# design 1

**config.mk**
```make
export PLATFORM = sky130hd
export DESIGN_NAME = l2_request_arbiter
export DESIGN_NICKNAME = d
export VERILOG_FILES = /design/src/rtl/cache_types_pkg.sv /design/src/rtl/arb_priority_select.sv /design/src/rtl/l2_request_arbiter.sv
export SDC_FILE = /design/constraint.sdc
export NUM_CORES = 1
export LEC_CHECK = 0
export CAP_MARGIN = 0
export CELL_PAD_IN_SITES_DETAIL_PLACEMENT = 0
export CELL_PAD_IN_SITES_GLOBAL_PLACEMENT = 2
export CORE_AREA = 5 5 533 535
export DETAILED_ROUTE_END_ITERATION = 6
export DIE_AREA = 0 0 538 540
export GPL_TIMING_DRIVEN = 0
export HOLD_SLACK_MARGIN = 0.06
export PLACE_DENSITY_LB_ADDON = 0.1
export SLEW_MARGIN = 20
export SYNTH_ARGS = -nofsm -noshare
export SYNTH_HDL_FRONTEND = slang
export SYNTH_HIERARCHICAL = 1
export SYNTH_SLANG_ARGS = --single-unit
```
**constraint.sdc**
```tcl
create_clock -name clk -period 2.8 [get_ports clk]
set_input_delay 0.42 -clock clk [delete_from_list [all_inputs] [get_ports clk]]
set_output_delay 0.42 -clock clk [all_outputs]
set_load 0.01 [all_outputs]
```
**src/rtl/cache_types_pkg.sv**
```systemverilog
// Shared cache types: arbiter FSM state encoding and default address/line widths
// used by the L1 caches, the L2 cache and the L2 request arbiter.
package cache_types_pkg;

  localparam int ADDR_W = 32;
  localparam int LINE_W = 256;

  typedef enum logic [1:0] {
    IDLE    = 2'd0,
    GRANT_I = 2'd1,
    GRANT_D = 2'd2
  } arb_state_t;

  // Encoding of the last_grant register: which side was served most recently.
  localparam logic LAST_I = 1'b0;
  localparam logic LAST_D = 1'b1;

endpackage

```
**src/rtl/arb_priority_select.sv**
```systemverilog
// Combinational winner selection between the L1I and L1D request lines.
// With FAIR set, a simultaneous request goes to the side that was not served
// last; with FAIR clear, L1D always wins a tie.
module arb_priority_select
  import cache_types_pkg::*;
#(
  parameter bit FAIR = 1'b1
) (
  input  logic req_i,
  input  logic req_d,
  input  logic last_grant,
  output logic grant_i,
  output logic grant_d,
  output logic conflict
);

  logic d_wins_tie;

  // Decide who wins a tie, then resolve the single-requester cases around it.
  always_comb begin
    d_wins_tie = 1'b1;
    if (FAIR) begin
      d_wins_tie = (last_grant == LAST_I);
    end
    conflict = req_i & req_d;
    grant_d  = req_d & (~req_i | d_wins_tie);
    grant_i  = req_i & ~grant_d;
  end

endmodule

```
**src/rtl/l2_request_arbiter.sv**
```systemverilog
// Shares the unified L2 port between the L1I miss path and the L1D
// miss/writeback path. A granted command is latched and held on the L2 port
// until resp_l2, and the L2 response is passed straight back to its owner.
module l2_request_arbiter
  import cache_types_pkg::*;
#(
  parameter int ADDR_WIDTH = ADDR_W,
  parameter int LINE_WIDTH = LINE_W,
  parameter bit FAIR       = 1'b1
) (
  input  logic                  clk,
  input  logic                  reset,
  input  logic                  read_I,
  input  logic [ADDR_WIDTH-1:0] address_I,
  output logic [LINE_WIDTH-1:0] rdata_I,
  output logic                  resp_I,
  input  logic                  read_D,
  input  logic                  write_D,
  input  logic [ADDR_WIDTH-1:0] address_D,
  input  logic [LINE_WIDTH-1:0] wdata_D,
  output logic [LINE_WIDTH-1:0] rdata_D,
  output logic                  resp_D,
  output logic                  read_l2,
  output logic                  write_l2,
  output logic [ADDR_WIDTH-1:0] address_l2,
  output logic [LINE_WIDTH-1:0] wdata_l2,
  input  logic [LINE_WIDTH-1:0] rdata_l2,
  input  logic                  resp_l2,
  output logic                  id_conflict
);

  arb_state_t state;
  arb_state_t state_next;

  logic                  cmd_rd;
  logic                  cmd_wr;
  logic [ADDR_WIDTH-1:0] cmd_addr;
  logic [LINE_WIDTH-1:0] cmd_wdata;
  logic                  last_grant;

  logic arb_enable;
  logic req_i;
  logic req_d;
  logic grant_i;
  logic grant_d;
  logic conflict;

  // Arbitration only happens in IDLE, so requests seen mid-grant or during
  // reset never produce a grant or a conflict pulse.
  assign arb_enable = (state == IDLE) & ~reset;
  assign req_i      = read_I & arb_enable;
  assign req_d      = (read_D | write_D) & arb_enable;

  arb_priority_select #(
    .FAIR (FAIR)
  ) u_select (
    .req_i      (req_i),
    .req_d      (req_d),
    .last_grant (last_grant),
    .grant_i    (grant_i),
    .grant_d    (grant_d),
    .conflict   (conflict)
  );

  assign id_conflict = conflict;

  // State register; reset abandons any in-flight transaction.
  always_ff @(posedge clk) begin
    if (reset) begin
      state <= IDLE;
    end else begin
      state <= state_next;
    end
  end

  // Capture the winning command on a grant so the L2 port never follows live inputs.
  always_ff @(posedge clk) begin
    if (reset) begin
      cmd_rd     <= 1'b0;
      cmd_wr     <= 1'b0;
      cmd_addr   <= '0;
      cmd_wdata  <= '0;
      last_grant <= LAST_I;
    end else if (grant_d) begin
      cmd_rd     <= ~write_D;
      cmd_wr     <= write_D;
      cmd_addr   <= address_D;
      cmd_wdata  <= write_D ? wdata_D : '0;
      last_grant <= LAST_D;
    end else if (grant_i) begin
      cmd_rd     <= 1'b1;
      cmd_wr     <= 1'b0;
      cmd_addr   <= address_I;
      cmd_wdata  <= '0;
      last_grant <= LAST_I;
    end
  end

  // Next-state logic, L2 command drive and response routing back to the owner.
  always_comb begin
    state_next = state;
    read_l2    = 1'b0;
    write_l2   = 1'b0;
    address_l2 = '0;
    wdata_l2   = '0;
    resp_I     = 1'b0;
    resp_D     = 1'b0;
    rdata_I    = '0;
    rdata_D    = '0;

    case (state)
      IDLE: begin
        if (grant_d) begin
          state_next = GRANT_D;
        end else if (grant_i) begin
          state_next = GRANT_I;
        end
      end

      GRANT_I: begin
        read_l2    = cmd_rd;
        write_l2   = cmd_wr;
        address_l2 = cmd_addr;
        wdata_l2   = cmd_wdata;
        if (resp_l2) begin
          resp_I     = 1'b1;
          rdata_I    = rdata_l2;
          state_next = IDLE;
        end
      end

      GRANT_D: begin
        read_l2    = cmd_rd;
        write_l2   = cmd_wr;
        address_l2 = cmd_addr;
        wdata_l2   = cmd_wdata;
        if (resp_l2) begin
          resp_D     = 1'b1;
          rdata_D    = rdata_l2;
          state_next = IDLE;
        end
      end

      default: begin
        state_next = IDLE;
      end
    endcase

    if (reset) begin
      read_l2    = 1'b0;
      write_l2   = 1'b0;
      address_l2 = '0;
      wdata_l2   = '0;
      resp_I     = 1'b0;
      resp_D     = 1'b0;
      rdata_I    = '0;
      rdata_D    = '0;
    end
  end

endmodule

```
==> GITHUB_STEP_SUMMARY <==
## Implementation flow summary

| Metric | Value |
|---|---|
| Remaining DRCs | 0 |
| Cells after synthesis | between 1500 and 2000 |
| Setup violators final | 183 |
| Slew HR | 45.2% |
| # nets final | 3807 |
| PnR worst setup slack | -0.117 ns |
| First-pass iteration count of the detailed router | 5 |
| R2r startpoint | state[0] |
| Fin Clk Skew | 0.0543 ns |
| Largest registers | cmd_wdata: 256 flops, cmd_addr: 32 flops, state: 2 flops |
| Number of global-route vias before repair | 19579 |
| Sequential Power Share | a little under a third |
| CTS Hold Bufs | 0 |
| Post_cts resized | between 1500 and 2000 |
| Failing checks | negative setup slack |
| CP max stage delay | 0.35 ns |
| Drt via density | 2.75 |
| P&R area growth vs syn | 150% |
| Status | complete, but fails checks |
| Wl on met1 | 77700 um |
| Antenna cells | 27 |
| Floorplan utilization | 5.47% |
| Row count | 194 |
## power by group through the flow
stage               clock, mW  sequential [mW]  combinational, mW
floorplan                   0             4.60               1.09
global placement            0             4.66               3.49
detailed placement          0             4.65               3.47
CTS                      6.47             4.57               3.80
global route             6.56             4.61               4.61
finish                   6.06             4.58               4.28
## worst max-delay path by stage
stage,end,slack [ns],cells past startpoint
after floorplan,cmd_addr[26],0.63,9
after global placement,wdata_l2[214],-2.54,7
after detailed placement,wdata_l2[214],-2.60,7
after CTS,wdata_l2[220],-0.30,10
after global routing,wdata_l2[220],-0.28,10
final,address_l2[8],-0.12,10
## cell families after synthesis
| logic type | synth area share (%) |
|---|---|
| AND/OR/NAND/NOR | 35.8 |
| buffers and inverters | 7.10 |
| multiplexers | 2.10 |
| flip-flops | 38.5 |
| AND-OR/OR-AND | 16.2 |
| adder cells (fa/ha/maj) | 0.247 |
## layout by cell type, fill, tap and decap left out, types with 92 or more instances in the layout
master           count
and2_4             250
buf_6              284
dfxtp_1            291
dlygate4sd2_1      181
clkdlybuf4s50_1    581
and2_1             553
a22o_1             256
buf_4              115
clkbuf_16           92
clkbuf_2           146
buf_2              110
**Design 1: where the registers sit**

Other sequential cells in the stronger gray, the rest of the logic in the fainter gray.
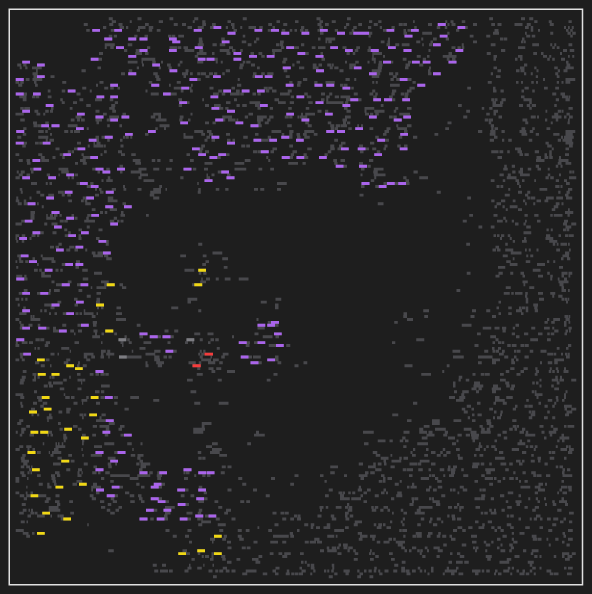
legend:
  `state`:
    color: red
    flops: 2
  `cmd_wdata`:
    color: purple
    flops: 256
  `cmd_addr`:
    color: yellow
    flops: 32
not colored: 3
Layout Utilization: 13.6%
register area: 0.00587 mm2
Seq area share: 15.5%
power of the sequential group: 4.58 mW

**Design 1: signal wires on met4**

Supply wires on this layer in gray.
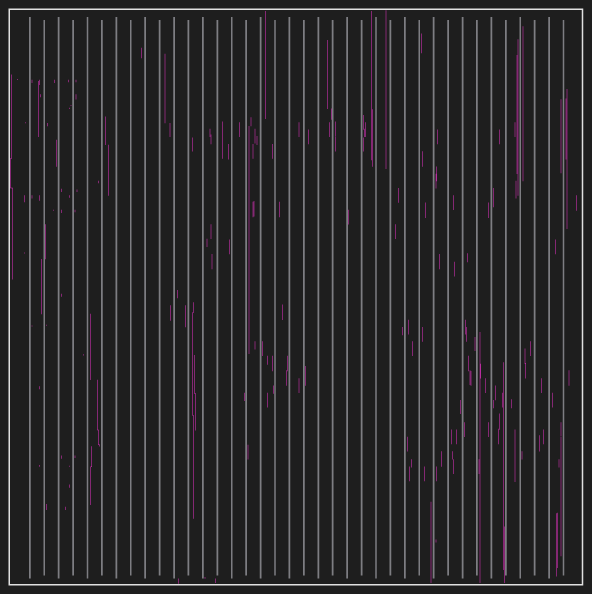
share of all routed wire: 2.2%
nets with wire on the layer: 158
longest straight run: 236 um
main direction: vertical
wire length on this layer: 4690 um


# design 2

--- src/rtl/ecc_serial_rx_pkg.sv ---
// rtl/ecc_serial_rx_pkg.sv - shared ECC receiver constants, state encoding and mode decode
// Contents: default word width and lane count, 2-bit key-length mode
// encodings, receiver FSM state type, mode-to-length decode function.
package ecc_serial_rx_pkg;

    localparam int ECC_MAX_BITS = 128;
    localparam int ECC_LANES    = 5;

    localparam logic [1:0] BITS16  = 2'b00;
    localparam logic [1:0] BITS32  = 2'b01;
    localparam logic [1:0] BITS64  = 2'b10;
    localparam logic [1:0] BITS128 = 2'b11;

    typedef enum logic [2:0] {
        ST_IDLE  = 3'd0,
        ST_MODE1 = 3'd1,
        ST_MODE0 = 3'd2,
        ST_SHIFT = 3'd3,
        ST_DONE  = 3'd4
    } rx_state_t;

    // Operand length in bits for a given key-length mode.
    function automatic logic [7:0] mode_to_nbits(input logic [1:0] mode);
        logic [7:0] nbits;
        case (mode)
            BITS16:  nbits = 8'd16;
            BITS32:  nbits = 8'd32;
            BITS64:  nbits = 8'd64;
            default: nbits = 8'd128;
        endcase
        return nbits;
    endfunction

endpackage

--- src/rtl/ecc_shift_lane.sv ---
// rtl/ecc_shift_lane.sv - one MAX_BITS serial-in shift register with clear and shift enable
// Ports: clk, rst (async active-low), i_clear (zero the word, wins over
// shift), i_shift (shift left, insert i_bit at bit 0), i_bit, o_word.
module ecc_shift_lane
    import ecc_serial_rx_pkg::*;
#(
    parameter int MAX_BITS = ECC_MAX_BITS
) (
    input  logic                clk,
    input  logic                rst,
    input  logic                i_clear,
    input  logic                i_shift,
    input  logic                i_bit,
    output logic [MAX_BITS-1:0] o_word
);

    logic [MAX_BITS-1:0] r_word;

    always_ff @(posedge clk or negedge rst) begin
        if (!rst) begin
            r_word <= '0;
        end else if (i_clear) begin
            r_word <= '0;
        end else if (i_shift) begin
            r_word <= {r_word[MAX_BITS-2:0], i_bit};
        end
    end

    assign o_word = r_word;

endmodule

--- src/rtl/ecc_serial_rx.sv ---
// rtl/ecc_serial_rx.sv - bit-serial ECC operand frame receiver
// Frame: start pulse on i_valid, two mode bits on i_mode (MSB first), then
// N cycles of one bit per lane on i_lane (MSB first).
// Ports: clk, rst (async active-low), i_valid, i_mode, i_lane[LANES],
// o_busy (receiving), o_done (one-cycle completion pulse), o_mode,
// o_nbits (16/32/64/128), o_data (lane k at [k*MAX_BITS +: MAX_BITS]).
module ecc_serial_rx
    import ecc_serial_rx_pkg::*;
#(
    parameter int MAX_BITS = ECC_MAX_BITS,
    parameter int LANES    = ECC_LANES
) (
    input  logic                      clk,
    input  logic                      rst,
    input  logic                      i_valid,
    input  logic                      i_mode,
    input  logic [LANES-1:0]          i_lane,
    output logic                      o_busy,
    output logic                      o_done,
    output logic [1:0]                o_mode,
    output logic [7:0]                o_nbits,
    output logic [LANES*MAX_BITS-1:0] o_data
);

    rx_state_t  r_state;
    rx_state_t  w_next;
    logic       w_clear;
    logic       w_shift;
    logic [7:0] w_nbits_new;
    logic [7:0] r_cnt;
    logic [1:0] r_mode;
    logic [7:0] r_nbits;
    logic       r_busy;
    logic       r_done;

    // Length decoded from the mode bit being latched in MODE0.
    assign w_nbits_new = mode_to_nbits({r_mode[1], i_mode});
    assign w_shift     = (r_state == ST_SHIFT);

    always_comb begin
        w_next  = r_state;
        w_clear = 1'b0;
        case (r_state)
            ST_IDLE: begin
                if (i_valid) begin
                    w_next  = ST_MODE1;
                    w_clear = 1'b1;
                end
            end
            ST_MODE1: w_next = ST_MODE0;
            ST_MODE0: w_next = ST_SHIFT;
            ST_SHIFT: begin
                if (r_cnt == 8'd0) begin
                    w_next = ST_DONE;
                end
            end
            ST_DONE: begin
                // A start pulse in the DONE cycle begins the next frame
                // immediately, so o_data is only valid while o_done is high.
                if (i_valid) begin
                    w_next  = ST_MODE1;
                    w_clear = 1'b1;
                end else begin
                    w_next = ST_IDLE;
                end
            end
            default: w_next = ST_IDLE;
        endcase
    end

    always_ff @(posedge clk or negedge rst) begin
        if (!rst) begin
            r_state <= ST_IDLE;
            r_busy  <= 1'b0;
            r_done  <= 1'b0;
        end else begin
            r_state <= w_next;
            // Status flags are registered from the next state so they line
            // up exactly with the state they describe.
            r_busy  <= (w_next == ST_MODE1) || (w_next == ST_MODE0) || (w_next == ST_SHIFT);
            r_done  <= (w_next == ST_DONE);
        end
    end

    always_ff @(posedge clk or negedge rst) begin
        if (!rst) begin
            r_mode  <= BITS128;
            r_nbits <= 8'd128;
            r_cnt   <= 8'd0;
        end else begin
            case (r_state)
                ST_MODE1: r_mode[1] <= i_mode;
                ST_MODE0: begin
                    r_mode[0] <= i_mode;
                    r_nbits   <= w_nbits_new;
                    r_cnt     <= w_nbits_new - 8'd1;
                end
                ST_SHIFT: begin
                    if (r_cnt != 8'd0) begin
                        r_cnt <= r_cnt - 8'd1;
                    end
                end
                default: ;
            endcase
        end
    end

    for (genvar k = 0; k < LANES; k++) begin : g_lane
        ecc_shift_lane #(
            .MAX_BITS (MAX_BITS)
        ) u_lane (
            .clk     (clk),
            .rst     (rst),
            .i_clear (w_clear),
            .i_shift (w_shift),
            .i_bit   (i_lane[k]),
            .o_word  (o_data[k*MAX_BITS +: MAX_BITS])
        );
    end

    assign o_busy  = r_busy;
    assign o_done  = r_done;
    assign o_mode  = r_mode;
    assign o_nbits = r_nbits;

endmodule

--- config.mk ---
export PLATFORM = sky130hd
export DESIGN_NAME = ecc_serial_rx
export DESIGN_NICKNAME = d
export VERILOG_FILES = /design/src/rtl/ecc_serial_rx_pkg.sv /design/src/rtl/ecc_shift_lane.sv /design/src/rtl/ecc_serial_rx.sv
export SDC_FILE = /design/constraint.sdc
export NUM_CORES = 1
export LEC_CHECK = 0
export CAP_MARGIN = 20
export CELL_PAD_IN_SITES_DETAIL_PLACEMENT = 1
export CELL_PAD_IN_SITES_GLOBAL_PLACEMENT = 1
export CORE_ASPECT_RATIO = 1.5
export CORE_MARGIN = 2
export CORE_UTILIZATION = 30
export CTS_CLUSTER_SIZE = 25
export DETAILED_ROUTE_END_ITERATION = 8
export GPL_TIMING_DRIVEN = 0
export PLACE_DENSITY_LB_ADDON = 0.15
export SLEW_MARGIN = 0
export SYNTH_ARGS = -nofsm -noshare
export SYNTH_HDL_FRONTEND = slang
export SYNTH_SLANG_ARGS = --single-unit
--- constraint.sdc ---
create_clock -name clk -period 2.55 [get_ports clk]
set_clock_uncertainty 0.1 [all_clocks]
set_input_delay 0.3825 -clock clk [delete_from_list [all_inputs] [get_ports clk]]
set_output_delay 0.3825 -clock clk [all_outputs]
set_load 0.005 [all_outputs]
**Design 2: the clock network**

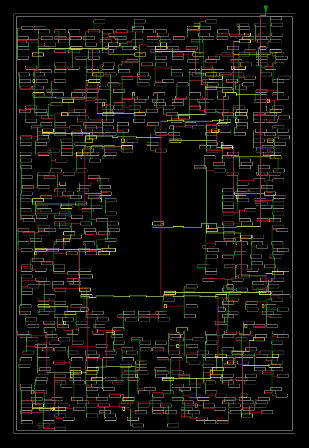
clkbuf count: 97
clk ins delay skew pair: 0.62 ns
clk sinks: 659
Flop Count: 659

**Design 2: routed clock nets over the placement**

Bar = 50 um.
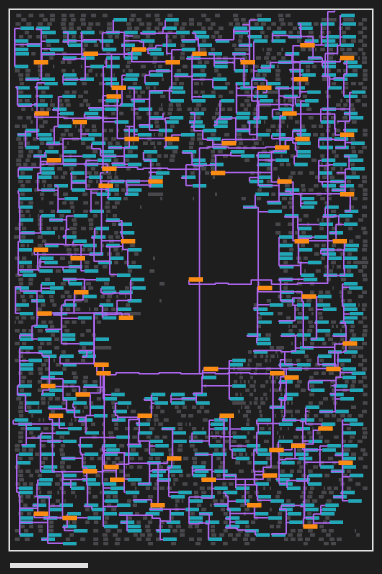
legend:
  clock drivers:
    color: orange
    count: 66
  flip-flops:
    color: cyan
    count: 659
  clock wires:
    color: purple
    length: 8950 um
routed clock nets: 67
flops lie: spread over the die
Clock Power Share: 28.2%
Clk power: 9.95 mW

**Design 2: signal wires on met4**

Supply wires on this layer in gray.
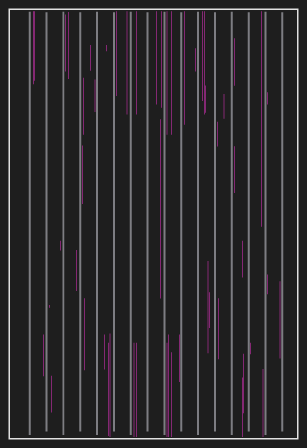
wire length on this layer: 2850 um
main direction: vertical
nets with wire on the layer: 37
share of all routed wire: 3.6%
longest straight run: 173 um
Post-Route WL: 79600 um
via count: 16975

-- sequential cells by signal, summed over array words and instances, names as in the netlist --
| register | count |
|---|---|
| o_nbits | 4 |
| o_busy | 1 |
| r_state | 3 |
| o_mode | 2 |
| g_lane.u_lane.o_word | 640 |
| o_done | 1 |
| r_cnt | 8 |
-- routing by layer --
metal / share of wire, % / vias up
li1: - / 7365
met1: 37 / 8942
met2: 50 / 548
met3: 9.6 / 118
met4: 3.6 / 2
met5: 0.016 / -
-- worst paths after layout --
check | endpoint | slack [ns] | depth (start not counted) | start
max | r_cnt[6] | 0.09 | 11 | r_state[0]
min | g_lane[4].u_lane.o_word[93] | 0.19 | 2 | rst
max reg2reg | r_cnt[6] | 0.09 | 11 | r_state[0]
min reg2reg | o_mode[0] | 0.36 | 2 | o_mode[0]
max in group asynchronous | g_lane[2].u_lane.o_word[26] | 0.31 | 5 | rst
min in group clk | g_lane[0].u_lane.o_word[0] | 0.28 | 2 | i_lane[0]
-- what timing repair did --
item	CTS	global route
hold buffers	1	0
gates resized	7	16
setup endpoints to repair	54	568
endpoints found under the hold margin	72	0
setup buffers	0	1
gates cloned	0	1
==> GITHUB_STEP_SUMMARY <==
## Implementation flow summary

| Metric | Value |
|---|---|
| Seq area share | just under 50% |
| Num CTS Buffers | 66 |
| NonClk Buf Share | 22.3% |
| CP top delay family | buffers and inverters |
| Drt via density | just over 5 |
| Max IR drop VDD | 0.482 mV |
| Crit-path most repeated cell | buf_6 |
| Initial antenna violation count | 1 |
| # nets final | 2269 |
| Top logic family | AND-OR/OR-AND gates |
| Antenna-violating nets left | 0 |
| DP HPWL | 58300 um |
| Number of global-route vias before repair | 18464 |
| Die Y | around 340 um |
| Status | finished, final reports clean |
| Clock-cell share | 6.60% |
| Final Hold Fails | 0 |
| Fmax | 0.407 GHz |
| Actual slew at the worst max-slew pin | 0.741 ns |
| Post-synth EDFFs | 0 |

# design 3

<file path="config.mk">
export PLATFORM = sky130hd
export DESIGN_NAME = mc_control_seq
export DESIGN_NICKNAME = d
export VERILOG_FILES = /design/src/rtl/mc_pkg.sv /design/src/rtl/mc_alu_decode.sv /design/src/rtl/mc_control_seq.sv
export SDC_FILE = /design/constraint.sdc
export NUM_CORES = 1
export LEC_CHECK = 0
export CAP_MARGIN = 20
export CORE_MARGIN = 2
export CORE_UTILIZATION = 49
export CTS_CLUSTER_SIZE = 10
export DETAILED_ROUTE_END_ITERATION = 10
export PLACE_DENSITY = 0.88
export SYNTH_ARGS = -nofsm -noshare
export SYNTH_HDL_FRONTEND = slang
export SYNTH_SLANG_ARGS = --single-unit
</file>
<file path="constraint.sdc">
create_clock -name Clk -period 2.9 [get_ports Clk]
set_clock_uncertainty 0.2 [all_clocks]
set_input_delay 0.58 -clock Clk [delete_from_list [all_inputs] [get_ports Clk]]
set_output_delay 0.58 -clock Clk [all_outputs]
set_load 0.01 [all_outputs]
</file>
<file path="src/rtl/mc_pkg.sv">
// -----------------------------------------------------------------------------
// mc_pkg
// Shared definitions for the multi-cycle control sequencer of the 16-bit
// TSC-style CPU: opcode/funct constants, FSM state enum, instruction classes,
// datapath select encodings, ALU operation codes and the instruction
// classifier used by the ID stage.
// -----------------------------------------------------------------------------
package mc_pkg;

  // Opcodes (IR[15:12])
  localparam logic [3:0] OP_BNE   = 4'd0;
  localparam logic [3:0] OP_BEQ   = 4'd1;
  localparam logic [3:0] OP_BGZ   = 4'd2;
  localparam logic [3:0] OP_BLZ   = 4'd3;
  localparam logic [3:0] OP_ADI   = 4'd4;
  localparam logic [3:0] OP_ORI   = 4'd5;
  localparam logic [3:0] OP_LHI   = 4'd6;
  localparam logic [3:0] OP_LWD   = 4'd7;
  localparam logic [3:0] OP_SWD   = 4'd8;
  localparam logic [3:0] OP_JMP   = 4'd9;
  localparam logic [3:0] OP_JAL   = 4'd10;
  localparam logic [3:0] OP_RTYPE = 4'd15;

  // R-type function codes (IR[5:0])
  localparam logic [5:0] FN_ADD = 6'd0;
  localparam logic [5:0] FN_SUB = 6'd1;
  localparam logic [5:0] FN_AND = 6'd2;
  localparam logic [5:0] FN_ORR = 6'd3;
  localparam logic [5:0] FN_NOT = 6'd4;
  localparam logic [5:0] FN_TCP = 6'd5;
  localparam logic [5:0] FN_SHL = 6'd6;
  localparam logic [5:0] FN_SHR = 6'd7;
  localparam logic [5:0] FN_JPR = 6'd25;
  localparam logic [5:0] FN_JRL = 6'd26;
  localparam logic [5:0] FN_WWD = 6'd28;
  localparam logic [5:0] FN_HLT = 6'd29;

  // Sequencer states
  typedef enum logic [2:0] {
    ST_IF   = 3'd0,
    ST_ID   = 3'd1,
    ST_EX   = 3'd2,
    ST_MEM  = 3'd3,
    ST_WB   = 3'd4,
    ST_HALT = 3'd5
  } state_t;

  // Instruction classes latched at ID; they steer every later state
  typedef enum logic [3:0] {
    CL_NOP  = 4'd0,
    CL_JMP  = 4'd1,
    CL_JPR  = 4'd2,
    CL_WWD  = 4'd3,
    CL_HLT  = 4'd4,
    CL_JAL  = 4'd5,
    CL_JRL  = 4'd6,
    CL_BR   = 4'd7,
    CL_RALU = 4'd8,
    CL_IALU = 4'd9,
    CL_LWD  = 4'd10,
    CL_SWD  = 4'd11
  } iclass_t;

  // pc_src encodings
  localparam logic [1:0] PCS_INC = 2'd0;  // PC + 1
  localparam logic [1:0] PCS_BR  = 2'd1;  // PC + sext(imm)
  localparam logic [1:0] PCS_JMP = 2'd2;  // {PC[15:12], target}
  localparam logic [1:0] PCS_REG = 2'd3;  // rs

  // wb_sel encodings
  localparam logic [1:0] WB_ALU = 2'd0;
  localparam logic [1:0] WB_MEM = 2'd1;
  localparam logic [1:0] WB_PC  = 2'd2;

  // reg_dst encodings
  localparam logic [1:0] RD_RT = 2'd0;
  localparam logic [1:0] RD_RD = 2'd1;
  localparam logic [1:0] RD_R2 = 2'd2;

  // alu_src_b encodings
  localparam logic [1:0] ASB_RT   = 2'd0;
  localparam logic [1:0] ASB_SIMM = 2'd1;
  localparam logic [1:0] ASB_ZIMM = 2'd2;

  // ALU operation codes
  localparam logic [3:0] ALU_ADD = 4'd0;
  localparam logic [3:0] ALU_SUB = 4'd1;
  localparam logic [3:0] ALU_AND = 4'd2;
  localparam logic [3:0] ALU_OR  = 4'd3;
  localparam logic [3:0] ALU_NOT = 4'd4;
  localparam logic [3:0] ALU_NEG = 4'd5;
  localparam logic [3:0] ALU_SHL = 4'd6;
  localparam logic [3:0] ALU_SHR = 4'd7;
  localparam logic [3:0] ALU_LHI = 4'd8;
  localparam logic [3:0] ALU_BNE = 4'd10;
  localparam logic [3:0] ALU_BEQ = 4'd11;
  localparam logic [3:0] ALU_BGZ = 4'd12;
  localparam logic [3:0] ALU_BLZ = 4'd13;

  // Map opcode/funct to an instruction class; anything unrecognised is a NOP
  function automatic iclass_t classify(input logic [3:0] op, input logic [5:0] fn);
    iclass_t cls;
    case (op)
      OP_BNE, OP_BEQ, OP_BGZ, OP_BLZ: cls = CL_BR;
      OP_ADI, OP_ORI, OP_LHI:         cls = CL_IALU;
      OP_LWD:                         cls = CL_LWD;
      OP_SWD:                         cls = CL_SWD;
      OP_JMP:                         cls = CL_JMP;
      OP_JAL:                         cls = CL_JAL;
      OP_RTYPE: begin
        case (fn)
          FN_ADD, FN_SUB, FN_AND, FN_ORR,
          FN_NOT, FN_TCP, FN_SHL, FN_SHR: cls = CL_RALU;
          FN_JPR:                         cls = CL_JPR;
          FN_JRL:                         cls = CL_JRL;
          FN_WWD:                         cls = CL_WWD;
          FN_HLT:                         cls = CL_HLT;
          default:                        cls = CL_NOP;
        endcase
      end
      default: cls = CL_NOP;
    endcase
    return cls;
  endfunction

  // ALU B operand select for the EX state; ORI/LHI need the zero-extended immediate
  function automatic logic [1:0] alu_src_b_of(input iclass_t cls, input logic [3:0] op);
    logic [1:0] sel;
    case (cls)
      CL_IALU:        sel = (op == OP_ADI) ? ASB_SIMM : ASB_ZIMM;
      CL_LWD, CL_SWD: sel = ASB_SIMM;
      default:        sel = ASB_RT;
    endcase
    return sel;
  endfunction

endpackage

</file>
<file path="src/rtl/mc_alu_decode.sv">
// -----------------------------------------------------------------------------
// mc_alu_decode
// Combinational ALU operation decoder.
//   opcode [3:0] : IR[15:12]
//   funct  [5:0] : IR[5:0]
//   alu_op [3:0] : ALU operation code (see mc_pkg ALU_*)
// Opcodes that do not use the ALU result decode to ALU_ADD.
// -----------------------------------------------------------------------------
module mc_alu_decode
  import mc_pkg::*;
(
  input  logic [3:0] opcode,
  input  logic [5:0] funct,
  output logic [3:0] alu_op
);

  // Opcode/funct to ALU operation
  always_comb begin
    alu_op = ALU_ADD;
    case (opcode)
      OP_BNE:                 alu_op = ALU_BNE;
      OP_BEQ:                 alu_op = ALU_BEQ;
      OP_BGZ:                 alu_op = ALU_BGZ;
      OP_BLZ:                 alu_op = ALU_BLZ;
      OP_ADI, OP_LWD, OP_SWD: alu_op = ALU_ADD;
      OP_ORI:                 alu_op = ALU_OR;
      OP_LHI:                 alu_op = ALU_LHI;
      OP_RTYPE: begin
        // funct 0..7 line up one-to-one with ALU codes 0..7
        if (funct[5:3] == 3'b000) begin
          alu_op = {1'b0, funct[2:0]};
        end else begin
          alu_op = ALU_ADD;
        end
      end
      default:                alu_op = ALU_ADD;
    endcase
  end

endmodule

</file>
<file path="src/rtl/mc_control_seq.sv">
// -----------------------------------------------------------------------------
// mc_control_seq
// Multi-cycle control sequencer (IF/ID/EX/MEM/WB/HALT) for the 16-bit
// TSC-style CPU, with a ready-based memory handshake, a retired-instruction
// counter and a sticky halt state.
//   Clk, Reset_N          : clock, asynchronous active-low reset
//   opcode, funct         : instruction fields (stable from ID onward)
//   bcond                 : branch condition from the ALU, valid in EX
//   mem_ready             : memory completes the current access this cycle
//   read_m, write_m       : memory request strobes
//   i_or_d                : address select (0 = PC, 1 = ALU result)
//   ir_write, pc_write    : IR / PC load strobes; pc_src selects next PC
//   reg_write, reg_dst,
//   wb_sel                : register-file write controls
//   alu_src_b, alu_op     : ALU controls
//   out_write             : output port latch enable (WWD)
//   num_inst              : retired instruction count (wraps)
//   is_halted             : HLT has been executed
// Strobes are decoded from the registered state and the class latched at ID;
// the IF/MEM handshake and the branch decision also look at mem_ready/bcond
// so the strobes land in the very cycle the access or compare completes.
// -----------------------------------------------------------------------------
module mc_control_seq
  import mc_pkg::*;
#(
  parameter int WORD_SIZE = 16,
  parameter int CNT_W     = 16
) (
  input  logic             Clk,
  input  logic             Reset_N,
  input  logic [3:0]       opcode,
  input  logic [5:0]       funct,
  input  logic             bcond,
  input  logic             mem_ready,
  output logic             read_m,
  output logic             write_m,
  output logic             i_or_d,
  output logic             ir_write,
  output logic             pc_write,
  output logic [1:0]       pc_src,
  output logic             reg_write,
  output logic [1:0]       reg_dst,
  output logic [1:0]       wb_sel,
  output logic [1:0]       alu_src_b,
  output logic [3:0]       alu_op,
  output logic             out_write,
  output logic [CNT_W-1:0] num_inst,
  output logic             is_halted
);

  localparam logic [CNT_W-1:0] CNT_ONE = {{(CNT_W-1){1'b0}}, 1'b1};

  // WORD_SIZE only documents the datapath width
  logic unused_word_size_s;
  assign unused_word_size_s = (WORD_SIZE > 0) ? 1'b1 : 1'b0;

  state_t           state_r;
  iclass_t          cls_r;
  logic [1:0]       asb_r;
  logic [3:0]       aop_r;
  logic [CNT_W-1:0] num_inst_r;

  iclass_t          cls_s;
  logic [1:0]       asb_s;
  logic [3:0]       aop_s;

  logic             read_m_s, write_m_s, i_or_d_s, ir_write_s, pc_write_s;
  logic             reg_write_s, out_write_s;
  logic [1:0]       pc_src_s, reg_dst_s, wb_sel_s, alu_src_b_s;
  logic [3:0]       alu_op_s;

  mc_alu_decode u_alu_decode (
    .opcode (opcode),
    .funct  (funct),
    .alu_op (aop_s)
  );

  // Live decode of the freshly loaded instruction, used in ID and latched there
  always_comb begin
    cls_s = classify(opcode, funct);
    asb_s = alu_src_b_of(cls_s, opcode);
  end

  // Sequencer state, latched decode and retired-instruction counter
  always_ff @(posedge Clk or negedge Reset_N) begin
    if (!Reset_N) begin
      state_r    <= ST_IF;
      cls_r      <= CL_NOP;
      asb_r      <= ASB_RT;
      aop_r      <= ALU_ADD;
      num_inst_r <= '0;
    end else begin
      case (state_r)
        ST_IF: begin
          if (mem_ready) begin
            state_r <= ST_ID;
          end
        end
        ST_ID: begin
          cls_r <= cls_s;
          asb_r <= asb_s;
          aop_r <= aop_s;
          case (cls_s)
            CL_JMP, CL_JPR, CL_WWD, CL_NOP: begin
              state_r    <= ST_IF;
              num_inst_r <= num_inst_r + CNT_ONE;
            end
            CL_HLT: begin
              state_r    <= ST_HALT;
              num_inst_r <= num_inst_r + CNT_ONE;
            end
            CL_JAL, CL_JRL: state_r <= ST_WB;
            default:        state_r <= ST_EX;
          endcase
        end
        ST_EX: begin
          case (cls_r)
            CL_BR: begin
              state_r    <= ST_IF;
              num_inst_r <= num_inst_r + CNT_ONE;
            end
            CL_LWD, CL_SWD: state_r <= ST_MEM;
            default:        state_r <= ST_WB;
          endcase
        end
        ST_MEM: begin
          if (mem_ready) begin
            if (cls_r == CL_LWD) begin
              state_r <= ST_WB;
            end else begin
              state_r    <= ST_IF;
              num_inst_r <= num_inst_r + CNT_ONE;
            end
          end
        end
        ST_WB: begin
          state_r    <= ST_IF;
          num_inst_r <= num_inst_r + CNT_ONE;
        end
        ST_HALT: state_r <= ST_HALT;
        default: state_r <= ST_IF;
      endcase
    end
  end

  // Datapath strobes; everything is held at 0 while reset is asserted
  always_comb begin
    read_m_s    = 1'b0;
    write_m_s   = 1'b0;
    i_or_d_s    = 1'b0;
    ir_write_s  = 1'b0;
    pc_write_s  = 1'b0;
    pc_src_s    = PCS_INC;
    reg_write_s = 1'b0;
    reg_dst_s   = RD_RT;
    wb_sel_s    = WB_ALU;
    alu_src_b_s = ASB_RT;
    alu_op_s    = ALU_ADD;
    out_write_s = 1'b0;
    if (Reset_N) begin
      case (state_r)
        ST_IF: begin
          read_m_s = 1'b1;
          if (mem_ready) begin
            ir_write_s = 1'b1;
            pc_write_s = 1'b1;
            pc_src_s   = PCS_INC;
          end else begin
            ir_write_s = 1'b0;
          end
        end
        ST_ID: begin
          case (cls_s)
            CL_JMP: begin
              pc_write_s = 1'b1;
              pc_src_s   = PCS_JMP;
            end
            CL_JPR: begin
              pc_write_s = 1'b1;
              pc_src_s   = PCS_REG;
            end
            CL_WWD:  out_write_s = 1'b1;
            default: out_write_s = 1'b0;
          endcase
        end
        ST_EX: begin
          alu_op_s    = aop_r;
          alu_src_b_s = asb_r;
          if ((cls_r == CL_BR) && bcond) begin
            pc_write_s = 1'b1;
            pc_src_s   = PCS_BR;
          end else begin
            pc_write_s = 1'b0;
          end
        end
        ST_MEM: begin
          i_or_d_s = 1'b1;
          // Exactly one of read/write can be raised here
          if (cls_r == CL_LWD) begin
            read_m_s = 1'b1;
          end else if (cls_r == CL_SWD) begin
            write_m_s = 1'b1;
          end else begin
            read_m_s = 1'b0;
          end
        end
        ST_WB: begin
          reg_write_s = 1'b1;
          case (cls_r)
            CL_RALU: begin
              reg_dst_s = RD_RD;
              wb_sel_s  = WB_ALU;
            end
            CL_IALU: begin
              reg_dst_s = RD_RT;
              wb_sel_s  = WB_ALU;
            end
            CL_LWD: begin
              reg_dst_s = RD_RT;
              wb_sel_s  = WB_MEM;
            end
            CL_JAL: begin
              reg_dst_s  = RD_R2;
              wb_sel_s   = WB_PC;
              pc_write_s = 1'b1;
              pc_src_s   = PCS_JMP;
            end
            CL_JRL: begin
              reg_dst_s  = RD_R2;
              wb_sel_s   = WB_PC;
              pc_write_s = 1'b1;
              pc_src_s   = PCS_REG;
            end
            default: reg_dst_s = RD_RT;
          endcase
        end
        ST_HALT: read_m_s = 1'b0;
        default: read_m_s = 1'b0;
      endcase
    end else begin
      read_m_s = 1'b0;
    end
  end

  assign read_m    = read_m_s;
  assign write_m   = write_m_s;
  assign i_or_d    = i_or_d_s;
  assign ir_write  = ir_write_s;
  assign pc_write  = pc_write_s;
  assign pc_src    = pc_src_s;
  assign reg_write = reg_write_s;
  assign reg_dst   = reg_dst_s;
  assign wb_sel    = wb_sel_s;
  assign alu_src_b = alu_src_b_s;
  assign alu_op    = alu_op_s;
  assign out_write = out_write_s;
  assign num_inst  = num_inst_r;
  assign is_halted = (state_r == ST_HALT);

endmodule

</file>
==> GITHUB_STEP_SUMMARY <==
## Implementation flow summary

| Metric | Value |
|---|---|
| Status | complete, but fails checks |
| Failing checks | negative setup slack |
| Top Consumer | combinational logic |
| Setup violators final | 1 |
| Fmax | approximately 0.34 GHz |
| Most frequent cells in the layout | buf_4, dfrtp_1, clkdlybuf4s50_1 |
| Gr ovfl total | 0 |
| Cell with the most instances after synthesis | dfrtp_1 |
| Post-synth EDFFs | 0 |
| Clk sinks | 29 |
| Clock-cell share | under 10% |
| Placed inst area | 0.00272 mm2 |
| First-pass GRT wire length | 9270 um |
| Initial antenna violation count | 0 |
| Clk ins delay skew pair | roughly 0.28 ns |
| PnR worst setup slack | -0.0116 ns |
| Minimum clock period | 2.91 ns |
| # placed instances | 355 |
| Sequential Power Share | 36.1% |
| Clkbuf count | 6 |
| Worst slack, placed | -0.731 ns |
| Actual slew at the worst max-slew pin | 0.587 ns |
| Startpoint Class | primary input |
| Nonclk buf count | 95 |
| Top cell area share | 37.3% |
| Comb. pwr | 0.924 mW |
| Register area | 726 um2 |
| CP max stage delay | 0.27 ns |
[kinds of logic after synthesis]
family | Yosys count | synth area share, %
compound gates | 48 | 16.1
xor+xnor | 17 | 7.65
fa+ha+maj | 4 | 2.57
buf+inv | 23 | 5.21
flops | 29 | 37.3
mux | 3 | 1.61
simple gates | 108 | 29.6
[registers in the layout, indices dropped and copies added (netlist names)]
signal    count
aop_r         4
asb_r         2
cls_r         4
num_inst     16
state_r       3
[worst max path at each step]
| stage | start | endpoint | slack (ns) | cells past startpoint |
|---|---|---|---|---|
| finish | opcode[2] | pc_src[0] | -0.01 | 8 |
| global route | opcode[2] | pc_src[0] | -0.1 | 8 |
| CTS | funct[5] | pc_write | 0.005 | 8 |
| detailed placement | funct[0] | pc_src[0] | -0.73 | 10 |
| global placement | funct[0] | pc_write | -0.69 | 11 |
| floorplan | opcode[0] | pc_write | 0.24 | 7 |
[metal layers]
layer  part of all wire, %  up-vias
met5                     0        -
met4                   4.1        0
met3                   6.4       29
met2                    51      140
met1                    38     1027
li1                      -     1001
**Design 3: where the registers sit**

Other sequential cells in the stronger gray, the rest of the logic in the fainter gray.
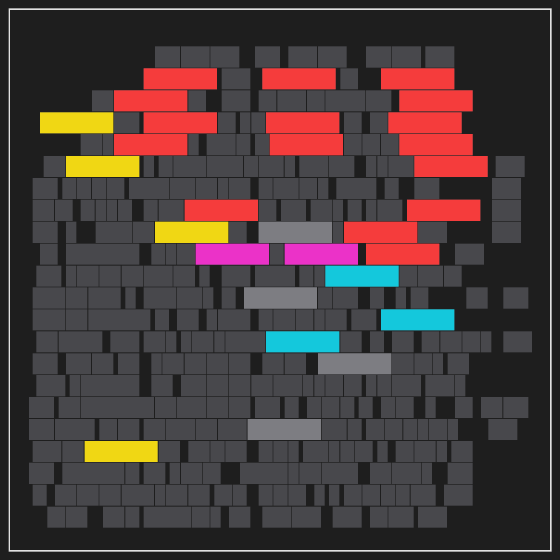
legend:
  `state_r`:
    color: cyan
    flops: 3
  `aop_r`:
    color: yellow
    flops: 4
  `asb_r`:
    color: magenta
    flops: 2
  `num_inst`:
    color: red
    flops: 16

**Design 3: sizing map**

Bar = 20 um.
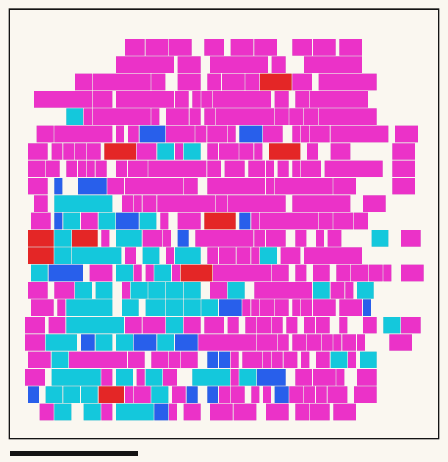
legend:
  _6 and larger:
    color: red
    cells: 9
    most_used: clkbuf_8
  _3 and _4 cells:
    color: cyan
    cells: 55
    most_used: buf_4
  _0 and _1 cells:
    color: magenta
    cells: 237
    most_used: dfrtp_1
  _2 cells:
    color: blue
    cells: 22

**Design 3: signal wires on met4**

Supply wires on this layer in gray.
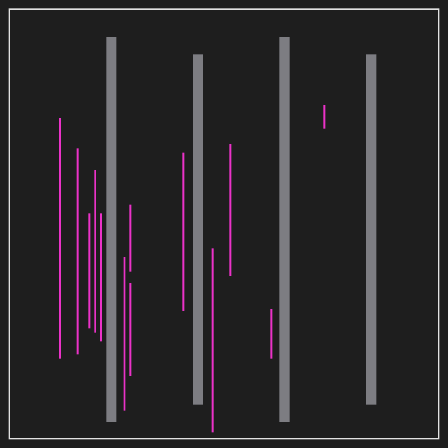
longest straight run: 37.4 um
main direction: vertical
wire length on this layer: 265 um
share of all routed wire: 4.2%
Post-Route WL: 6370 um
via count: 2197


# design 4

File: src/rtl/alu_input_sequencer.sv
// alu_input_sequencer: debounced A/B/opcode operand entry from a shared switch bus.
// Define SHOW_TIMEOUT_EN to leave S_SHOW automatically after TIMEOUT idle cycles.
module alu_input_sequencer #(
  parameter int WIDTH     = 4,
  parameter int DB_CYCLES = 4,
  parameter int TIMEOUT   = 16
) (
  input  logic             clk,
  input  logic             rst,
  input  logic [WIDTH-1:0] data_in,
  input  logic             btn_load,
  input  logic             btn_clear,
  output logic [WIDTH-1:0] A,
  output logic [WIDTH-1:0] B,
  output logic [1:0]       opcode,
  output logic             enable,
  output logic [1:0]       state_o,
  output logic             load_ack
);
  typedef enum logic [1:0] {S_A = 2'd0, S_B = 2'd1, S_OP = 2'd2, S_SHOW = 2'd3} state_t;
  localparam int CW = DB_CYCLES > 1 ? $clog2(DB_CYCLES) : 1;
  state_t           state_q, state_d;
  logic [WIDTH-1:0] a_q, a_d, b_q, b_d;
  logic [1:0]       op_q, op_d;
  logic             en_q, en_d, ack_q, ack_d;
  logic             ld_s1_q, ld_s2_q, cl_s1_q, cl_s2_q;
  logic             db_level_q, db_level_d, db_dly_q;
  logic [CW-1:0]    db_cnt_q, db_cnt_d;
  logic             press, db_done;
`ifdef SHOW_TIMEOUT_EN
  localparam int TW = TIMEOUT > 1 ? $clog2(TIMEOUT) : 1;
  logic [TW-1:0] tmr_q, tmr_d;
`endif
  // Any sample agreeing with the current level restarts the stability count.
  assign db_done = (ld_s2_q != db_level_q) && (db_cnt_q == CW'(DB_CYCLES - 1));
  assign press   = db_level_q & ~db_dly_q;
  always_comb begin
    db_cnt_d   = (ld_s2_q == db_level_q || db_done) ? '0 : db_cnt_q + 1'b1;
    db_level_d = db_done ? ld_s2_q : db_level_q;
    state_d    = state_q;
    a_d        = a_q;
    b_d        = b_q;
    op_d       = op_q;
    ack_d      = 1'b0;
    if (cl_s2_q) begin
      state_d = S_A;
      a_d     = '0;
      b_d     = '0;
      op_d    = '0;
    end else if (press) begin
      case (state_q)
        S_A:     begin a_d  = data_in;      state_d = S_B;    ack_d = 1'b1; end
        S_B:     begin b_d  = data_in;      state_d = S_OP;   ack_d = 1'b1; end
        S_OP:    begin op_d = data_in[1:0]; state_d = S_SHOW; ack_d = 1'b1; end
        default: state_d = S_A;
      endcase
    end
`ifdef SHOW_TIMEOUT_EN
    else if (state_q == S_SHOW && tmr_q == TW'(TIMEOUT - 1)) state_d = S_A;
    tmr_d = (state_q == S_SHOW && state_d == S_SHOW) ? tmr_q + 1'b1 : '0;
`endif
    en_d = state_d == S_SHOW;
  end
  always_ff @(posedge clk or posedge rst)
    if (rst) begin
      ld_s1_q    <= 1'b0;
      ld_s2_q    <= 1'b0;
      cl_s1_q    <= 1'b0;
      cl_s2_q    <= 1'b0;
      db_level_q <= 1'b0;
      db_dly_q   <= 1'b0;
      db_cnt_q   <= '0;
      state_q    <= S_A;
      a_q        <= '0;
      b_q        <= '0;
      op_q       <= '0;
      en_q       <= 1'b0;
      ack_q      <= 1'b0;
`ifdef SHOW_TIMEOUT_EN
      tmr_q      <= '0;
`endif
    end else begin
      ld_s1_q    <= btn_load;
      ld_s2_q    <= ld_s1_q;
      cl_s1_q    <= btn_clear;
      cl_s2_q    <= cl_s1_q;
      db_level_q <= db_level_d;
      db_dly_q   <= db_level_q;
      db_cnt_q   <= db_cnt_d;
      state_q    <= state_d;
      a_q        <= a_d;
      b_q        <= b_d;
      op_q       <= op_d;
      en_q       <= en_d;
      ack_q      <= ack_d;
`ifdef SHOW_TIMEOUT_EN
      tmr_q      <= tmr_d;
`endif
    end
  assign A        = a_q;
  assign B        = b_q;
  assign opcode   = op_q;
  assign enable   = en_q;
  assign state_o  = state_q;
  assign load_ack = ack_q;
endmodule

File: config.mk
export PLATFORM = sky130hd
export DESIGN_NAME = alu_input_sequencer
export DESIGN_NICKNAME = d
export VERILOG_FILES = /design/src/rtl/alu_input_sequencer.sv
export SDC_FILE = /design/constraint.sdc
export NUM_CORES = 1
export LEC_CHECK = 0
export ABC_CLOCK_PERIOD_IN_PS = 1150
export CAP_MARGIN = 10
export CORE_MARGIN = 4
export CORE_UTILIZATION = 43
export CTS_BUF_LIST = sky130_fd_sc_hd__clkbuf_4 sky130_fd_sc_hd__clkbuf_8
export CTS_CLUSTER_SIZE = 25
export DETAILED_ROUTE_END_ITERATION = 7
export PLACE_DENSITY = 0.74
export SYNTH_ARGS = -nofsm -noshare
export SYNTH_HDL_FRONTEND = slang
export SYNTH_SLANG_ARGS = --single-unit
File: constraint.sdc
create_clock -name clk -period 1.15 [get_ports clk]
set_input_delay 0.115 -clock clk [delete_from_list [all_inputs] [get_ports clk]]
set_output_delay 0.115 -clock clk [all_outputs]
set_load 0.01 [all_outputs]
==> GITHUB_STEP_SUMMARY <==
## Implementation flow summary

| Metric | Value |
|---|---|
| Nonclk buf count | 31 |
| Tool Warnings | 31 |
| Worst slack, placed | -0.0449 ns |
| CP Capture Point | A[1] |
| Setup tns final | -0.0815 ns |
| RSZ-0062 raised after global routing | true |
| Layout Utilization | 64.6% |
| Final Hold Fails | 0 |
| Setup violators final | 4 |
| Fill cells | 177 |
| M1 GR Usage | roughly 18% |
| PnR worst setup slack | -0.0449 ns |
| Floorplan utilization | 45.7% |
| Crit Path Category | reg2reg |
| I/O pin count | 22 |
| Yosys Chip Area | 896 um2 |
| Max IR drop VDD | 1.03 mV |
| DP HPWL | around 1300 um |
| Via count | 701 |
| Combinational fraction of design power | 40.5% |
| Depth of the worst register-to-register path | 5 |
| Slowest cell on crit path | dfrtp_2 |
| DR WL/cell | 12.9 um |
| Minimum clock period | 1.19 ns |
| Seq area share | 43.6% |
| Cells after synthesis | between 80 and 90 |
| Status | complete, but fails checks |
| Combinational share of cell area | 28.8% |
| Die ar. | 0.00288 mm2 |
| Violation count after the first detailed-route iteration | 6 |
| CTS Hold Bufs | 0 |
| Cell taking the most area after synthesis | dfrtp_1 |
| Post-route cell area | 0.00127 mm2 |
| CP Launch Point | state_o[0] |
| Total GRT Usage | 15.1% |
| GR Util met2 | 25.5% |
| # placed instances | 134 |
| Sw Pwr | 0.831 mW |
| Row count | 16 |
| Comb gate area | 365 um2 |
| Most numerous logic cell after layout | dfrtp_1 |
| First-pass GRT wire length | 3050 um |
| Actual slew at the worst max-slew pin | 0.462 ns |
| Top cells by area | dfrtp_1, a21oi_1, ha_1, nand3_1, nand2_1 |
| Pint | around 1.6 mW |
| Taps Inserted | 27 |
| Syn Std Cell Area | 896 um2 |
| Reg clk slew, reported paths | roughly 0.12 ns |
| Slew HR | 69.2% |
| Number of global-route vias before repair | between 600 and 700 |
| Share of cells above drive strength 1 | 23.7% |
| Die Y | about 54 um |
| Antenna-violating nets left | 0 |
| R2R Setup Slk | -0.04 ns |
| P&R area growth vs syn | 41.5% |
| Failing checks | negative setup slack |
| CP max stage delay | 0.48 ns |
| Register area | 553 um2 |
| NonClk Buf Share | approximately 21% |
| Worst min-delay path category | in2async |
| CP top delay family | flip-flops |
| Most frequent cells in the layout | dfrtp_1, nand2_1, nand3_1, a21oi_1 |
| Clock-cell share | 2.86% |
| Antenna cells | 0 |
| Syn nets | around 94 |
| Largest net degree at the start of global routing | 23 |
| #MultiIn Comb | 54 |
| FF+latch count, synth | 22 |
| Comb. pwr | around 0.99 mW |
-- per-layer routing --
metal  vias to the layer above  part of all wire (%)
li1                        342                     -
met1                       340                    45
met2                        14                    49
met3                         5                   4.1
met4                         0                   2.0
met5                         -                     0
-- per-stage QoR --
step                      power, mW  hold WS [ns]
final                          2.45         0.120
after global routing           2.63         0.156
after CTS                      2.36         0.134
after detailed placement       1.95         0.335
after global placement         1.90         0.333
after floorplan                1.54         0.104
-- Yosys cell counts --
cell type  count
ha_1           5
nand2b_1       1
o211ai_1       1
nor3b_1        1
nand2_1       13
clkbuf_1       1
o21ai_0        1
xnor2_1        1
nand3b_1       3
and2b_2        1
nor3_1         2
mux2_2         1
buf_6          1
nand3_1       11
dfrtp_1       22
inv_1          3
a21oi_1       13
-- cells by family (layout without fill, tap and decap cells) --
family / Yosys count / in the layout / synth area share (%)
xor gates and xnor gates: 1 / 1 / 0.978
adders and majority gates: 5 / 5 / 6.98
buffers and inverters: 5 / 38 / 2.93
muxes: 1 / 1 / 1.26
and+or+nand+nor: 32 / 32 / 17.7
DFF: 22 / 22 / 61.5
AOI/OAI and AO/OA: 15 / 15 / 8.66
**Design 4: the clock network**

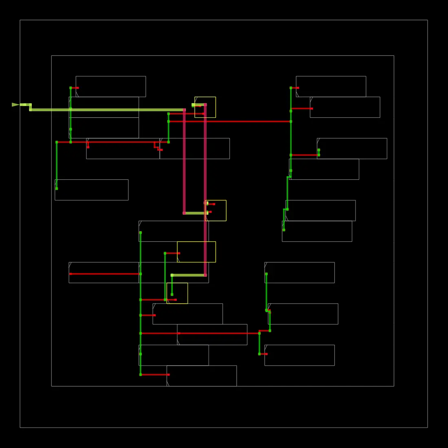
clkbuf count: 4
clk ins delay skew pair: 0.31 ns

**Design 4: where the registers sit**

Other sequential cells in the stronger gray, the rest of the logic in the fainter gray.
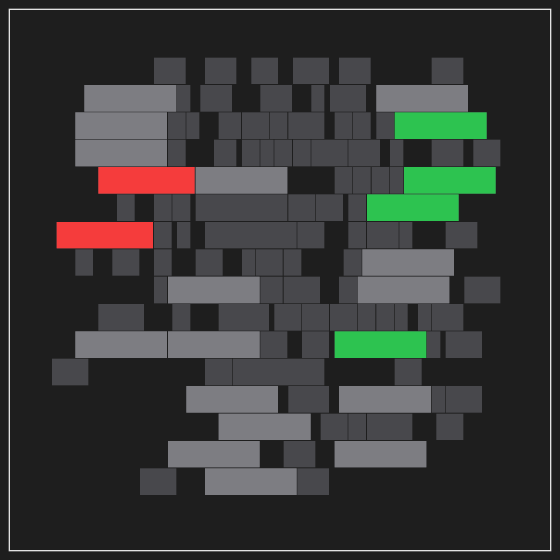
legend:
  `A`:
    color: green
    flops: 4
  `state_o`:
    color: red
    flops: 2


# design 5

<file path="src/rtl/sobel_line_buffer.sv">
// sobel_line_buffer
//   Line buffer that feeds a vertical pixel column to a 3x3 (or taller)
//   window operator. It stores NUM_LINES previous image lines. For every
//   accepted pixel it returns that pixel together with the pixels at the
//   same column 1..NUM_LINES lines above it. The result appears one cycle
//   after the accept.
//
// Parameters
//   DATA_WD   pixel width in bits
//   ADDR_WD   column address width
//   LINE_WD   pixels per image line (2 .. 2**ADDR_WD)
//   NUM_LINES stored previous lines (1 .. 4)
//
// Ports
//   clk_i        clock; all logic on the rising edge
//   rst_ni       asynchronous active-low reset
//   clear_i      synchronous frame restart; wins over valid_i
//   pix_i        incoming pixel in raster order
//   valid_i      pix_i accepted this cycle (no backpressure)
//   taps_o       vertical column; slice k = pixel k lines above, slice 0 at LSBs
//   col_o        column index of taps_o
//   valid_o      taps_o / col_o valid this cycle
//   win_valid_o  valid_o and all upper taps hold data of the current frame
module sobel_line_buffer #(
  parameter int DATA_WD   = 8,
  parameter int ADDR_WD   = 8,
  parameter int LINE_WD   = 220,
  parameter int NUM_LINES = 2
) (
  input  logic                             clk_i,
  input  logic                             rst_ni,
  input  logic                             clear_i,
  input  logic [DATA_WD-1:0]               pix_i,
  input  logic                             valid_i,
  output logic [(NUM_LINES+1)*DATA_WD-1:0] taps_o,
  output logic [ADDR_WD-1:0]               col_o,
  output logic                             valid_o,
  output logic                             win_valid_o
);

  localparam int                  R_WD   = $clog2(NUM_LINES + 1);
  localparam logic [R_WD-1:0]     R_FULL = R_WD'(NUM_LINES);
  localparam logic [ADDR_WD-1:0]  X_LAST = ADDR_WD'(LINE_WD - 1);

  // Row-fill count saturates once every stored line holds frame data.
  function automatic logic [R_WD-1:0] sat_inc(input logic [R_WD-1:0] v);
    return (v == R_FULL) ? v : v + 1'b1;
  endfunction

  // ---- stage p0: accept, column / row-fill counters, memory read ----
  logic               accept_p0;
  logic [ADDR_WD-1:0] col_p0;
  logic [R_WD-1:0]    fill_p0;

  assign accept_p0 = valid_i & ~clear_i;

  // ---- stage p1: registered read data, delayed write, outputs ----
  logic [DATA_WD-1:0]                 pix_p1;
  logic [ADDR_WD-1:0]                 col_p1;
  logic                               vld_p1;
  logic                               win_p1;
  logic [NUM_LINES:0][DATA_WD-1:0]    tap_p1;

  always_ff @(posedge clk_i or negedge rst_ni) begin
    if (!rst_ni) begin
      col_p0  <= '0;
      fill_p0 <= '0;
      vld_p1  <= 1'b0;
      win_p1  <= 1'b0;
    end else begin
      vld_p1 <= accept_p0;
      win_p1 <= accept_p0 && (fill_p0 == R_FULL);
      if (clear_i) begin
        col_p0  <= '0;
        fill_p0 <= '0;
      end else if (valid_i) begin
        if (col_p0 == X_LAST) begin
          col_p0  <= '0;
          fill_p0 <= sat_inc(fill_p0);
        end else begin
          col_p0 <= col_p0 + 1'b1;
        end
      end
    end
  end

  // Output registers only move on an accept, so they hold while valid_o is low.
  always_ff @(posedge clk_i or negedge rst_ni) begin
    if (!rst_ni) begin
      pix_p1 <= '0;
      col_p1 <= '0;
    end else if (accept_p0) begin
      pix_p1 <= pix_i;
      col_p1 <= col_p0;
    end
  end

  assign tap_p1[0] = pix_p1;

  // Line k is rewritten one cycle after the accept with what was tap k,
  // so the column shifts up by one line per image row. A write and a read
  // never hit the same column in the same cycle: the next accept is always
  // at a different column, or comes after a clear/reset.
  for (genvar k = 0; k < NUM_LINES; k++) begin : g_line
    logic [DATA_WD-1:0] mem [LINE_WD];
    logic [DATA_WD-1:0] rd_p1;

    always_ff @(posedge clk_i) begin
      if (vld_p1) begin
        mem[col_p1] <= tap_p1[k];
      end
    end

    always_ff @(posedge clk_i or negedge rst_ni) begin
      if (!rst_ni) begin
        rd_p1 <= '0;
      end else if (accept_p0) begin
        rd_p1 <= mem[col_p0];
      end
    end

    assign tap_p1[k+1] = rd_p1;
  end

  assign taps_o      = tap_p1;
  assign col_o       = col_p1;
  assign valid_o     = vld_p1;
  assign win_valid_o = win_p1;

endmodule

</file>
<file path="config.mk">
export PLATFORM = sky130hd
export DESIGN_NAME = sobel_line_buffer
export DESIGN_NICKNAME = d
export VERILOG_FILES = /design/src/rtl/sobel_line_buffer.sv
export SDC_FILE = /design/constraint.sdc
export NUM_CORES = 2
export LEC_CHECK = 0
export CORE_UTILIZATION = 40
export CTS_CLUSTER_SIZE = 14
export DETAILED_ROUTE_END_ITERATION = 6
export SYNTH_ARGS = -nofsm -noshare
export SYNTH_HDL_FRONTEND = slang
export SYNTH_SLANG_ARGS = --single-unit
</file>
<file path="constraint.sdc">
create_clock -name clk_i -period 5 [get_ports clk_i]
set_input_delay 1 -clock clk_i [delete_from_list [all_inputs] [get_ports clk_i]]
set_output_delay 1 -clock clk_i [all_outputs]
set_load 0.02 [all_outputs]
</file>
**Design 5: signal wires on met4**

Supply wires on this layer in gray.
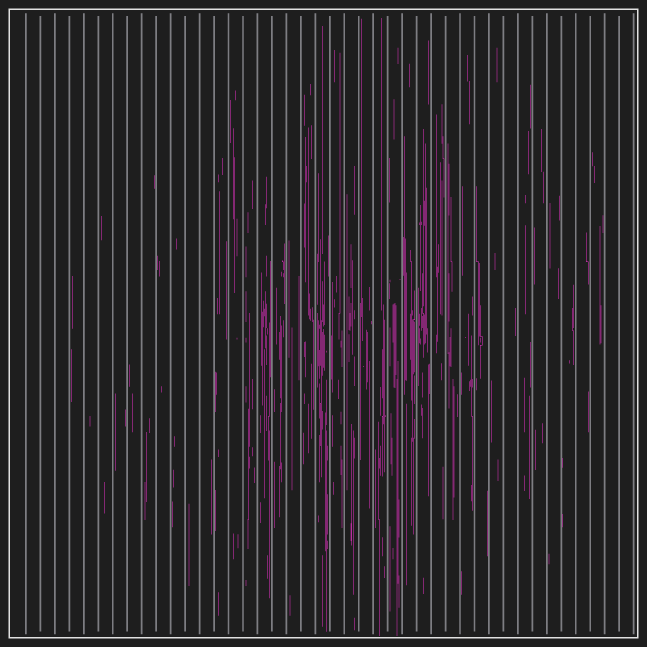
longest straight run: 280 um
main direction: vertical
nets with wire on the layer: 191

**Design 5: where the registers sit**

Other sequential cells in the stronger gray, the rest of the logic in the fainter gray.
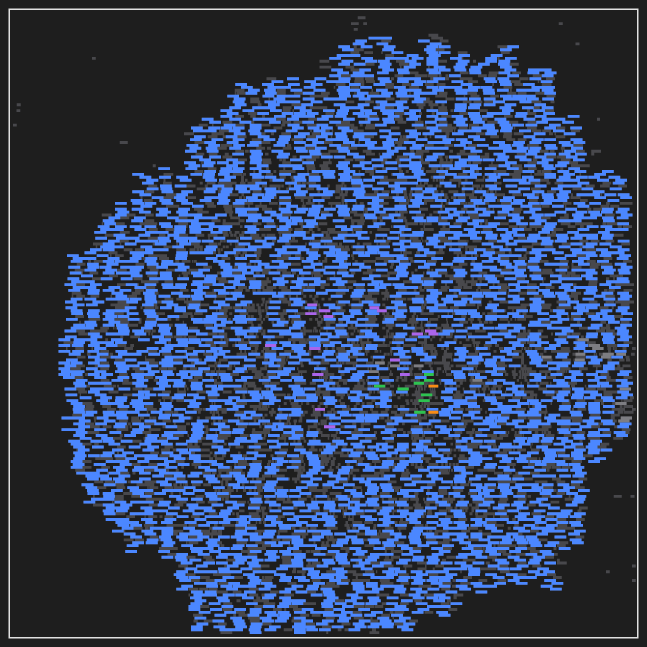
legend:
  `g_line.mem`:
    color: blue
    flops: 3520
    where: spread over the die
  `fill_p0`:
    color: orange
    flops: 2
  `g_line.rd_p1`:
    color: purple
    flops: 16
    where: center
  `col_p0`:
    color: green
    flops: 8
not colored: 18
register area: 0.107 mm2
power of the sequential group: 34.2 mW
Seq area share: 67.6%

==> GITHUB_STEP_SUMMARY <==
## Implementation flow summary

| Metric | Value |
|---|---|
| RR Endpoint | g_line[0].rd_p1[3] |
| P&R area growth vs syn | 15.1% |
| Gpl congestion | 0.908 |
| Share of cells above drive strength 1 | 30.9% |
| Die X | 588 um |
| Final Cycle Share | approximately nine tenths |
| # placed instances | 10834 |
| Top Consumer | registers |
| Yosys aoi share | 2.11% |
| Die Y | ~590 um |
| Top post-synthesis cells by count | edfxtp_1, mux4_2, nor2_1 |
| #MultiIn Comb | 2167 |
| Max FFs per register | 3520 |
| Largest net degree at the start of global routing | 178 |
| Reg clk slew, reported paths | 0.06 ns |
| Yosys Chip Area | 0.137 mm2 |
| Tool Warnings | around 63 |
| Minimum clock period | about 4.6 ns |
| Yosys cell count | a little over 6000 |
| Top cell area share | 76.9% |
| Adder-cell share of the synthesized area | 0.0182% |
| Pint | roughly 50 mW |
| Status | finished, final reports clean |
| Clock Power Share | 41.3% |
| Cells after synthesis | 6091 |
| Post_cts resized | 0 |
| Antenna cells | 15 |
| Max IR drop VDD | 0.299 mV |
| Fin Clk Skew | 0.0802 ns |
| CTS tree | built |
| Cell taking the most area after synthesis | edfxtp_1 |
| Depth of the worst register-to-register path | 8 |
| R2r startpoint | col_p0[0] |
| Clk sinks | 3564 |
| # Post-CTS Setup Buffers | 0 |
| Violation count after the first detailed-route iteration | 10683 |
| Clk ins delay skew pair | 0.97 ns |
| Setup tns final | 0 ns |
| Cell with the most instances after synthesis | edfxtp_1 |
| Main synth FF type | edfxtp_1 |
| Total GRT Usage | a little under a quarter |
| Row count | roughly 210 |
| Nonclk buf count | 559 |
| Clkbuf count | approximately 470 |
| Number of global-route vias before repair | 68225 |
| Post-Route WL | 398000 um |
| Combinational fraction of design power | approximately 5.8% |
| Drt via density | 5.98 |
| Synth Area per Inst | 22.6 um2 |
| Lkg Pwr | 49.2 nW |
| Comb. pwr | 3.75 mW |
| Flop Count | between 3000 and 4000 |
| Leading cell kind | flip-flops and latches |
| Antenna-violating nets left | 0 |
| Max FO, Critical Path | 40 |
| RSZ-0062 raised after global routing | false |
| Max-Cap Viols | 0 |
| Xor+xnor area frac | less than 1% |
| DP HPWL | between 200000 and 250000 um |
| Clk power | 26.7 mW |
| Setup violators final | 0 |
[through the flow]
stage | instance area (um2) | power (mW) | setup slack (ns) | hold slack [ns]
2_1_floorplan | 137000 | 36.9 | 1.09 | 0.490
3_3_place_gp | 146000 | 38.5 | 0.557 | 0.515
3_5_place_dp | 146000 | 38.6 | 0.559 | 0.527
4_1_cts | 158000 | 65.0 | 0.548 | 0.0742
5_1_grt | 158000 | 66.2 | 0.569 | 0.0928
6_report | 158000 | 64.7 | 0.404 | 0.125
[worst max-delay path, cell delays in order (launching register included)]
cell       delay, ns
dfrtp_4         0.86
buf_12          0.29
buf_12          0.32
mux4_2          0.57
mux2_2          0.31
a2111oi_0       1.20
a221oi_1        0.25
o21ai_0         0.41
o211ai_1        0.14
[cell usage in the layout (no fill, tap or decap), types with 44 or more instances in the layout]
cell             count
edfxtp_1          3520
mux4_2             901
buf_4              460
clkbuf_16          366
mux2i_1            223
nand2_1            196
nor2_1             149
nor2_2             130
clkbuf_1            95
clkinv_1            74
clkinv_2            69
a21oi_1             62
o21ai_0             55
buf_12              54
a22oi_1             52
mux2_2              45
clkdlybuf4s50_1     44

# design 6

**Design 6: sizing map**

Bar = 50 um.
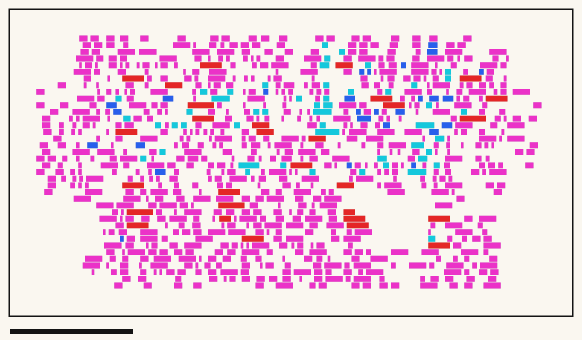
**Design 6: routed clock nets over the placement**

Bar = 50 um.
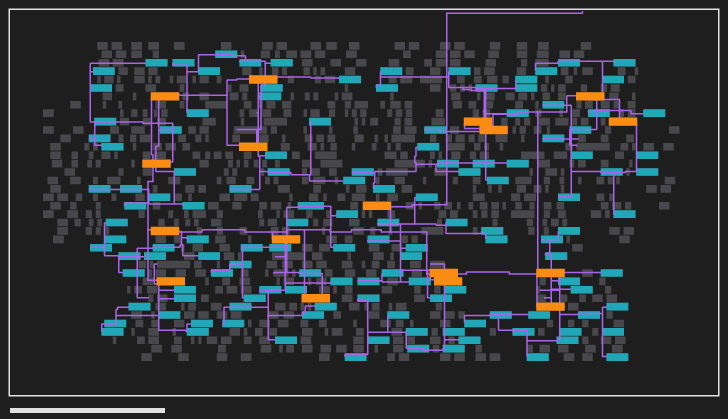
===== config.mk =====
export PLATFORM = sky130hd
export DESIGN_NAME = fetch_unit
export DESIGN_NICKNAME = d
export VERILOG_FILES = /design/src/rtl/fetch_unit.sv
export SDC_FILE = /design/constraint.sdc
export NUM_CORES = 1
export LEC_CHECK = 0
export CELL_PAD_IN_SITES_DETAIL_PLACEMENT = 1
export CELL_PAD_IN_SITES_GLOBAL_PLACEMENT = 2
export CORE_ASPECT_RATIO = 0.5
export CORE_MARGIN = 10
export CORE_UTILIZATION = 26
export CTS_CLUSTER_DIAMETER = 200
export DETAILED_ROUTE_END_ITERATION = 8
export GPL_ROUTABILITY_DRIVEN = 0
export PLACE_DENSITY = 0.77
export SETUP_SLACK_MARGIN = 0.2
export SYNTH_ARGS = -nofsm -noshare
export SYNTH_HDL_FRONTEND = slang
export SYNTH_SLANG_ARGS = --single-unit

===== constraint.sdc =====
create_clock -name clk -period 3 [get_ports clk]
set_clock_uncertainty 0.15 [all_clocks]
set_input_delay 0.6 -clock clk [delete_from_list [all_inputs] [get_ports clk]]
set_output_delay 0.6 -clock clk [all_outputs]
set_load 0.01 [all_outputs]

===== src/rtl/fetch_unit.sv =====
// fetch_unit: instruction-fetch stage with PC, IF/ID register, redirect, stall, flush and halt
module fetch_unit #(
  parameter logic [31:0] RESET_PC  = 32'd0,
  parameter int          MEM_DEPTH = 65,
  parameter logic [31:0] NOP_WORD  = 32'h0000_0000
) (
  input  logic        clk,
  input  logic        reset,
  input  logic        stall,
  input  logic        redirect_valid,
  input  logic [31:0] redirect_pc,
  input  logic [31:0] inst_in,
  output logic [31:0] pc,
  output logic [31:0] ifid_inst,
  output logic [31:0] ifid_pc_plus1,
  output logic        ifid_valid,
  output logic        halted,
  output logic [31:0] fetch_count
);
  typedef enum logic [1:0] {BOOT, RUN, HALT} state_t;
  state_t state_q, state_d;
  logic [31:0] pc_q, pc_d, inst_q, inst_d, pcp1_q, pcp1_d, cnt_q, cnt_d;
  logic valid_q, valid_d, halted_q, halted_d;
  logic in_range;
  assign in_range = pc_q < 32'(MEM_DEPTH);
  // next-state: BOOT waits one cycle, RUN prioritises redirect over stall over sequential fetch, HALT waits for a redirect
  always_comb begin
    state_d  = state_q;
    pc_d     = pc_q;
    inst_d   = inst_q;
    pcp1_d   = pcp1_q;
    cnt_d    = cnt_q;
    valid_d  = valid_q;
    halted_d = halted_q;
    if (state_q == BOOT) begin
      state_d = RUN;
    end else if (state_q == HALT) begin
      if (redirect_valid) begin
        pc_d     = redirect_pc;
        halted_d = 1'b0;
        state_d  = RUN;
      end
    end else if (redirect_valid) begin
      pc_d    = redirect_pc;
      inst_d  = NOP_WORD;
      valid_d = 1'b0;
    end else if (!stall) begin
      if (in_range) begin
        inst_d  = inst_in;
        pcp1_d  = pc_q + 32'd1;
        valid_d = 1'b1;
        pc_d    = pc_q + 32'd1;
        cnt_d   = cnt_q + 32'd1;
      end else begin
        valid_d  = 1'b0;
        halted_d = 1'b1;
        state_d  = HALT;
      end
    end
  end
  // state registers with synchronous reset overriding every other update
  always_ff @(posedge clk) begin
    if (reset) begin
      state_q  <= BOOT;
      pc_q     <= RESET_PC;
      inst_q   <= NOP_WORD;
      pcp1_q   <= 32'd0;
      cnt_q    <= 32'd0;
      valid_q  <= 1'b0;
      halted_q <= 1'b0;
    end else begin
      state_q  <= state_d;
      pc_q     <= pc_d;
      inst_q   <= inst_d;
      pcp1_q   <= pcp1_d;
      cnt_q    <= cnt_d;
      valid_q  <= valid_d;
      halted_q <= halted_d;
    end
  end
  assign pc            = pc_q;
  assign ifid_inst     = inst_q;
  assign ifid_pc_plus1 = pcp1_q;
  assign ifid_valid    = valid_q;
  assign halted        = halted_q;
  assign fetch_count   = cnt_q;
endmodule


==> GITHUB_STEP_SUMMARY <==
## Implementation flow summary

| Metric | Value |
|---|---|
| Status | finished, final reports clean |
| Crit Path Category | reg2reg |
| Reg clk slew, reported paths | 0.06 ns |
| Lkg Pwr | 3.13 nW |
| CTS Hold Bufs | 0 |
| Met3 usage | 3.25% |
| Floorplan utilization | between 20% and 30% |
| Adder-cell share of the synthesized area | 0.882% |
| Depth of the worst register-to-register path | 8 |
| Cell with the most instances after synthesis | dfxtp_1 |
| Antenna-violating nets left | 0 |
| Max-Cap Viols | 0 |
| Top cells by area | dfxtp_1, a22oi_1, nor2_1, a21oi_1, and3_1 |
| Crit path DAT | approximately 3.0 ns |
| DP HPWL | approximately 17000 um |
| Clk sinks | 132 |
| Initial antenna violation count | 0 |
| Switching Share | 26.9% |
| Pint | 3.58 mW |
| # nets final | 912 |
| # placed instances | approximately 1100 |
| Power of the sequential group | 1.86 mW |
| Count of buffers from port buffering | 197 |
| CTS Root Cell | clkbuf_16 |
| GR Util met2 | between 20 and 30% |
| Startpoint Class | flop |
| Post-Route WL | 24000 um |
| Slowest cell on crit path | or4_4 |
| First-pass GRT wire length | 38000 um |
| Worst Hold Depth | 2 |
| Simple Share, Synth | between 20% and 30% |
| Sw Pwr | 1.31 mW |
| Synth Seq Share | 46.6% |
| Max FO, Critical Path | 7 |
| R2R Setup Slk | ~0.18 ns |
| Top Consumer | clock |
| Tool Warnings | 31 |
| Number of global-route vias before repair | 6237 |
| Row count | 38 |
| Syn Std Cell Area | 0.00568 mm2 |
| Worst Path Buf+Inv | 2 |
| Synth Area per Inst | 8.90 um2 |
| Wl on met1 | 10200 um |
| Gr ovfl total | 0 |
| Layout Utilization | 41.4% |
| R2r startpoint | pc[0] |
| Max IR drop VDD | 0.214 mV |
| Yosys Chip Area | ~0.0057 mm2 |
| Post-synth EDFFs | 0 |
| Power Total | 4.89 mW |
| M1 GR Usage | 19.6% |
| I/O pin count | 198 |
About 'sizing map' of design 6:
legend:
  _0 and _1 cells:
    color: magenta
    cells: 747
    most_used: clkdlybuf4s50_1
  _2 cells:
    color: blue
    cells: 27
    most_used: or2_2
  _3 and _4 cells:
    color: cyan
    cells: 50
    most_used: buf_4
  _6 and larger:
    color: red
    cells: 29
    most_used: clkbuf_16
PnR worst setup slack: 0.178 ns
post-route cell area: 0.00893 mm2
nonclk buf count: 233
P&R area growth vs syn: 57.2%

About 'routed clock nets over the placement' of design 6:
legend:
  clock drivers:
    color: orange
    count: 17
  flip-flops:
    color: cyan
    count: 132
  clock wires:
    color: purple
    length: 2200 um
flops lie: spread over the die

final cells by class:
type / count / area [um2] / share of cell area [%]
Timing Repair Buffer: 233 / 2310 / 25.9
Sequential cell: 132 / 2650 / 29.6
Clock inverter: 12 / 179 / 2.00
Tap cell: 300 / 375 / 4.21
Inverter: 14 / 55.1 / 0.617
Multi-Input combinational cell: 442 / 2900 / 32.5
Clock buffer: 20 / 457 / 5.12
worst max path at each step:
stage,from,endpoint,slack (ns),cells past startpoint
after global placement,redirect_valid,fetch_count[31],-0.11,5
after global routing,pc[0],fetch_count[29],0.1,7
final,pc[0],fetch_count[27],0.18,8
after detailed placement,redirect_valid,fetch_count[27],-0.18,5
after CTS,pc[28],fetch_count[25],0.17,6
after floorplan,pc[0],fetch_count[25],0.30,9
through the flow:
| stage | setup slack, ns | hold slack, ns | instance area (um2) |
|---|---|---|---|
| 5_1_grt | 0.0990 | 0.339 | 8930 |
| 4_1_cts | 0.172 | 0.312 | 8800 |
| 2_1_floorplan | 0.300 | 0.301 | 5680 |
| 6_report | 0.178 | 0.309 | 8930 |
| 3_5_place_dp | -0.182 | 0.303 | 8140 |
| 3_3_place_gp | -0.110 | 0.296 | 8140 |

# design 7

**Design 7: where the registers sit**

Other sequential cells in the stronger gray, the rest of the logic in the fainter gray.
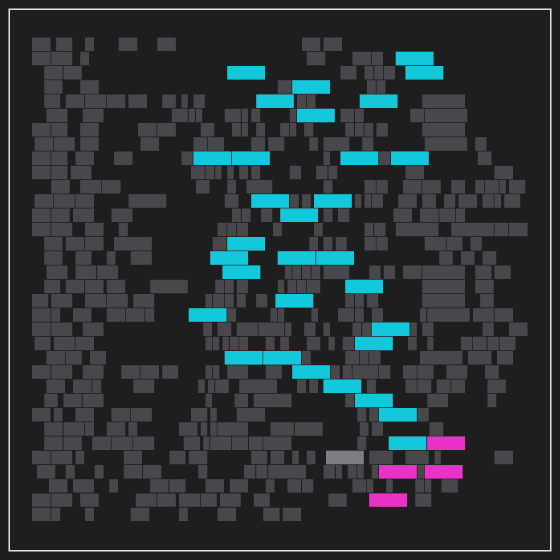
**Design 7: routed clock nets over the placement**

Bar = 20 um.
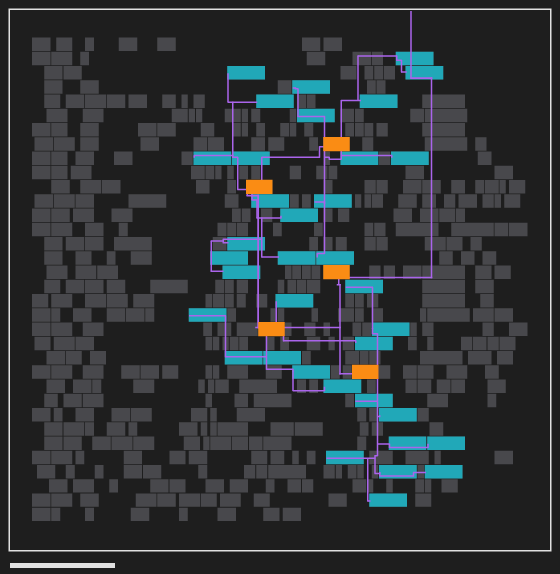
<file path="src/rtl/rf_wb_arbiter.sv">
// rf_wb_arbiter: arbitrates the RF write port between pipeline writeback and a long-latency unit
//   clk/rst                     clock, synchronous active-high reset
//   p_we/p_ad/p_wd/p_stall      pipeline writeback request and hold
//   l_valid/l_ready/l_ad/l_wd   long-latency result handshake
//   iss_valid/iss_ad            long-latency issue, marks destination pending
//   q_ad1/q_ad2/q_busy1/q_busy2 operand pending queries
//   pending_any                 any register pending
//   we3/ad3/wd3                 register file write port
module rf_wb_arbiter #(
  parameter int A_WIDTH = 5,
  parameter int D_WIDTH = 32,
  parameter int STARVE_LIMIT = 3
) (
  input  logic               clk,
  input  logic               rst,
  input  logic               p_we,
  input  logic [A_WIDTH-1:0] p_ad,
  input  logic [D_WIDTH-1:0] p_wd,
  output logic               p_stall,
  input  logic               l_valid,
  output logic               l_ready,
  input  logic [A_WIDTH-1:0] l_ad,
  input  logic [D_WIDTH-1:0] l_wd,
  input  logic               iss_valid,
  input  logic [A_WIDTH-1:0] iss_ad,
  input  logic [A_WIDTH-1:0] q_ad1,
  input  logic [A_WIDTH-1:0] q_ad2,
  output logic               q_busy1,
  output logic               q_busy2,
  output logic               pending_any,
  output logic               we3,
  output logic [A_WIDTH-1:0] ad3,
  output logic [D_WIDTH-1:0] wd3
);
  typedef enum logic {NORMAL, FORCE} state_t;
  localparam logic [3:0] LIM_M1 = 4'(STARVE_LIMIT - 1);
  state_t r_state, w_state_nxt;
  logic [3:0] r_cnt, w_cnt_nxt;
  logic [2**A_WIDTH-1:0] r_pend, w_pend_nxt;
  logic w_claim, w_force, w_grant_p, w_lr, w_xfer;
  assign w_claim = p_we && p_ad != '0;
  assign w_force = r_state == FORCE;
  assign w_grant_p = !w_force && w_claim;
  assign w_lr = !w_grant_p;
  assign w_xfer = !rst && l_valid && w_lr;
  assign l_ready = !rst && w_lr;
  assign p_stall = !rst && w_force;
  assign we3 = !rst && (w_grant_p || (l_valid && l_ad != '0));
  assign ad3 = w_grant_p ? p_ad : l_ad;
  assign wd3 = w_grant_p ? p_wd : l_wd;
  assign q_busy1 = !rst && r_pend[q_ad1];
  assign q_busy2 = !rst && r_pend[q_ad2];
  assign pending_any = !rst && |r_pend;
  always_comb begin
    w_state_nxt = NORMAL;
    w_cnt_nxt = '0;
    if (!w_force && l_valid && !w_lr) begin
      w_state_nxt = (r_cnt == LIM_M1) ? FORCE : NORMAL;
      w_cnt_nxt = (r_cnt == LIM_M1) ? 4'd0 : r_cnt + 4'd1;
    end
  end
  // issue set is applied after the commit clear so a same-register reissue stays pending
  always_comb begin
    w_pend_nxt = r_pend;
    if (w_xfer) w_pend_nxt[l_ad] = 1'b0;
    if (iss_valid) w_pend_nxt[iss_ad] = 1'b1;
    w_pend_nxt[0] = 1'b0;
  end
  always_ff @(posedge clk) begin
    if (rst) begin
      r_state <= NORMAL;
      r_cnt <= '0;
      r_pend <= '0;
    end else begin
      r_state <= w_state_nxt;
      r_cnt <= w_cnt_nxt;
      r_pend <= w_pend_nxt;
    end
  end
endmodule

</file>
<file path="config.mk">
export PLATFORM = sky130hd
export DESIGN_NAME = rf_wb_arbiter
export DESIGN_NICKNAME = d
export VERILOG_FILES = /design/src/rtl/rf_wb_arbiter.sv
export SDC_FILE = /design/constraint.sdc
export NUM_CORES = 1
export LEC_CHECK = 0
export CAP_MARGIN = 0
export CORE_MARGIN = 4
export CORE_UTILIZATION = 30
export CTS_CLUSTER_SIZE = 25
export DETAILED_ROUTE_END_ITERATION = 12
export GPL_ROUTABILITY_DRIVEN = 0
export PLACE_DENSITY_LB_ADDON = 0.08
export REMOVE_ABC_BUFFERS = 1
export SLEW_MARGIN = 20
export SYNTH_ARGS = -nofsm -noshare
export SYNTH_HDL_FRONTEND = slang
export SYNTH_SLANG_ARGS = --single-unit
export TNS_END_PERCENT = 100
</file>
<file path="constraint.sdc">
create_clock -name clk -period 3.3 [get_ports clk]
set_input_delay 0.66 -clock clk [delete_from_list [all_inputs] [get_ports clk]]
set_output_delay 0.66 -clock clk [all_outputs]
set_load 0.02 [all_outputs]
</file>
==> GITHUB_STEP_SUMMARY <==
## Implementation flow summary

| Metric | Value |
|---|---|
| Status | finished, final reports clean |
| I/O pin count | ~140 |
| Combinational share of cell area | 42.9% |
| Number of synthesis warnings | 0 |
| Yosys Chip Area | ~0.0027 mm2 |
| Most numerous logic cell after layout | clkdlybuf4s50_1 |
| Largest net degree at the start of global routing | 29 |
| RR Endpoint | r_pend[12] |
| WL met2 | 5620 um |
| Initial antenna violation count | 0 |
| Die ar. | 0.0106 mm2 |
| CP top delay family | buffers and inverters |
| Core box area | 0.00876 mm2 |
| Lkg Pwr | 1.72 nW |
| Layout Utilization | 50.1% |
| Depth of the worst register-to-register path | 8 |
| Via count | 3080 |
| Max FFs per register | 31 |
| CTS Hold Bufs | 0 |
| Post-Route WL | 10800 um |
| Slew Viols, Final | 0 |
| First-pass GRT wire length | 16800 um |
| Reg clk slew, reported paths | 0.07 ns |
| Wl on met1 | 4200 um |
| Row count | 34 |
| # nets final | around 560 |
| Post-synth EDFFs | 0 |
| H-tree depth | 2 |
| Synth Seq Share | 26.6% |
| Antenna cells | 0 |
## Picture notes: 'where the registers sit' of design 7
legend:
  `r_pend`:
    color: cyan
    flops: 31
  `r_cnt`:
    color: magenta
    flops: 4
    where: south-east
not colored: 1
Seq area share: 16.4%
power of the sequential group: 0.447 mW

## Picture notes: 'routed clock nets over the placement' of design 7
legend:
  flip-flops:
    color: cyan
    count: 36
  clock wires:
    color: purple
    length: 502 um
  clock drivers:
    color: orange
    count: 5
routed clock nets: 6

-- worst max-delay path by stage --
| stage | cells past startpoint | slack (ns) | to |
|---|---|---|---|
| after global routing | 7 | -0.005 | wd3[30] |
| after floorplan | 3 | 0.22 | ad3[0] |
| after detailed placement | 6 | -0.34 | q_busy2 |
| after CTS | 8 | -0.02 | wd3[30] |
| final | 7 | 0.05 | wd3[30] |
| after global placement | 6 | -0.32 | q_busy2 |
-- stage by stage --
step / area (um2) / instances / hold slack, ns / setup WS (ns)
after floorplan: 2610 / 292 / 0.430 / 0.216
after global placement: 4290 / 559 / 0.439 / -0.324
after detailed placement: 4290 / 559 / 0.455 / -0.341
after CTS: 4460 / 575 / 0.472 / -0.0201
after global routing: 4390 / 574 / 0.506 / -0.00508
final: 4390 / 574 / 0.466 / 0.0525
-- logic make-up after synthesis --
logic type	Yosys count	synth area share (%)
and+or+nand+nor	120	25.4
buffers and inverters	23	3.92
adders and majority gates	2	0.922
muxes	55	27.0
DFF	36	26.6
xor gates and xnor gates	2	0.646
AOI/OAI and AO/OA	76	15.5

# design 8

**Design 8: signal wires on met4**

Supply wires on this layer in gray.
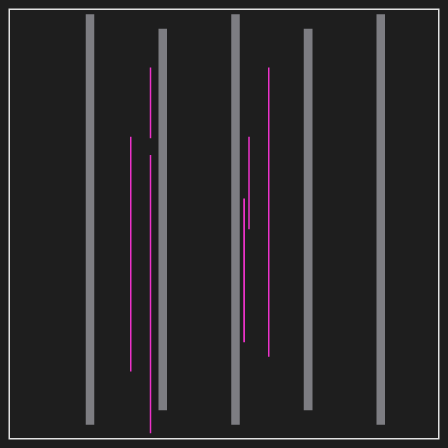
$ cat src/rtl/imem_byte_loader_pkg.sv
// Shared constants and types for the IMEM byte loader.
//   state_e  : loader FSM states
//   START_B  : start-of-image byte
//   END_W    : end-of-image word
//   LANE_W   : byte-lane counter width
package loader_pkg;

  localparam int unsigned BYTE_W = 8;
  localparam int unsigned WORD_W = 32;
  localparam int unsigned LANE_W = 2;

  localparam logic [BYTE_W-1:0] START_B = 8'hFE;
  localparam logic [WORD_W-1:0] END_W   = 32'hFFFF_FFFF;

  typedef enum logic [1:0] {
    ST_IDLE = 2'd0,
    ST_LOAD = 2'd1,
    ST_DONE = 2'd2
  } state_e;

endpackage

$ cat src/rtl/imem_byte_loader_byte_packer.sv
// Assembles four accepted bytes into one big-endian 32-bit word.
//   clk_i, reset_n : clock, async active-low reset
//   clear_i        : resynchronise lane counter and drop any partial word
//   accept_i       : byte_i is taken into the current lane
//   byte_i         : stream byte
//   word_valid_c   : lane-3 byte accepted this cycle (combinational)
//   word_c         : completed word, valid with word_valid_c (combinational)
module byte_packer
  import loader_pkg::*;
(
  input  logic              clk_i,
  input  logic              reset_n,
  input  logic              clear_i,
  input  logic              accept_i,
  input  logic [BYTE_W-1:0] byte_i,
  output logic              word_valid_c,
  output logic [WORD_W-1:0] word_c
);

  localparam int unsigned SHIFT_W = WORD_W - BYTE_W;

  logic [LANE_W-1:0]  lane_q, lane_d;
  // Only lanes 0..2 need storage; lane 3 comes straight from byte_i.
  logic [SHIFT_W-1:0] shift_q, shift_d;

  // Lane and shift register next state.
  always_comb begin
    lane_d  = lane_q;
    shift_d = shift_q;
    if (clear_i) begin
      lane_d  = '0;
      shift_d = '0;
    end else if (accept_i) begin
      lane_d  = lane_q + LANE_W'(1);
      shift_d = {shift_q[SHIFT_W-BYTE_W-1:0], byte_i};
    end
  end

  always_ff @(posedge clk_i or negedge reset_n) begin
    if (!reset_n) begin
      lane_q  <= '0;
      shift_q <= '0;
    end else begin
      lane_q  <= lane_d;
      shift_q <= shift_d;
    end
  end

  assign word_valid_c = accept_i && (lane_q == LANE_W'(3));
  assign word_c       = {shift_q, byte_i};

endmodule

$ cat src/rtl/imem_byte_loader.sv
// Byte-serial program loader: packs host bytes into words, writes them to
// consecutive IMEM addresses and releases the CPU once the image ends.
//   clk_i, reset_n : clock, async active-low reset
//   byte_valid_i   : byte_i valid this cycle
//   byte_i         : stream byte
//   imem_we_o      : one-cycle IMEM write strobe
//   imem_addr_o    : IMEM word address (holds between strobes)
//   imem_data_o    : IMEM write data (holds between strobes)
//   cpu_run_o      : CPU may run
//   load_done_o    : image complete
//   overflow_o     : sticky, more than DEPTH words received
//   word_count_o   : words written so far
module imem_byte_loader
  import loader_pkg::*;
#(
  parameter int unsigned ADDR_W = 6,
  parameter int unsigned DEPTH  = 64
) (
  input  logic              clk_i,
  input  logic              reset_n,
  input  logic              byte_valid_i,
  input  logic [BYTE_W-1:0] byte_i,
  output logic              imem_we_o,
  output logic [ADDR_W-1:0] imem_addr_o,
  output logic [WORD_W-1:0] imem_data_o,
  output logic              cpu_run_o,
  output logic              load_done_o,
  output logic              overflow_o,
  output logic [ADDR_W:0]   word_count_o
);

  localparam int unsigned CNT_W = ADDR_W + 1;

  state_e              state_q, state_d;
  logic                we_q, we_d;
  logic [ADDR_W-1:0]   addr_q, addr_d;
  logic [WORD_W-1:0]   data_q, data_d;
  logic                run_q, run_d;
  logic                done_q, done_d;
  logic                ovf_q, ovf_d;
  logic [CNT_W-1:0]    count_q, count_d;

  logic                start_hit;
  logic                accept;
  logic                word_valid_c;
  logic [WORD_W-1:0]   word_c;

  assign start_hit = byte_valid_i && (byte_i == START_B);
  assign accept    = byte_valid_i && (state_q == ST_LOAD);

  byte_packer u_packer (
    .clk_i        (clk_i),
    .reset_n      (reset_n),
    .clear_i      (start_hit && (state_q != ST_LOAD)),
    .accept_i     (accept),
    .byte_i       (byte_i),
    .word_valid_c (word_valid_c),
    .word_c       (word_c)
  );

  // FSM next state, write stage and status.
  always_comb begin
    state_d = state_q;
    we_d    = 1'b0;
    addr_d  = addr_q;
    data_d  = data_q;
    count_d = count_q;
    ovf_d   = ovf_q;

    case (state_q)
      ST_IDLE, ST_DONE: begin
        if (start_hit) begin
          state_d = ST_LOAD;
          count_d = '0;
          ovf_d   = 1'b0;
        end
      end
      ST_LOAD: begin
        if (word_valid_c) begin
          if (word_c == END_W) begin
            state_d = ST_DONE;
          end else if (count_q < CNT_W'(DEPTH)) begin
            we_d    = 1'b1;
            addr_d  = count_q[ADDR_W-1:0];
            data_d  = word_c;
            count_d = count_q + CNT_W'(1);
          end else begin
            ovf_d   = 1'b1;
          end
        end
      end
      default: state_d = ST_IDLE;
    endcase

    // Run lags done by one cycle so IMEM is settled before the CPU starts.
    done_d = (state_d == ST_DONE);
    run_d  = (state_q == ST_DONE) && (state_d == ST_DONE);
  end

  always_ff @(posedge clk_i or negedge reset_n) begin
    if (!reset_n) begin
      state_q <= ST_IDLE;
      we_q    <= 1'b0;
      addr_q  <= '0;
      data_q  <= '0;
      run_q   <= 1'b0;
      done_q  <= 1'b0;
      ovf_q   <= 1'b0;
      count_q <= '0;
    end else begin
      state_q <= state_d;
      we_q    <= we_d;
      addr_q  <= addr_d;
      data_q  <= data_d;
      run_q   <= run_d;
      done_q  <= done_d;
      ovf_q   <= ovf_d;
      count_q <= count_d;
    end
  end

  assign imem_we_o    = we_q;
  assign imem_addr_o  = addr_q;
  assign imem_data_o  = data_q;
  assign cpu_run_o    = run_q;
  assign load_done_o  = done_q;
  assign overflow_o   = ovf_q;
  assign word_count_o = count_q;

endmodule

$ cat config.mk
export PLATFORM = sky130hd
export DESIGN_NAME = imem_byte_loader
export DESIGN_NICKNAME = d
export VERILOG_FILES = /design/src/rtl/imem_byte_loader_pkg.sv /design/src/rtl/imem_byte_loader_byte_packer.sv /design/src/rtl/imem_byte_loader.sv
export SDC_FILE = /design/constraint.sdc
export NUM_CORES = 1
export LEC_CHECK = 0
export CAP_MARGIN = 20
export CORE_UTILIZATION = 57
export DETAILED_ROUTE_END_ITERATION = 7
export PLACE_DENSITY = 0.95
export SLEW_MARGIN = 20
export SYNTH_ARGS = -nofsm -noshare
export SYNTH_HDL_FRONTEND = slang
export SYNTH_HIERARCHICAL = 1
export SYNTH_SLANG_ARGS = --single-unit
$ cat constraint.sdc
create_clock -name clk_i -period 3.8 [get_ports clk_i]
set_input_delay 0.76 -clock clk_i [delete_from_list [all_inputs] [get_ports clk_i]]
set_output_delay 0.76 -clock clk_i [all_outputs]
set_load 0.02 [all_outputs]
==> GITHUB_STEP_SUMMARY <==
## Implementation flow summary

| Metric | Value |
|---|---|
| Status | finished, final reports clean |
| Top logic family | multiplexers |
| Gpl congestion | 0.803 |
| RR Endpoint | imem_data_o[19] |
| Cells after synthesis | 244 |
| Gr ovfl total | 0 |
| Simple Share, Synth | 9.84% |
| Syn nets | ~260 |
| Top post-synthesis cells by count | dfrtp_1, mux2_4, mux2i_1 |
| # placed instances | ~360 |
| Synth Area per Inst | 14.2 um2 |
| Pint | between 1 and 1.5 mW |
| Row count | 28 |
| Floorplan utilization | about 59% |
| Largest net degree at the start of global routing | 78 |
| Distinct lib cells | 32 |
| Cell taking the most area after synthesis | dfrtp_1 |
| Syn Std Cell Area | 0.00346 mm2 |
| R2R Setup Slk | between 0.9 and 1 ns |
| Reg clk slew, reported paths | 0.07 ns |
| P&R area growth vs syn | 21.1% |
| Hold Path Origin | imem_data_o[22] |
| DR WL/cell | ~19 um |
| R2r startpoint | state_q[0] |
| Met3 usage | 4.34% |
| # nets final | 310 |
| Comb. pwr | 0.171 mW |
| CP max stage delay | 0.71 ns |
| Critical path endpoint category | flop |
| Startpoint Class | primary input |
| CTS tree | built |
| FFs w/ async S/R, synth | 100% |
| Top cells by area | dfrtp_1, mux2_4, mux2i_1, nor2_1, nand4_1 |
| Setup violators final | 0 |
| WL met3 | between 200 and 300 um |
| Cell count along the critical path | 6 |
| Cell with the most instances after synthesis | dfrtp_1 |
| Clk ins delay skew pair | 0.36 ns |
| Core box area | 0.00589 mm2 |
| Die ar. | 0.00638 mm2 |
| Placed inst area | 0.00400 mm2 |
| Sequential Power Share | 56.5% |
| Yosys Chip Area | 0.00346 mm2 |
| Max IR drop VDD | around 0.25 mV |
| Slew Viols, Final | 0 |
| WL met2 | roughly 3400 um |
| CTS Root Cell | clkbuf_8 |
| Tool Warnings | 26 |
| Fmax | 0.345 GHz |
| Drt via density | 5.72 |
| Initial antenna violation count | 0 |
| Post_cts resized | 0 |
| Remaining DRCs | 0 |
| RSZ-0062 raised after global routing | false |
| Layout Utilization | 71.2% |
| First-pass iteration count of the detailed router | 4 |
| Final Cycle Share | 76.2% |
| Clock Power Share | between 30 and 40% |
| Xor+xnor area frac | 0.253% |
| H-tree depth | 3 |
| Power of the sequential group | 1.02 mW |
| Main synth FF type | dfrtp_1 |
| Minimum clock period | 2.90 ns |
| Post-route cell area | approximately 0.0042 mm2 |
| Non-Filler Instances | 377 |
| Synth Seq Share | 55.7% |
| Clk power | 0.616 mW |
| Max-Cap Viols | 0 |
| CP Launch Point | byte_i[6] |
Notes on 'signal wires on met4' of design 8 above:
wire length on this layer: 205 um
main direction: vertical
share of all routed wire: 2.9%
nets with wire on the layer: 4
longest straight run: 53.7 um

==> cells by family (layout without fill, tap and decap cells) <==
logic type,after synthesis,count (layout)
flip-flops,77,77
buffers and inverters,20,78
multiplexers,68,68
AND/OR/NAND/NOR,63,63
XOR/XNOR,1,1
AND-OR/OR-AND,13,13
adder cells (fa/ha/maj),2,2
==> sequential cells by signal, indices dropped and copies added, names as in the netlist <==
signal,cells
overflow_o,1
state_q,2
cpu_run_o,1
imem_we_o,1
imem_data_o,32
load_done_o,1
imem_addr_o,6
u_packer/lane_q,2
u_packer/shift_q,24
word_count_o,7
==> placed cells by master, fill, tap and decap left out, types with 3 or more instances in the layout <==
cell type,instances
a22o_1,3
nand2_1,9
mux2i_1,29
nand4_1,11
a21oi_1,4
nand3_1,3
mux2_4,37
clkdlybuf4s50_1,58
nor2_1,27
dfrtp_1,77
clkbuf_8,10
buf_4,3
clkinv_2,4
==> cell type report <==
class	instances	area, um2
clock buffer	11	141
clock inverter	5	50.0
fill	391	1700
multi-input combinational	147	1360
sequential	77	1930
tap	75	93.8
timing repair buffer	62	623

# design 9

**Design 9: signal wires on met4**

Supply wires on this layer in gray.
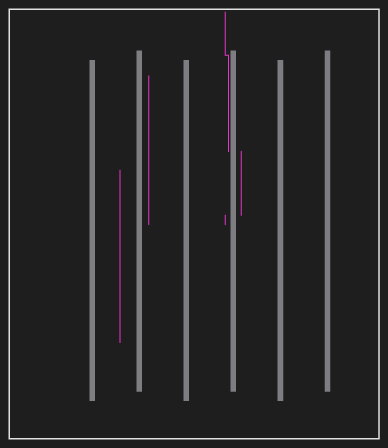
**Design 9: the clock network**

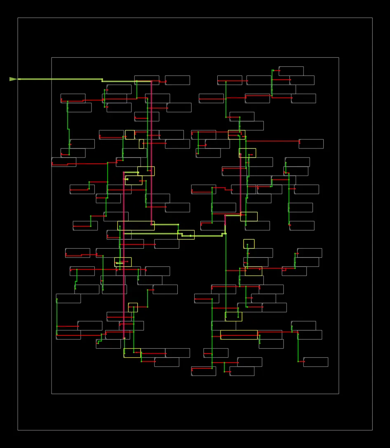
[src/rtl/pipe_pkg.sv]
// Shared definitions for the CPU pipeline stage registers: control-field layout,
// bubble constants and occupancy encoding.
package pipe_pkg;

    localparam int CTRL_W_DEF = 17;
    localparam int DATA_W_DEF = 32;

    // Control-field slices: EX 11:0, MEM 13:12, WB 16:14
    localparam int EX_LSB  = 0;
    localparam int EX_MSB  = 11;
    localparam int MEM_LSB = 12;
    localparam int MEM_MSB = 13;
    localparam int WB_LSB  = 14;
    localparam int WB_MSB  = 16;

    localparam logic [CTRL_W_DEF-1:0] BUBBLE_NOP = '0;

    typedef enum logic [1:0] {
        OCC_EMPTY = 2'd0,
        OCC_ONE   = 2'd1,
        OCC_TWO   = 2'd2
    } occ_e;

endpackage

[src/rtl/pipe_stage_reg_entry.sv]
// One loadable control+data register. Clearing drops the control field to the
// bubble value but keeps the data field so out_data never toggles on a kill.
module pipe_entry_reg
    import pipe_pkg::*;
#(
    parameter int                 CTRL_W      = CTRL_W_DEF,
    parameter int                 DATA_W      = DATA_W_DEF,
    parameter logic [CTRL_W-1:0]  BUBBLE_CTRL = CTRL_W'(BUBBLE_NOP)
) (
    input  logic              sysclk,
    input  logic              reset,
    input  logic              ld,
    input  logic              clr,
    input  logic [CTRL_W-1:0] in_ctrl,
    input  logic [DATA_W-1:0] in_data,
    output logic [CTRL_W-1:0] q_ctrl,
    output logic [DATA_W-1:0] q_data
);

    logic [CTRL_W-1:0] ctrl_q, ctrl_d;
    logic [DATA_W-1:0] data_q, data_d;

    always_comb begin
        ctrl_d = ctrl_q;
        data_d = data_q;
        if (clr) begin
            ctrl_d = BUBBLE_CTRL;
        end else if (ld) begin
            ctrl_d = in_ctrl;
            data_d = in_data;
        end
    end

    always_ff @(posedge sysclk) begin
        if (reset) begin
            ctrl_q <= BUBBLE_CTRL;
            data_q <= '0;
        end else begin
            ctrl_q <= ctrl_d;
            data_q <= data_d;
        end
    end

    assign q_ctrl = ctrl_q;
    assign q_data = data_q;

endmodule

[src/rtl/pipe_stage_reg.sv]
// Parametrised valid/ready pipeline stage register with optional 2-entry skid.
//   state     | meaning
//   OCC_EMPTY | no entry held, out_valid=0, out_ctrl=bubble
//   OCC_ONE   | head entry in main register
//   OCC_TWO   | head in main, second entry in skid (SKID=1 only), in_ready=0
module pipe_stage_reg
    import pipe_pkg::*;
#(
    parameter int                 CTRL_W      = CTRL_W_DEF,
    parameter int                 DATA_W      = DATA_W_DEF,
    parameter int                 SKID        = 1,
    parameter logic [CTRL_W-1:0]  BUBBLE_CTRL = CTRL_W'(BUBBLE_NOP)
) (
    input  logic              sysclk,
    input  logic              reset,
    input  logic              flush,
    input  logic              in_valid,
    output logic              in_ready,
    input  logic [CTRL_W-1:0] in_ctrl,
    input  logic [DATA_W-1:0] in_data,
    output logic              out_valid,
    input  logic              out_ready,
    output logic [CTRL_W-1:0] out_ctrl,
    output logic [DATA_W-1:0] out_data,
    output logic [1:0]        occupancy
);

    occ_e state_q, state_d;
    logic in_ready_q, in_ready_d;
    logic accept, drain;
    logic main_load, main_clear, main_from_skid;
    logic skid_load, skid_clear;
    logic [CTRL_W-1:0] main_ctrl, skid_ctrl, main_src_ctrl;
    logic [DATA_W-1:0] main_data, skid_data, main_src_data;

    assign out_valid = (state_q != OCC_EMPTY);
    assign in_ready  = (SKID != 0) ? in_ready_q : (~out_valid | out_ready);

    // An offer in a flush cycle is dropped even when in_ready is high.
    assign accept = in_valid & in_ready & ~flush;
    assign drain  = out_valid & out_ready;

    always_ff @(posedge sysclk) begin
        if (reset) begin
            state_q    <= OCC_EMPTY;
            in_ready_q <= 1'b1;
        end else begin
            state_q    <= state_d;
            in_ready_q <= in_ready_d;
        end
    end

    always_comb begin
        state_d = state_q;
        if (flush) begin
            state_d = OCC_EMPTY;
        end else begin
            unique case (state_q)
                OCC_EMPTY: if (accept) state_d = OCC_ONE;
                OCC_ONE: begin
                    if (accept && !drain && (SKID != 0)) state_d = OCC_TWO;
                    else if (!accept && drain)           state_d = OCC_EMPTY;
                end
                OCC_TWO:   if (drain) state_d = OCC_ONE;
                default:   state_d = OCC_EMPTY;
            endcase
        end
        in_ready_d = (state_d != OCC_TWO);
    end

    always_comb begin
        main_load      = 1'b0;
        main_clear     = 1'b0;
        main_from_skid = 1'b0;
        skid_load      = 1'b0;
        skid_clear     = 1'b0;
        if (flush) begin
            main_clear = 1'b1;
            skid_clear = 1'b1;
        end else begin
            unique case (state_q)
                OCC_EMPTY: main_load = accept;
                OCC_ONE: begin
                    main_load  = accept & drain;
                    main_clear = ~accept & drain;
                    skid_load  = accept & ~drain;
                end
                OCC_TWO: begin
                    main_load      = drain;
                    main_from_skid = 1'b1;
                    skid_clear     = drain;
                end
                default: main_clear = 1'b1;
            endcase
        end
    end

    assign main_src_ctrl = main_from_skid ? skid_ctrl : in_ctrl;
    assign main_src_data = main_from_skid ? skid_data : in_data;

    pipe_entry_reg #(
        .CTRL_W      (CTRL_W),
        .DATA_W      (DATA_W),
        .BUBBLE_CTRL (BUBBLE_CTRL)
    ) u_main (
        .sysclk  (sysclk),
        .reset   (reset),
        .ld      (main_load),
        .clr     (main_clear),
        .in_ctrl (main_src_ctrl),
        .in_data (main_src_data),
        .q_ctrl  (main_ctrl),
        .q_data  (main_data)
    );

    if (SKID != 0) begin : g_skid
        pipe_entry_reg #(
            .CTRL_W      (CTRL_W),
            .DATA_W      (DATA_W),
            .BUBBLE_CTRL (BUBBLE_CTRL)
        ) u_skid (
            .sysclk  (sysclk),
            .reset   (reset),
            .ld      (skid_load),
            .clr     (skid_clear),
            .in_ctrl (in_ctrl),
            .in_data (in_data),
            .q_ctrl  (skid_ctrl),
            .q_data  (skid_data)
        );
    end else begin : g_no_skid
        assign skid_ctrl = BUBBLE_CTRL;
        assign skid_data = '0;
    end

    assign out_ctrl  = main_ctrl;
    assign out_data  = main_data;
    assign occupancy = state_q;

endmodule

[config.mk]
export PLATFORM = sky130hd
export DESIGN_NAME = pipe_stage_reg
export DESIGN_NICKNAME = d
export VERILOG_FILES = /design/src/rtl/pipe_pkg.sv /design/src/rtl/pipe_stage_reg_entry.sv /design/src/rtl/pipe_stage_reg.sv
export SDC_FILE = /design/constraint.sdc
export NUM_CORES = 1
export LEC_CHECK = 0
export CORE_ASPECT_RATIO = 1.2
export CORE_MARGIN = 10
export CORE_UTILIZATION = 45
export DETAILED_ROUTE_END_ITERATION = 7
export GPL_ROUTABILITY_DRIVEN = 0
export HOLD_SLACK_MARGIN = 0.12
export PLACE_DENSITY = 0.75
export SLEW_MARGIN = 30
export SYNTH_ARGS = -nofsm -noshare
export SYNTH_HDL_FRONTEND = slang
export SYNTH_SLANG_ARGS = --single-unit
export TNS_END_PERCENT = 10
[constraint.sdc]
create_clock -name sysclk -period 4.5 [get_ports sysclk]
set_input_delay 0.45 -clock sysclk [delete_from_list [all_inputs] [get_ports sysclk]]
set_output_delay 0.45 -clock sysclk [all_outputs]
set_load 0.05 [all_outputs]
==> GITHUB_STEP_SUMMARY <==
## Implementation flow summary

| Metric | Value |
|---|---|
| Distinct lib cells | 21 |
| Final Hold Fails | 0 |
| Inverters | 3 |
| Share of cells above drive strength 1 | 5.66% |
| Crit path DAT | 1.83 ns |
| Switching Share | 27.0% |
| Final hold slack | 0.456 ns |
| Hold endpoint | g_skid.u_skid.q_data[30] |
| Die ar. | 0.0131 mm2 |
| Die Y | roughly 120 um |
| CTS Hold Bufs | 0 |
| NonClk Buf Share | 20.7% |
| Status | finished, final reports clean |
| RSZ-0062 raised after global routing | false |
| CP max stage delay | around 0.8 ns |
| Cell count along the critical path | 2 |
| Violation count after the first detailed-route iteration | 184 |
| Layout Utilization | 61.9% |
| Gr ovfl total | 0 |
| Sw Pwr | 0.509 mW |
| Main synth FF type | dfxtp_1 |
| Top post-synthesis cells by count | nand2_1, dfxtp_1, a21oi_1 |
| Nonclk buf count | 112 |
Notes on 'signal wires on met4' of design 9 above:
main direction: vertical
share of all routed wire: 1.5%
longest straight run: 49.6 um

Notes on 'the clock network' of design 9 above:
Clk power: 0.633 mW
clk sinks: 101
Flop Count: 101
Num CTS Buffers: 9
clk ins delay skew pair: 0.36 ns

[placed cells by master (no fill, tap or decap), drive strengths merged]
cell / count
o21ai: 2
buf: 7
nor3: 1
nand3: 1
nand4bb: 1
clkdlybuf4s50: 105
a211oi: 49
clkinvlp: 2
dfxtp: 101
clkbuf: 11
clkinv: 1
nor2: 50
o31ai: 1
inv: 3
o21a: 1
bufinv: 2
nand2: 102
or2: 2
or3: 1
nand3b: 1
nor2b: 1
a21oi: 52
a2111oi: 1
nand2b: 1
mux2i: 49
[sequential cells by signal, summed over array words and instances (netlist names)]
signal	cells
occupancy	2
u_main.q_data	32
in_ready	1
g_skid.u_skid.q_data	32
u_main.q_ctrl	17
g_skid.u_skid.q_ctrl	17
[worst min-delay path: stages, from the launching register on]
cell	delay, ns
dfxtp_1	0.32
nand2_1	0.05
a21oi_1	0.05
[metal layers]
metal	global-route usage, %	up-vias	part of all wire, %
met5	0	-	0
met1	17.6	1559	43
met2	25.1	84	48
li1	-	1740	-
met4	6.44	0	1.5
met3	5.36	13	7.4

# design 10

**Design 10: signal wires on met4**

Supply wires on this layer in gray.
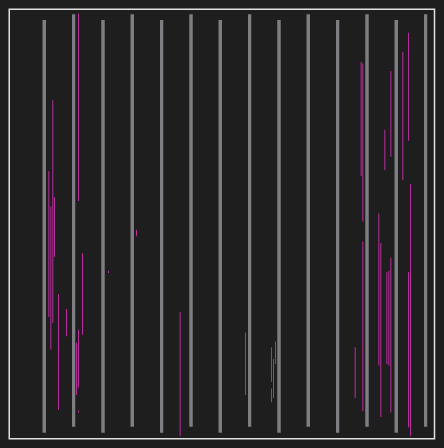
[src/rtl/coherent_bus_arbiter_pkg.sv]
// Shared types for the coherent bus arbiter: RAM handshake, bus FSM states and
// request kinds, plus the mapping from a granted request to its first state.
package coherent_bus_arbiter_pkg;

  typedef logic [31:0] word_t;

  typedef enum logic [1:0] {
    FREE,
    BUSY,
    ACCESS,
    ERROR
  } ramstate_t;

  typedef enum logic [2:0] {
    IDLE,
    IFETCH,
    WB,
    SNOOP,
    C2C,
    MEMRD,
    INV
  } bus_state_t;

  typedef enum logic [2:0] {
    KindIfetch,
    KindMemRd,
    KindWb,
    KindSnoop,
    KindInv
  } bus_kind_t;

  // A coherence read snoops first; a bare coherence transaction is an upgrade.
  function automatic bus_kind_t dcache_kind(input logic ren, input logic wen, input logic trans);
    bus_kind_t kind;
    if (ren && trans) begin
      kind = KindSnoop;
    end else if (ren) begin
      kind = KindMemRd;
    end else if (wen) begin
      kind = KindWb;
    end else begin
      kind = KindInv;
    end
    return kind;
  endfunction

  function automatic bus_state_t kind_state(input bus_kind_t kind);
    bus_state_t st;
    unique case (kind)
      KindIfetch: st = IFETCH;
      KindMemRd:  st = MEMRD;
      KindWb:     st = WB;
      KindSnoop:  st = SNOOP;
      KindInv:    st = INV;
      default:    st = IDLE;
    endcase
    return st;
  endfunction

endpackage

[src/rtl/coherent_bus_arbiter_rr_arbiter.sv]
// Combinational round-robin picker: first requester at or after ptr_i wins.
module coherent_bus_arbiter_rr_arbiter #(
  parameter int unsigned N = 2,
  localparam int unsigned IdxW = (N > 1) ? $clog2(N) : 1
) (
  input  logic [N-1:0]    req_i,
  input  logic [IdxW-1:0] ptr_i,
  output logic [N-1:0]    gnt_o,
  output logic [IdxW-1:0] idx_o
);

  always_comb begin
    int unsigned pos;
    logic found;
    gnt_o = '0;
    idx_o = '0;
    found = 1'b0;
    pos   = 0;
    for (int unsigned i = 0; i < N; i++) begin
      pos = (32'(ptr_i) + i) % N;
      for (int unsigned j = 0; j < N; j++) begin
        if (!found && (j == pos) && req_i[j]) begin
          found    = 1'b1;
          gnt_o[j] = 1'b1;
          idx_o    = IdxW'(j);
        end
      end
    end
  end

endmodule

[src/rtl/coherent_bus_arbiter.sv]
// Snooping bus controller: NCORES icache/dcache pairs share one RAM port, with
// round-robin fairness, dcache priority and cache-to-cache dirty block transfer.
module coherent_bus_arbiter
  import coherent_bus_arbiter_pkg::*;
#(
  parameter int unsigned NCORES    = 2,
  parameter int unsigned BLK_WORDS = 2,
  parameter int unsigned ADDR_W    = 32
) (
  input  logic                           CLK,
  input  logic                           RST,
  input  logic [NCORES-1:0]              iREN,
  input  logic [NCORES-1:0][ADDR_W-1:0]  iaddr,
  output logic [NCORES-1:0]              iwait,
  output word_t [NCORES-1:0]             iload,
  input  logic [NCORES-1:0]              dREN,
  input  logic [NCORES-1:0]              dWEN,
  input  logic [NCORES-1:0][ADDR_W-1:0]  daddr,
  input  word_t [NCORES-1:0]             dstore,
  output logic [NCORES-1:0]              dwait,
  output word_t [NCORES-1:0]             dload,
  input  logic [NCORES-1:0]              cctrans,
  input  logic [NCORES-1:0]              ccwrite,
  output logic [NCORES-1:0]              ccwait,
  output logic [NCORES-1:0]              ccinv,
  output logic [NCORES-1:0][ADDR_W-1:0]  ccsnoopaddr,
  output logic [ADDR_W-1:0]              ramaddr,
  output word_t                          ramstore,
  output logic                           ramREN,
  output logic                           ramWEN,
  input  word_t                          ramload,
  input  ramstate_t                      ramstate
);

  localparam int unsigned IdxW  = (NCORES > 1) ? $clog2(NCORES) : 1;
  localparam int unsigned WcntW = $clog2(BLK_WORDS) + 1;

  bus_state_t       state_q, state_d;
  logic [IdxW-1:0]  grant_q, grant_d;
  logic [IdxW-1:0]  sup_q, sup_d;
  logic [IdxW-1:0]  rr_q, rr_d;
  logic [WcntW-1:0] wcnt_q, wcnt_d;

  logic [NCORES-1:0] d_req, d_gnt, i_gnt;
  logic [IdxW-1:0]   d_idx, i_idx;
  logic              acc, last, xfer_req, done, found;

  assign d_req = dREN | dWEN | cctrans;
  assign acc   = (ramstate == ACCESS);
  assign last  = (wcnt_q == WcntW'(BLK_WORDS - 1));
  // Write-back is kept alive by dWEN; every read-type transfer by dREN.
  assign xfer_req = (state_q == WB) ? dWEN[grant_q] : dREN[grant_q];

  coherent_bus_arbiter_rr_arbiter #(
    .N(NCORES)
  ) u_d_arb (
    .req_i(d_req),
    .ptr_i(rr_q),
    .gnt_o(d_gnt),
    .idx_o(d_idx)
  );

  coherent_bus_arbiter_rr_arbiter #(
    .N(NCORES)
  ) u_i_arb (
    .req_i(iREN),
    .ptr_i(rr_q),
    .gnt_o(i_gnt),
    .idx_o(i_idx)
  );

  always_comb begin
    state_d = state_q;
    grant_d = grant_q;
    sup_d   = sup_q;
    rr_d    = rr_q;
    wcnt_d  = wcnt_q;
    done    = 1'b0;
    found   = 1'b0;
    unique case (state_q)
      IDLE: begin
        wcnt_d = '0;
        if (|d_gnt) begin
          grant_d = d_idx;
          state_d = kind_state(dcache_kind(dREN[d_idx], dWEN[d_idx], cctrans[d_idx]));
        end else if (|i_gnt) begin
          grant_d = i_idx;
          state_d = kind_state(KindIfetch);
        end
      end
      IFETCH: done = !iREN[grant_q] || acc;
      WB, C2C, MEMRD: begin
        if (!xfer_req) begin
          done = 1'b1;
        end else if (acc) begin
          done   = last;
          wcnt_d = wcnt_q + WcntW'(1);
        end
      end
      SNOOP: begin
        // Lowest-indexed dirty hit supplies the block.
        for (int unsigned k = 0; k < NCORES; k++) begin
          if (!found && ccwrite[k] && (IdxW'(k) != grant_q)) begin
            found = 1'b1;
            sup_d = IdxW'(k);
          end
        end
        state_d = found ? C2C : MEMRD;
      end
      INV: done = 1'b1;
      default: state_d = IDLE;
    endcase
    if (done) begin
      state_d = IDLE;
      wcnt_d  = '0;
      rr_d    = (grant_q == IdxW'(NCORES - 1)) ? '0 : grant_q + IdxW'(1);
    end
  end

  always_comb begin
    iwait       = '1;
    dwait       = '1;
    ccwait      = '0;
    ccinv       = '0;
    ccsnoopaddr = '0;
    ramaddr     = '0;
    ramstore    = '0;
    ramREN      = 1'b0;
    ramWEN      = 1'b0;
    iload       = {NCORES{ramload}};
    dload       = {NCORES{ramload}};
    unique case (state_q)
      IFETCH: begin
        if (iREN[grant_q]) begin
          ramREN  = 1'b1;
          ramaddr = iaddr[grant_q];
          iwait[grant_q] = !acc;
        end
      end
      WB: begin
        if (dWEN[grant_q]) begin
          ramWEN   = 1'b1;
          ramaddr  = daddr[grant_q];
          ramstore = dstore[grant_q];
          dwait[grant_q] = !acc;
        end
      end
      SNOOP, INV: begin
        for (int unsigned k = 0; k < NCORES; k++) begin
          if (IdxW'(k) != grant_q) begin
            ccwait[k]      = 1'b1;
            ccsnoopaddr[k] = daddr[grant_q];
            ccinv[k]       = ccwrite[grant_q];
          end
        end
        if (state_q == INV) begin
          dwait[grant_q] = 1'b0;
        end
      end
      C2C: begin
        ccwait[sup_q]      = 1'b1;
        ccsnoopaddr[sup_q] = daddr[grant_q];
        dload[grant_q]     = dstore[sup_q];
        if (dREN[grant_q]) begin
          ramWEN   = 1'b1;
          ramaddr  = daddr[sup_q];
          ramstore = dstore[sup_q];
          dwait[grant_q] = !acc;
          dwait[sup_q]   = !acc;
        end
      end
      MEMRD: begin
        if (dREN[grant_q]) begin
          ramREN  = 1'b1;
          ramaddr = daddr[grant_q];
          dwait[grant_q] = !acc;
        end
      end
      default: ;
    endcase
  end

  always_ff @(posedge CLK) begin
    if (RST) begin
      state_q <= IDLE;
      grant_q <= '0;
      sup_q   <= '0;
      rr_q    <= '0;
      wcnt_q  <= '0;
    end else begin
      state_q <= state_d;
      grant_q <= grant_d;
      sup_q   <= sup_d;
      rr_q    <= rr_d;
      wcnt_q  <= wcnt_d;
    end
  end

endmodule

[config.mk]
export PLATFORM = sky130hd
export DESIGN_NAME = coherent_bus_arbiter
export DESIGN_NICKNAME = d
export VERILOG_FILES = /design/src/rtl/coherent_bus_arbiter_pkg.sv /design/src/rtl/coherent_bus_arbiter_rr_arbiter.sv /design/src/rtl/coherent_bus_arbiter.sv
export SDC_FILE = /design/constraint.sdc
export NUM_CORES = 1
export LEC_CHECK = 0
export ABC_AREA = 1
export ABC_CLOCK_PERIOD_IN_PS = 2400
export CORE_AREA = 2 2 194 196
export DETAILED_ROUTE_END_ITERATION = 12
export DIE_AREA = 0 0 196 198
export GPL_ROUTABILITY_DRIVEN = 0
export PLACE_DENSITY_LB_ADDON = 0.3
export SKIP_LAST_GASP = 1
export SYNTH_ARGS = -nofsm -noshare
export SYNTH_HDL_FRONTEND = slang
export SYNTH_SLANG_ARGS = --single-unit
[constraint.sdc]
create_clock -name CLK -period 2.4 [get_ports CLK]
set_clock_uncertainty 0.15 [all_clocks]
set_input_delay 0.48 -clock CLK [delete_from_list [all_inputs] [get_ports CLK]]
set_output_delay 0.48 -clock CLK [all_outputs]
set_load 0.05 [all_outputs]
==> GITHUB_STEP_SUMMARY <==
## Implementation flow summary

| Metric | Value |
|---|---|
| Status | complete, but fails checks |
| Failing checks | negative setup slack |
| Wl on met1 | about 16000 um |
| I/O pin count | 504 |
| Switching Share | 53.8% |
| Hold endpoint | wcnt_q[0] |
| Top cell area share | 30.9% |
| Top Consumer | combinational logic |
| Comb gate area | 0.00529 mm2 |
| Adder-cell share of the synthesized area | less than 1% |
| Max Used Layer | met5 |
| Setup tns final | -17.45 ns |
| Max IR drop VDD | 0.467 mV |
| R2R Setup Slk | 0.41 ns |
| Sw Pwr | 8.16 mW |
| WL met3 | ~3700 um |
| Yosys cell count | roughly 1100 |
| Number of synthesis warnings | 0 |
| Total GRT Usage | around a fifth |
| Post-synth EDFFs | 0 |
| Die ar. | 0.0388 mm2 |
| Cell taking the most area after synthesis | nand2_1 |
| FFs w/ async S/R, synth | 0% |
| Most numerous logic cell after layout | nand2_1 |
| Die X | 196 um |
| Max FFs per register | 3 |
| Top cells by area | nand2_1, buf_4, o21ai_0, o22ai_1, a21oi_1 |
| NonClk Buf Share | between 60 and 70% |
| Setup violators final | 183 |
| Taps Inserted | 474 |
| Power of the sequential group | 0.286 mW |
| RR Endpoint | state_q[1] |
| Synth Seq Share | just under 3% |
| Cells after synthesis | 1082 |
| Worst min-delay path category | reg2reg |
| R2r startpoint | state_q[0] |
| Yosys Chip Area | 0.00537 mm2 |
| Crit Path Category | in2out |
| Crit-path most repeated cell | buf_6 |
| Hold Path Origin | wcnt_q[0] |
| #MultiIn Comb | 854 |
| Clock-cell share | 0.477% |
| P&R area growth vs syn | 208% |
| PnR worst setup slack | -0.230 ns |
| Max FO, Critical Path | 6 |
| Nonclk buf count | 742 |
| Core box area | 0.0370 mm2 |
| Max-Cap Viols | 0 |
| Reg clk slew, reported paths | 0.04 ns |
| Critical Path RT | 1.77 ns |
| Worst Hold Depth | 2 |
| Register area | 179 um2 |
| Combinational share of cell area | 32.0% |
| Combinational fraction of design power | 96.2% |
| Top post-synthesis cells by count | nand2_1, o21ai_0, buf_4 |
| Antenna cells | 1 |
| Pwr/cell area | 917 mW/mm2 |
| Xor+xnor area frac | 0% |
| Top logic family | simple AND/OR/NAND/NOR gates |
Notes on 'signal wires on met4' of design 10 above:
nets with wire on the layer: 32
main direction: vertical
wire length on this layer: 1530 um
Post-Route WL: 45200 um
via count: 9919

## tightest hold or removal path: cells and delay by family (launching register included)
family,cells,cell delay [ns]
AND-OR/OR-AND,1,0.06
flip-flops,1,0.31
AND/OR/NAND/NOR,1,0.06
## worst max-delay path by stage
stage	endpoint	slack (ns)	cells after the start
finish	ramaddr[15]	-0.23	10
global route	ramaddr[22]	-0.28	10
CTS	ramaddr[15]	-0.23	8
detailed placement	ramaddr[31]	-0.49	7
global placement	ramaddr[31]	-0.49	9
floorplan	ramstore[2]	-0.33	6
## metrics by stage
step | total power, mW | hold slack (ns) | std cells | area, um2 | utilization (%)
6_report | 15.2 | 0.339 | 2165 | 16500 | 44.8
5_1_grt | 15.8 | 0.372 | 2164 | 16500 | 44.7
4_1_cts | 14.6 | 0.346 | 2141 | 15600 | 42.3
3_5_place_dp | 12.9 | 0.341 | 2096 | 14400 | 39.0
3_3_place_gp | 12.8 | 0.327 | 2096 | 14400 | 39.0
2_1_floorplan | 6.72 | 0.311 | 1082 | 5760 | -
## metal layers
layer / GRT usage, % / vias to the layer above
met3: 5.16 / 73
met4: 5.19 / 6
met2: 39.7 / 477
met1: 22.5 / 4640
li1: - / 4723
met5: 0 / -


## Gallery

Where the registers sit.
Other sequential cells in the stronger gray, the rest of the logic in the fainter gray.
shot_01.png
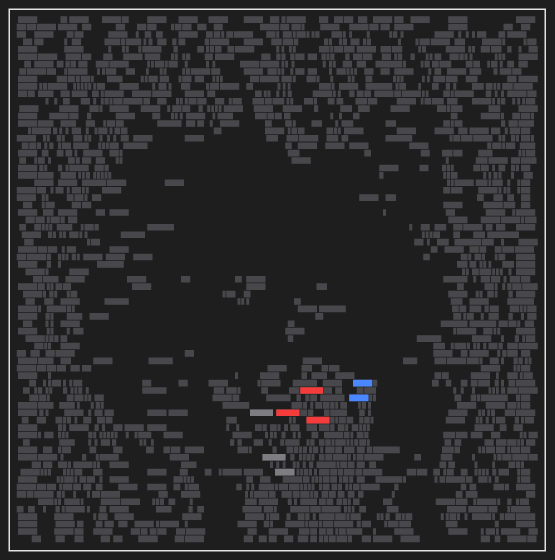
shot_02.png
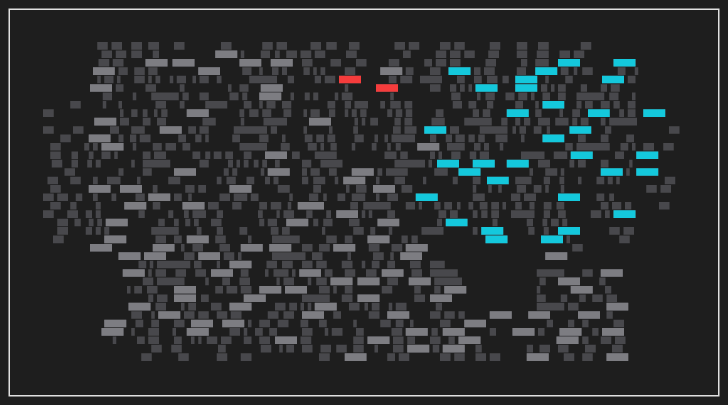
shot_03.png
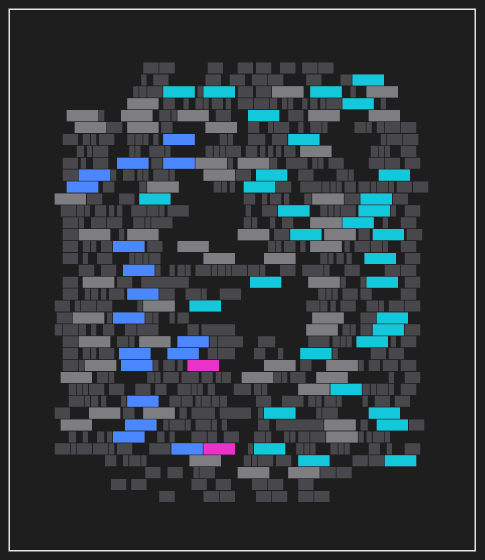
shot_04.png
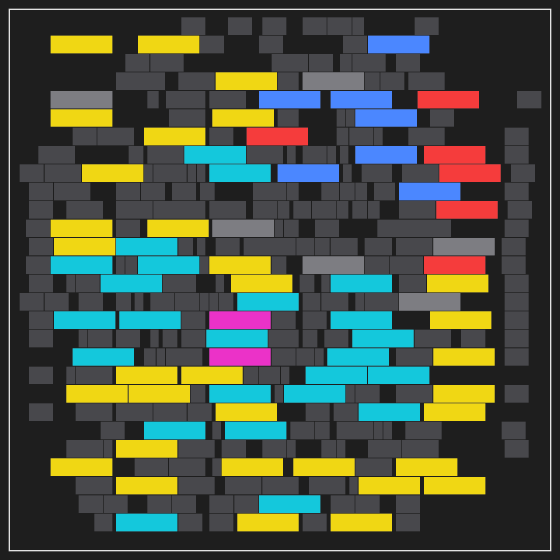
shot_05.png
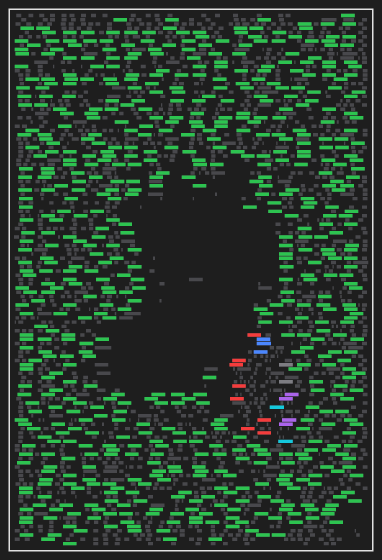
The one with the fewest sequential cells is shot_01.png.
shot_05.png comes from design 2.
shot_03.png comes from design 9.
shot_02.png comes from design 6.
shot_01.png comes from design 10.
shot_04.png comes from design 8.

Key to shot_04.png:
legend:
  `word_count_o`:
    color: blue
    flops: 7
  `u_packer/shift_q`:
    color: cyan
    flops: 24
  `imem_addr_o`:
    color: red
    flops: 6
  `imem_data_o`:
    color: yellow
    flops: 32
    where: spread over the die
  `u_packer/lane_q`:
    color: magenta
    flops: 2
not colored: 6


==> gallery <==
Routed clock nets over the placement.
panel A
Bar = 20 um.
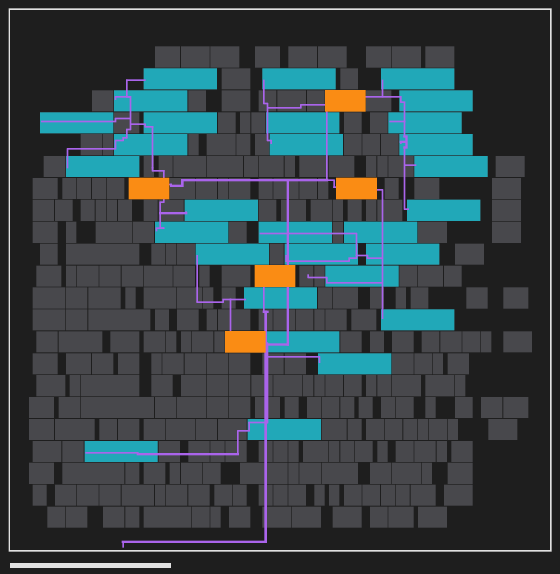
panel B
Bar = 20 um.
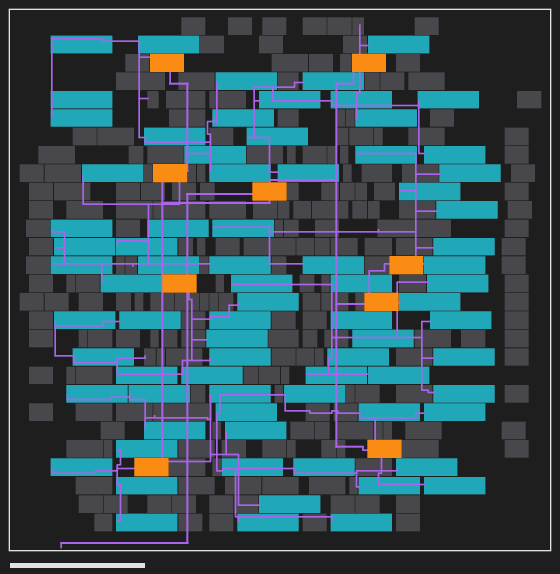
panel C
Bar = 50 um.
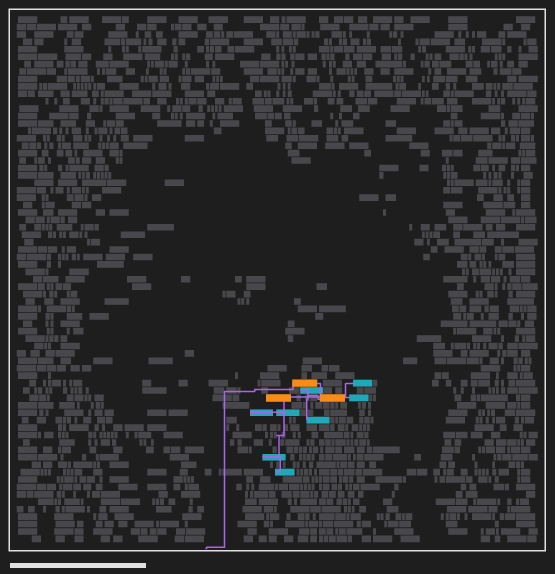
panel D
Bar = 200 um.
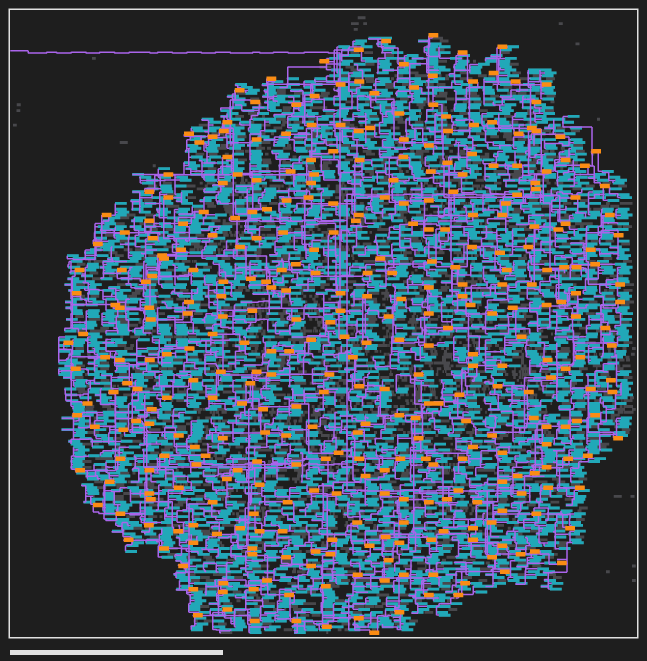
panel E
Bar = 20 um.
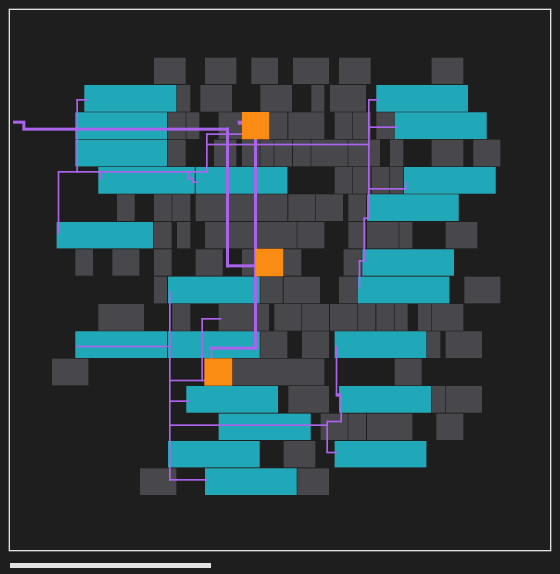
panel F
Bar = 200 um.
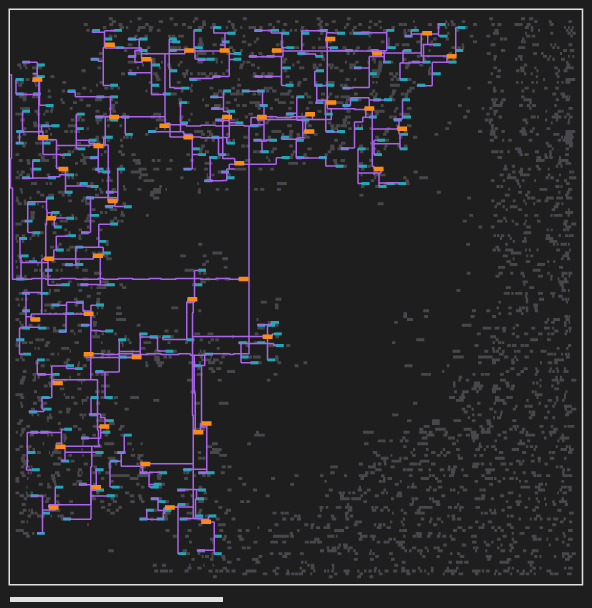
design 3 -> panel A
design 8 -> panel B
design 4 -> panel E
design 10 -> panel C
design 1 -> panel F
design 5 -> panel D
- largest die: panel D
- smallest die: panel E

Power is estimated from default activity; no workload was simulated.
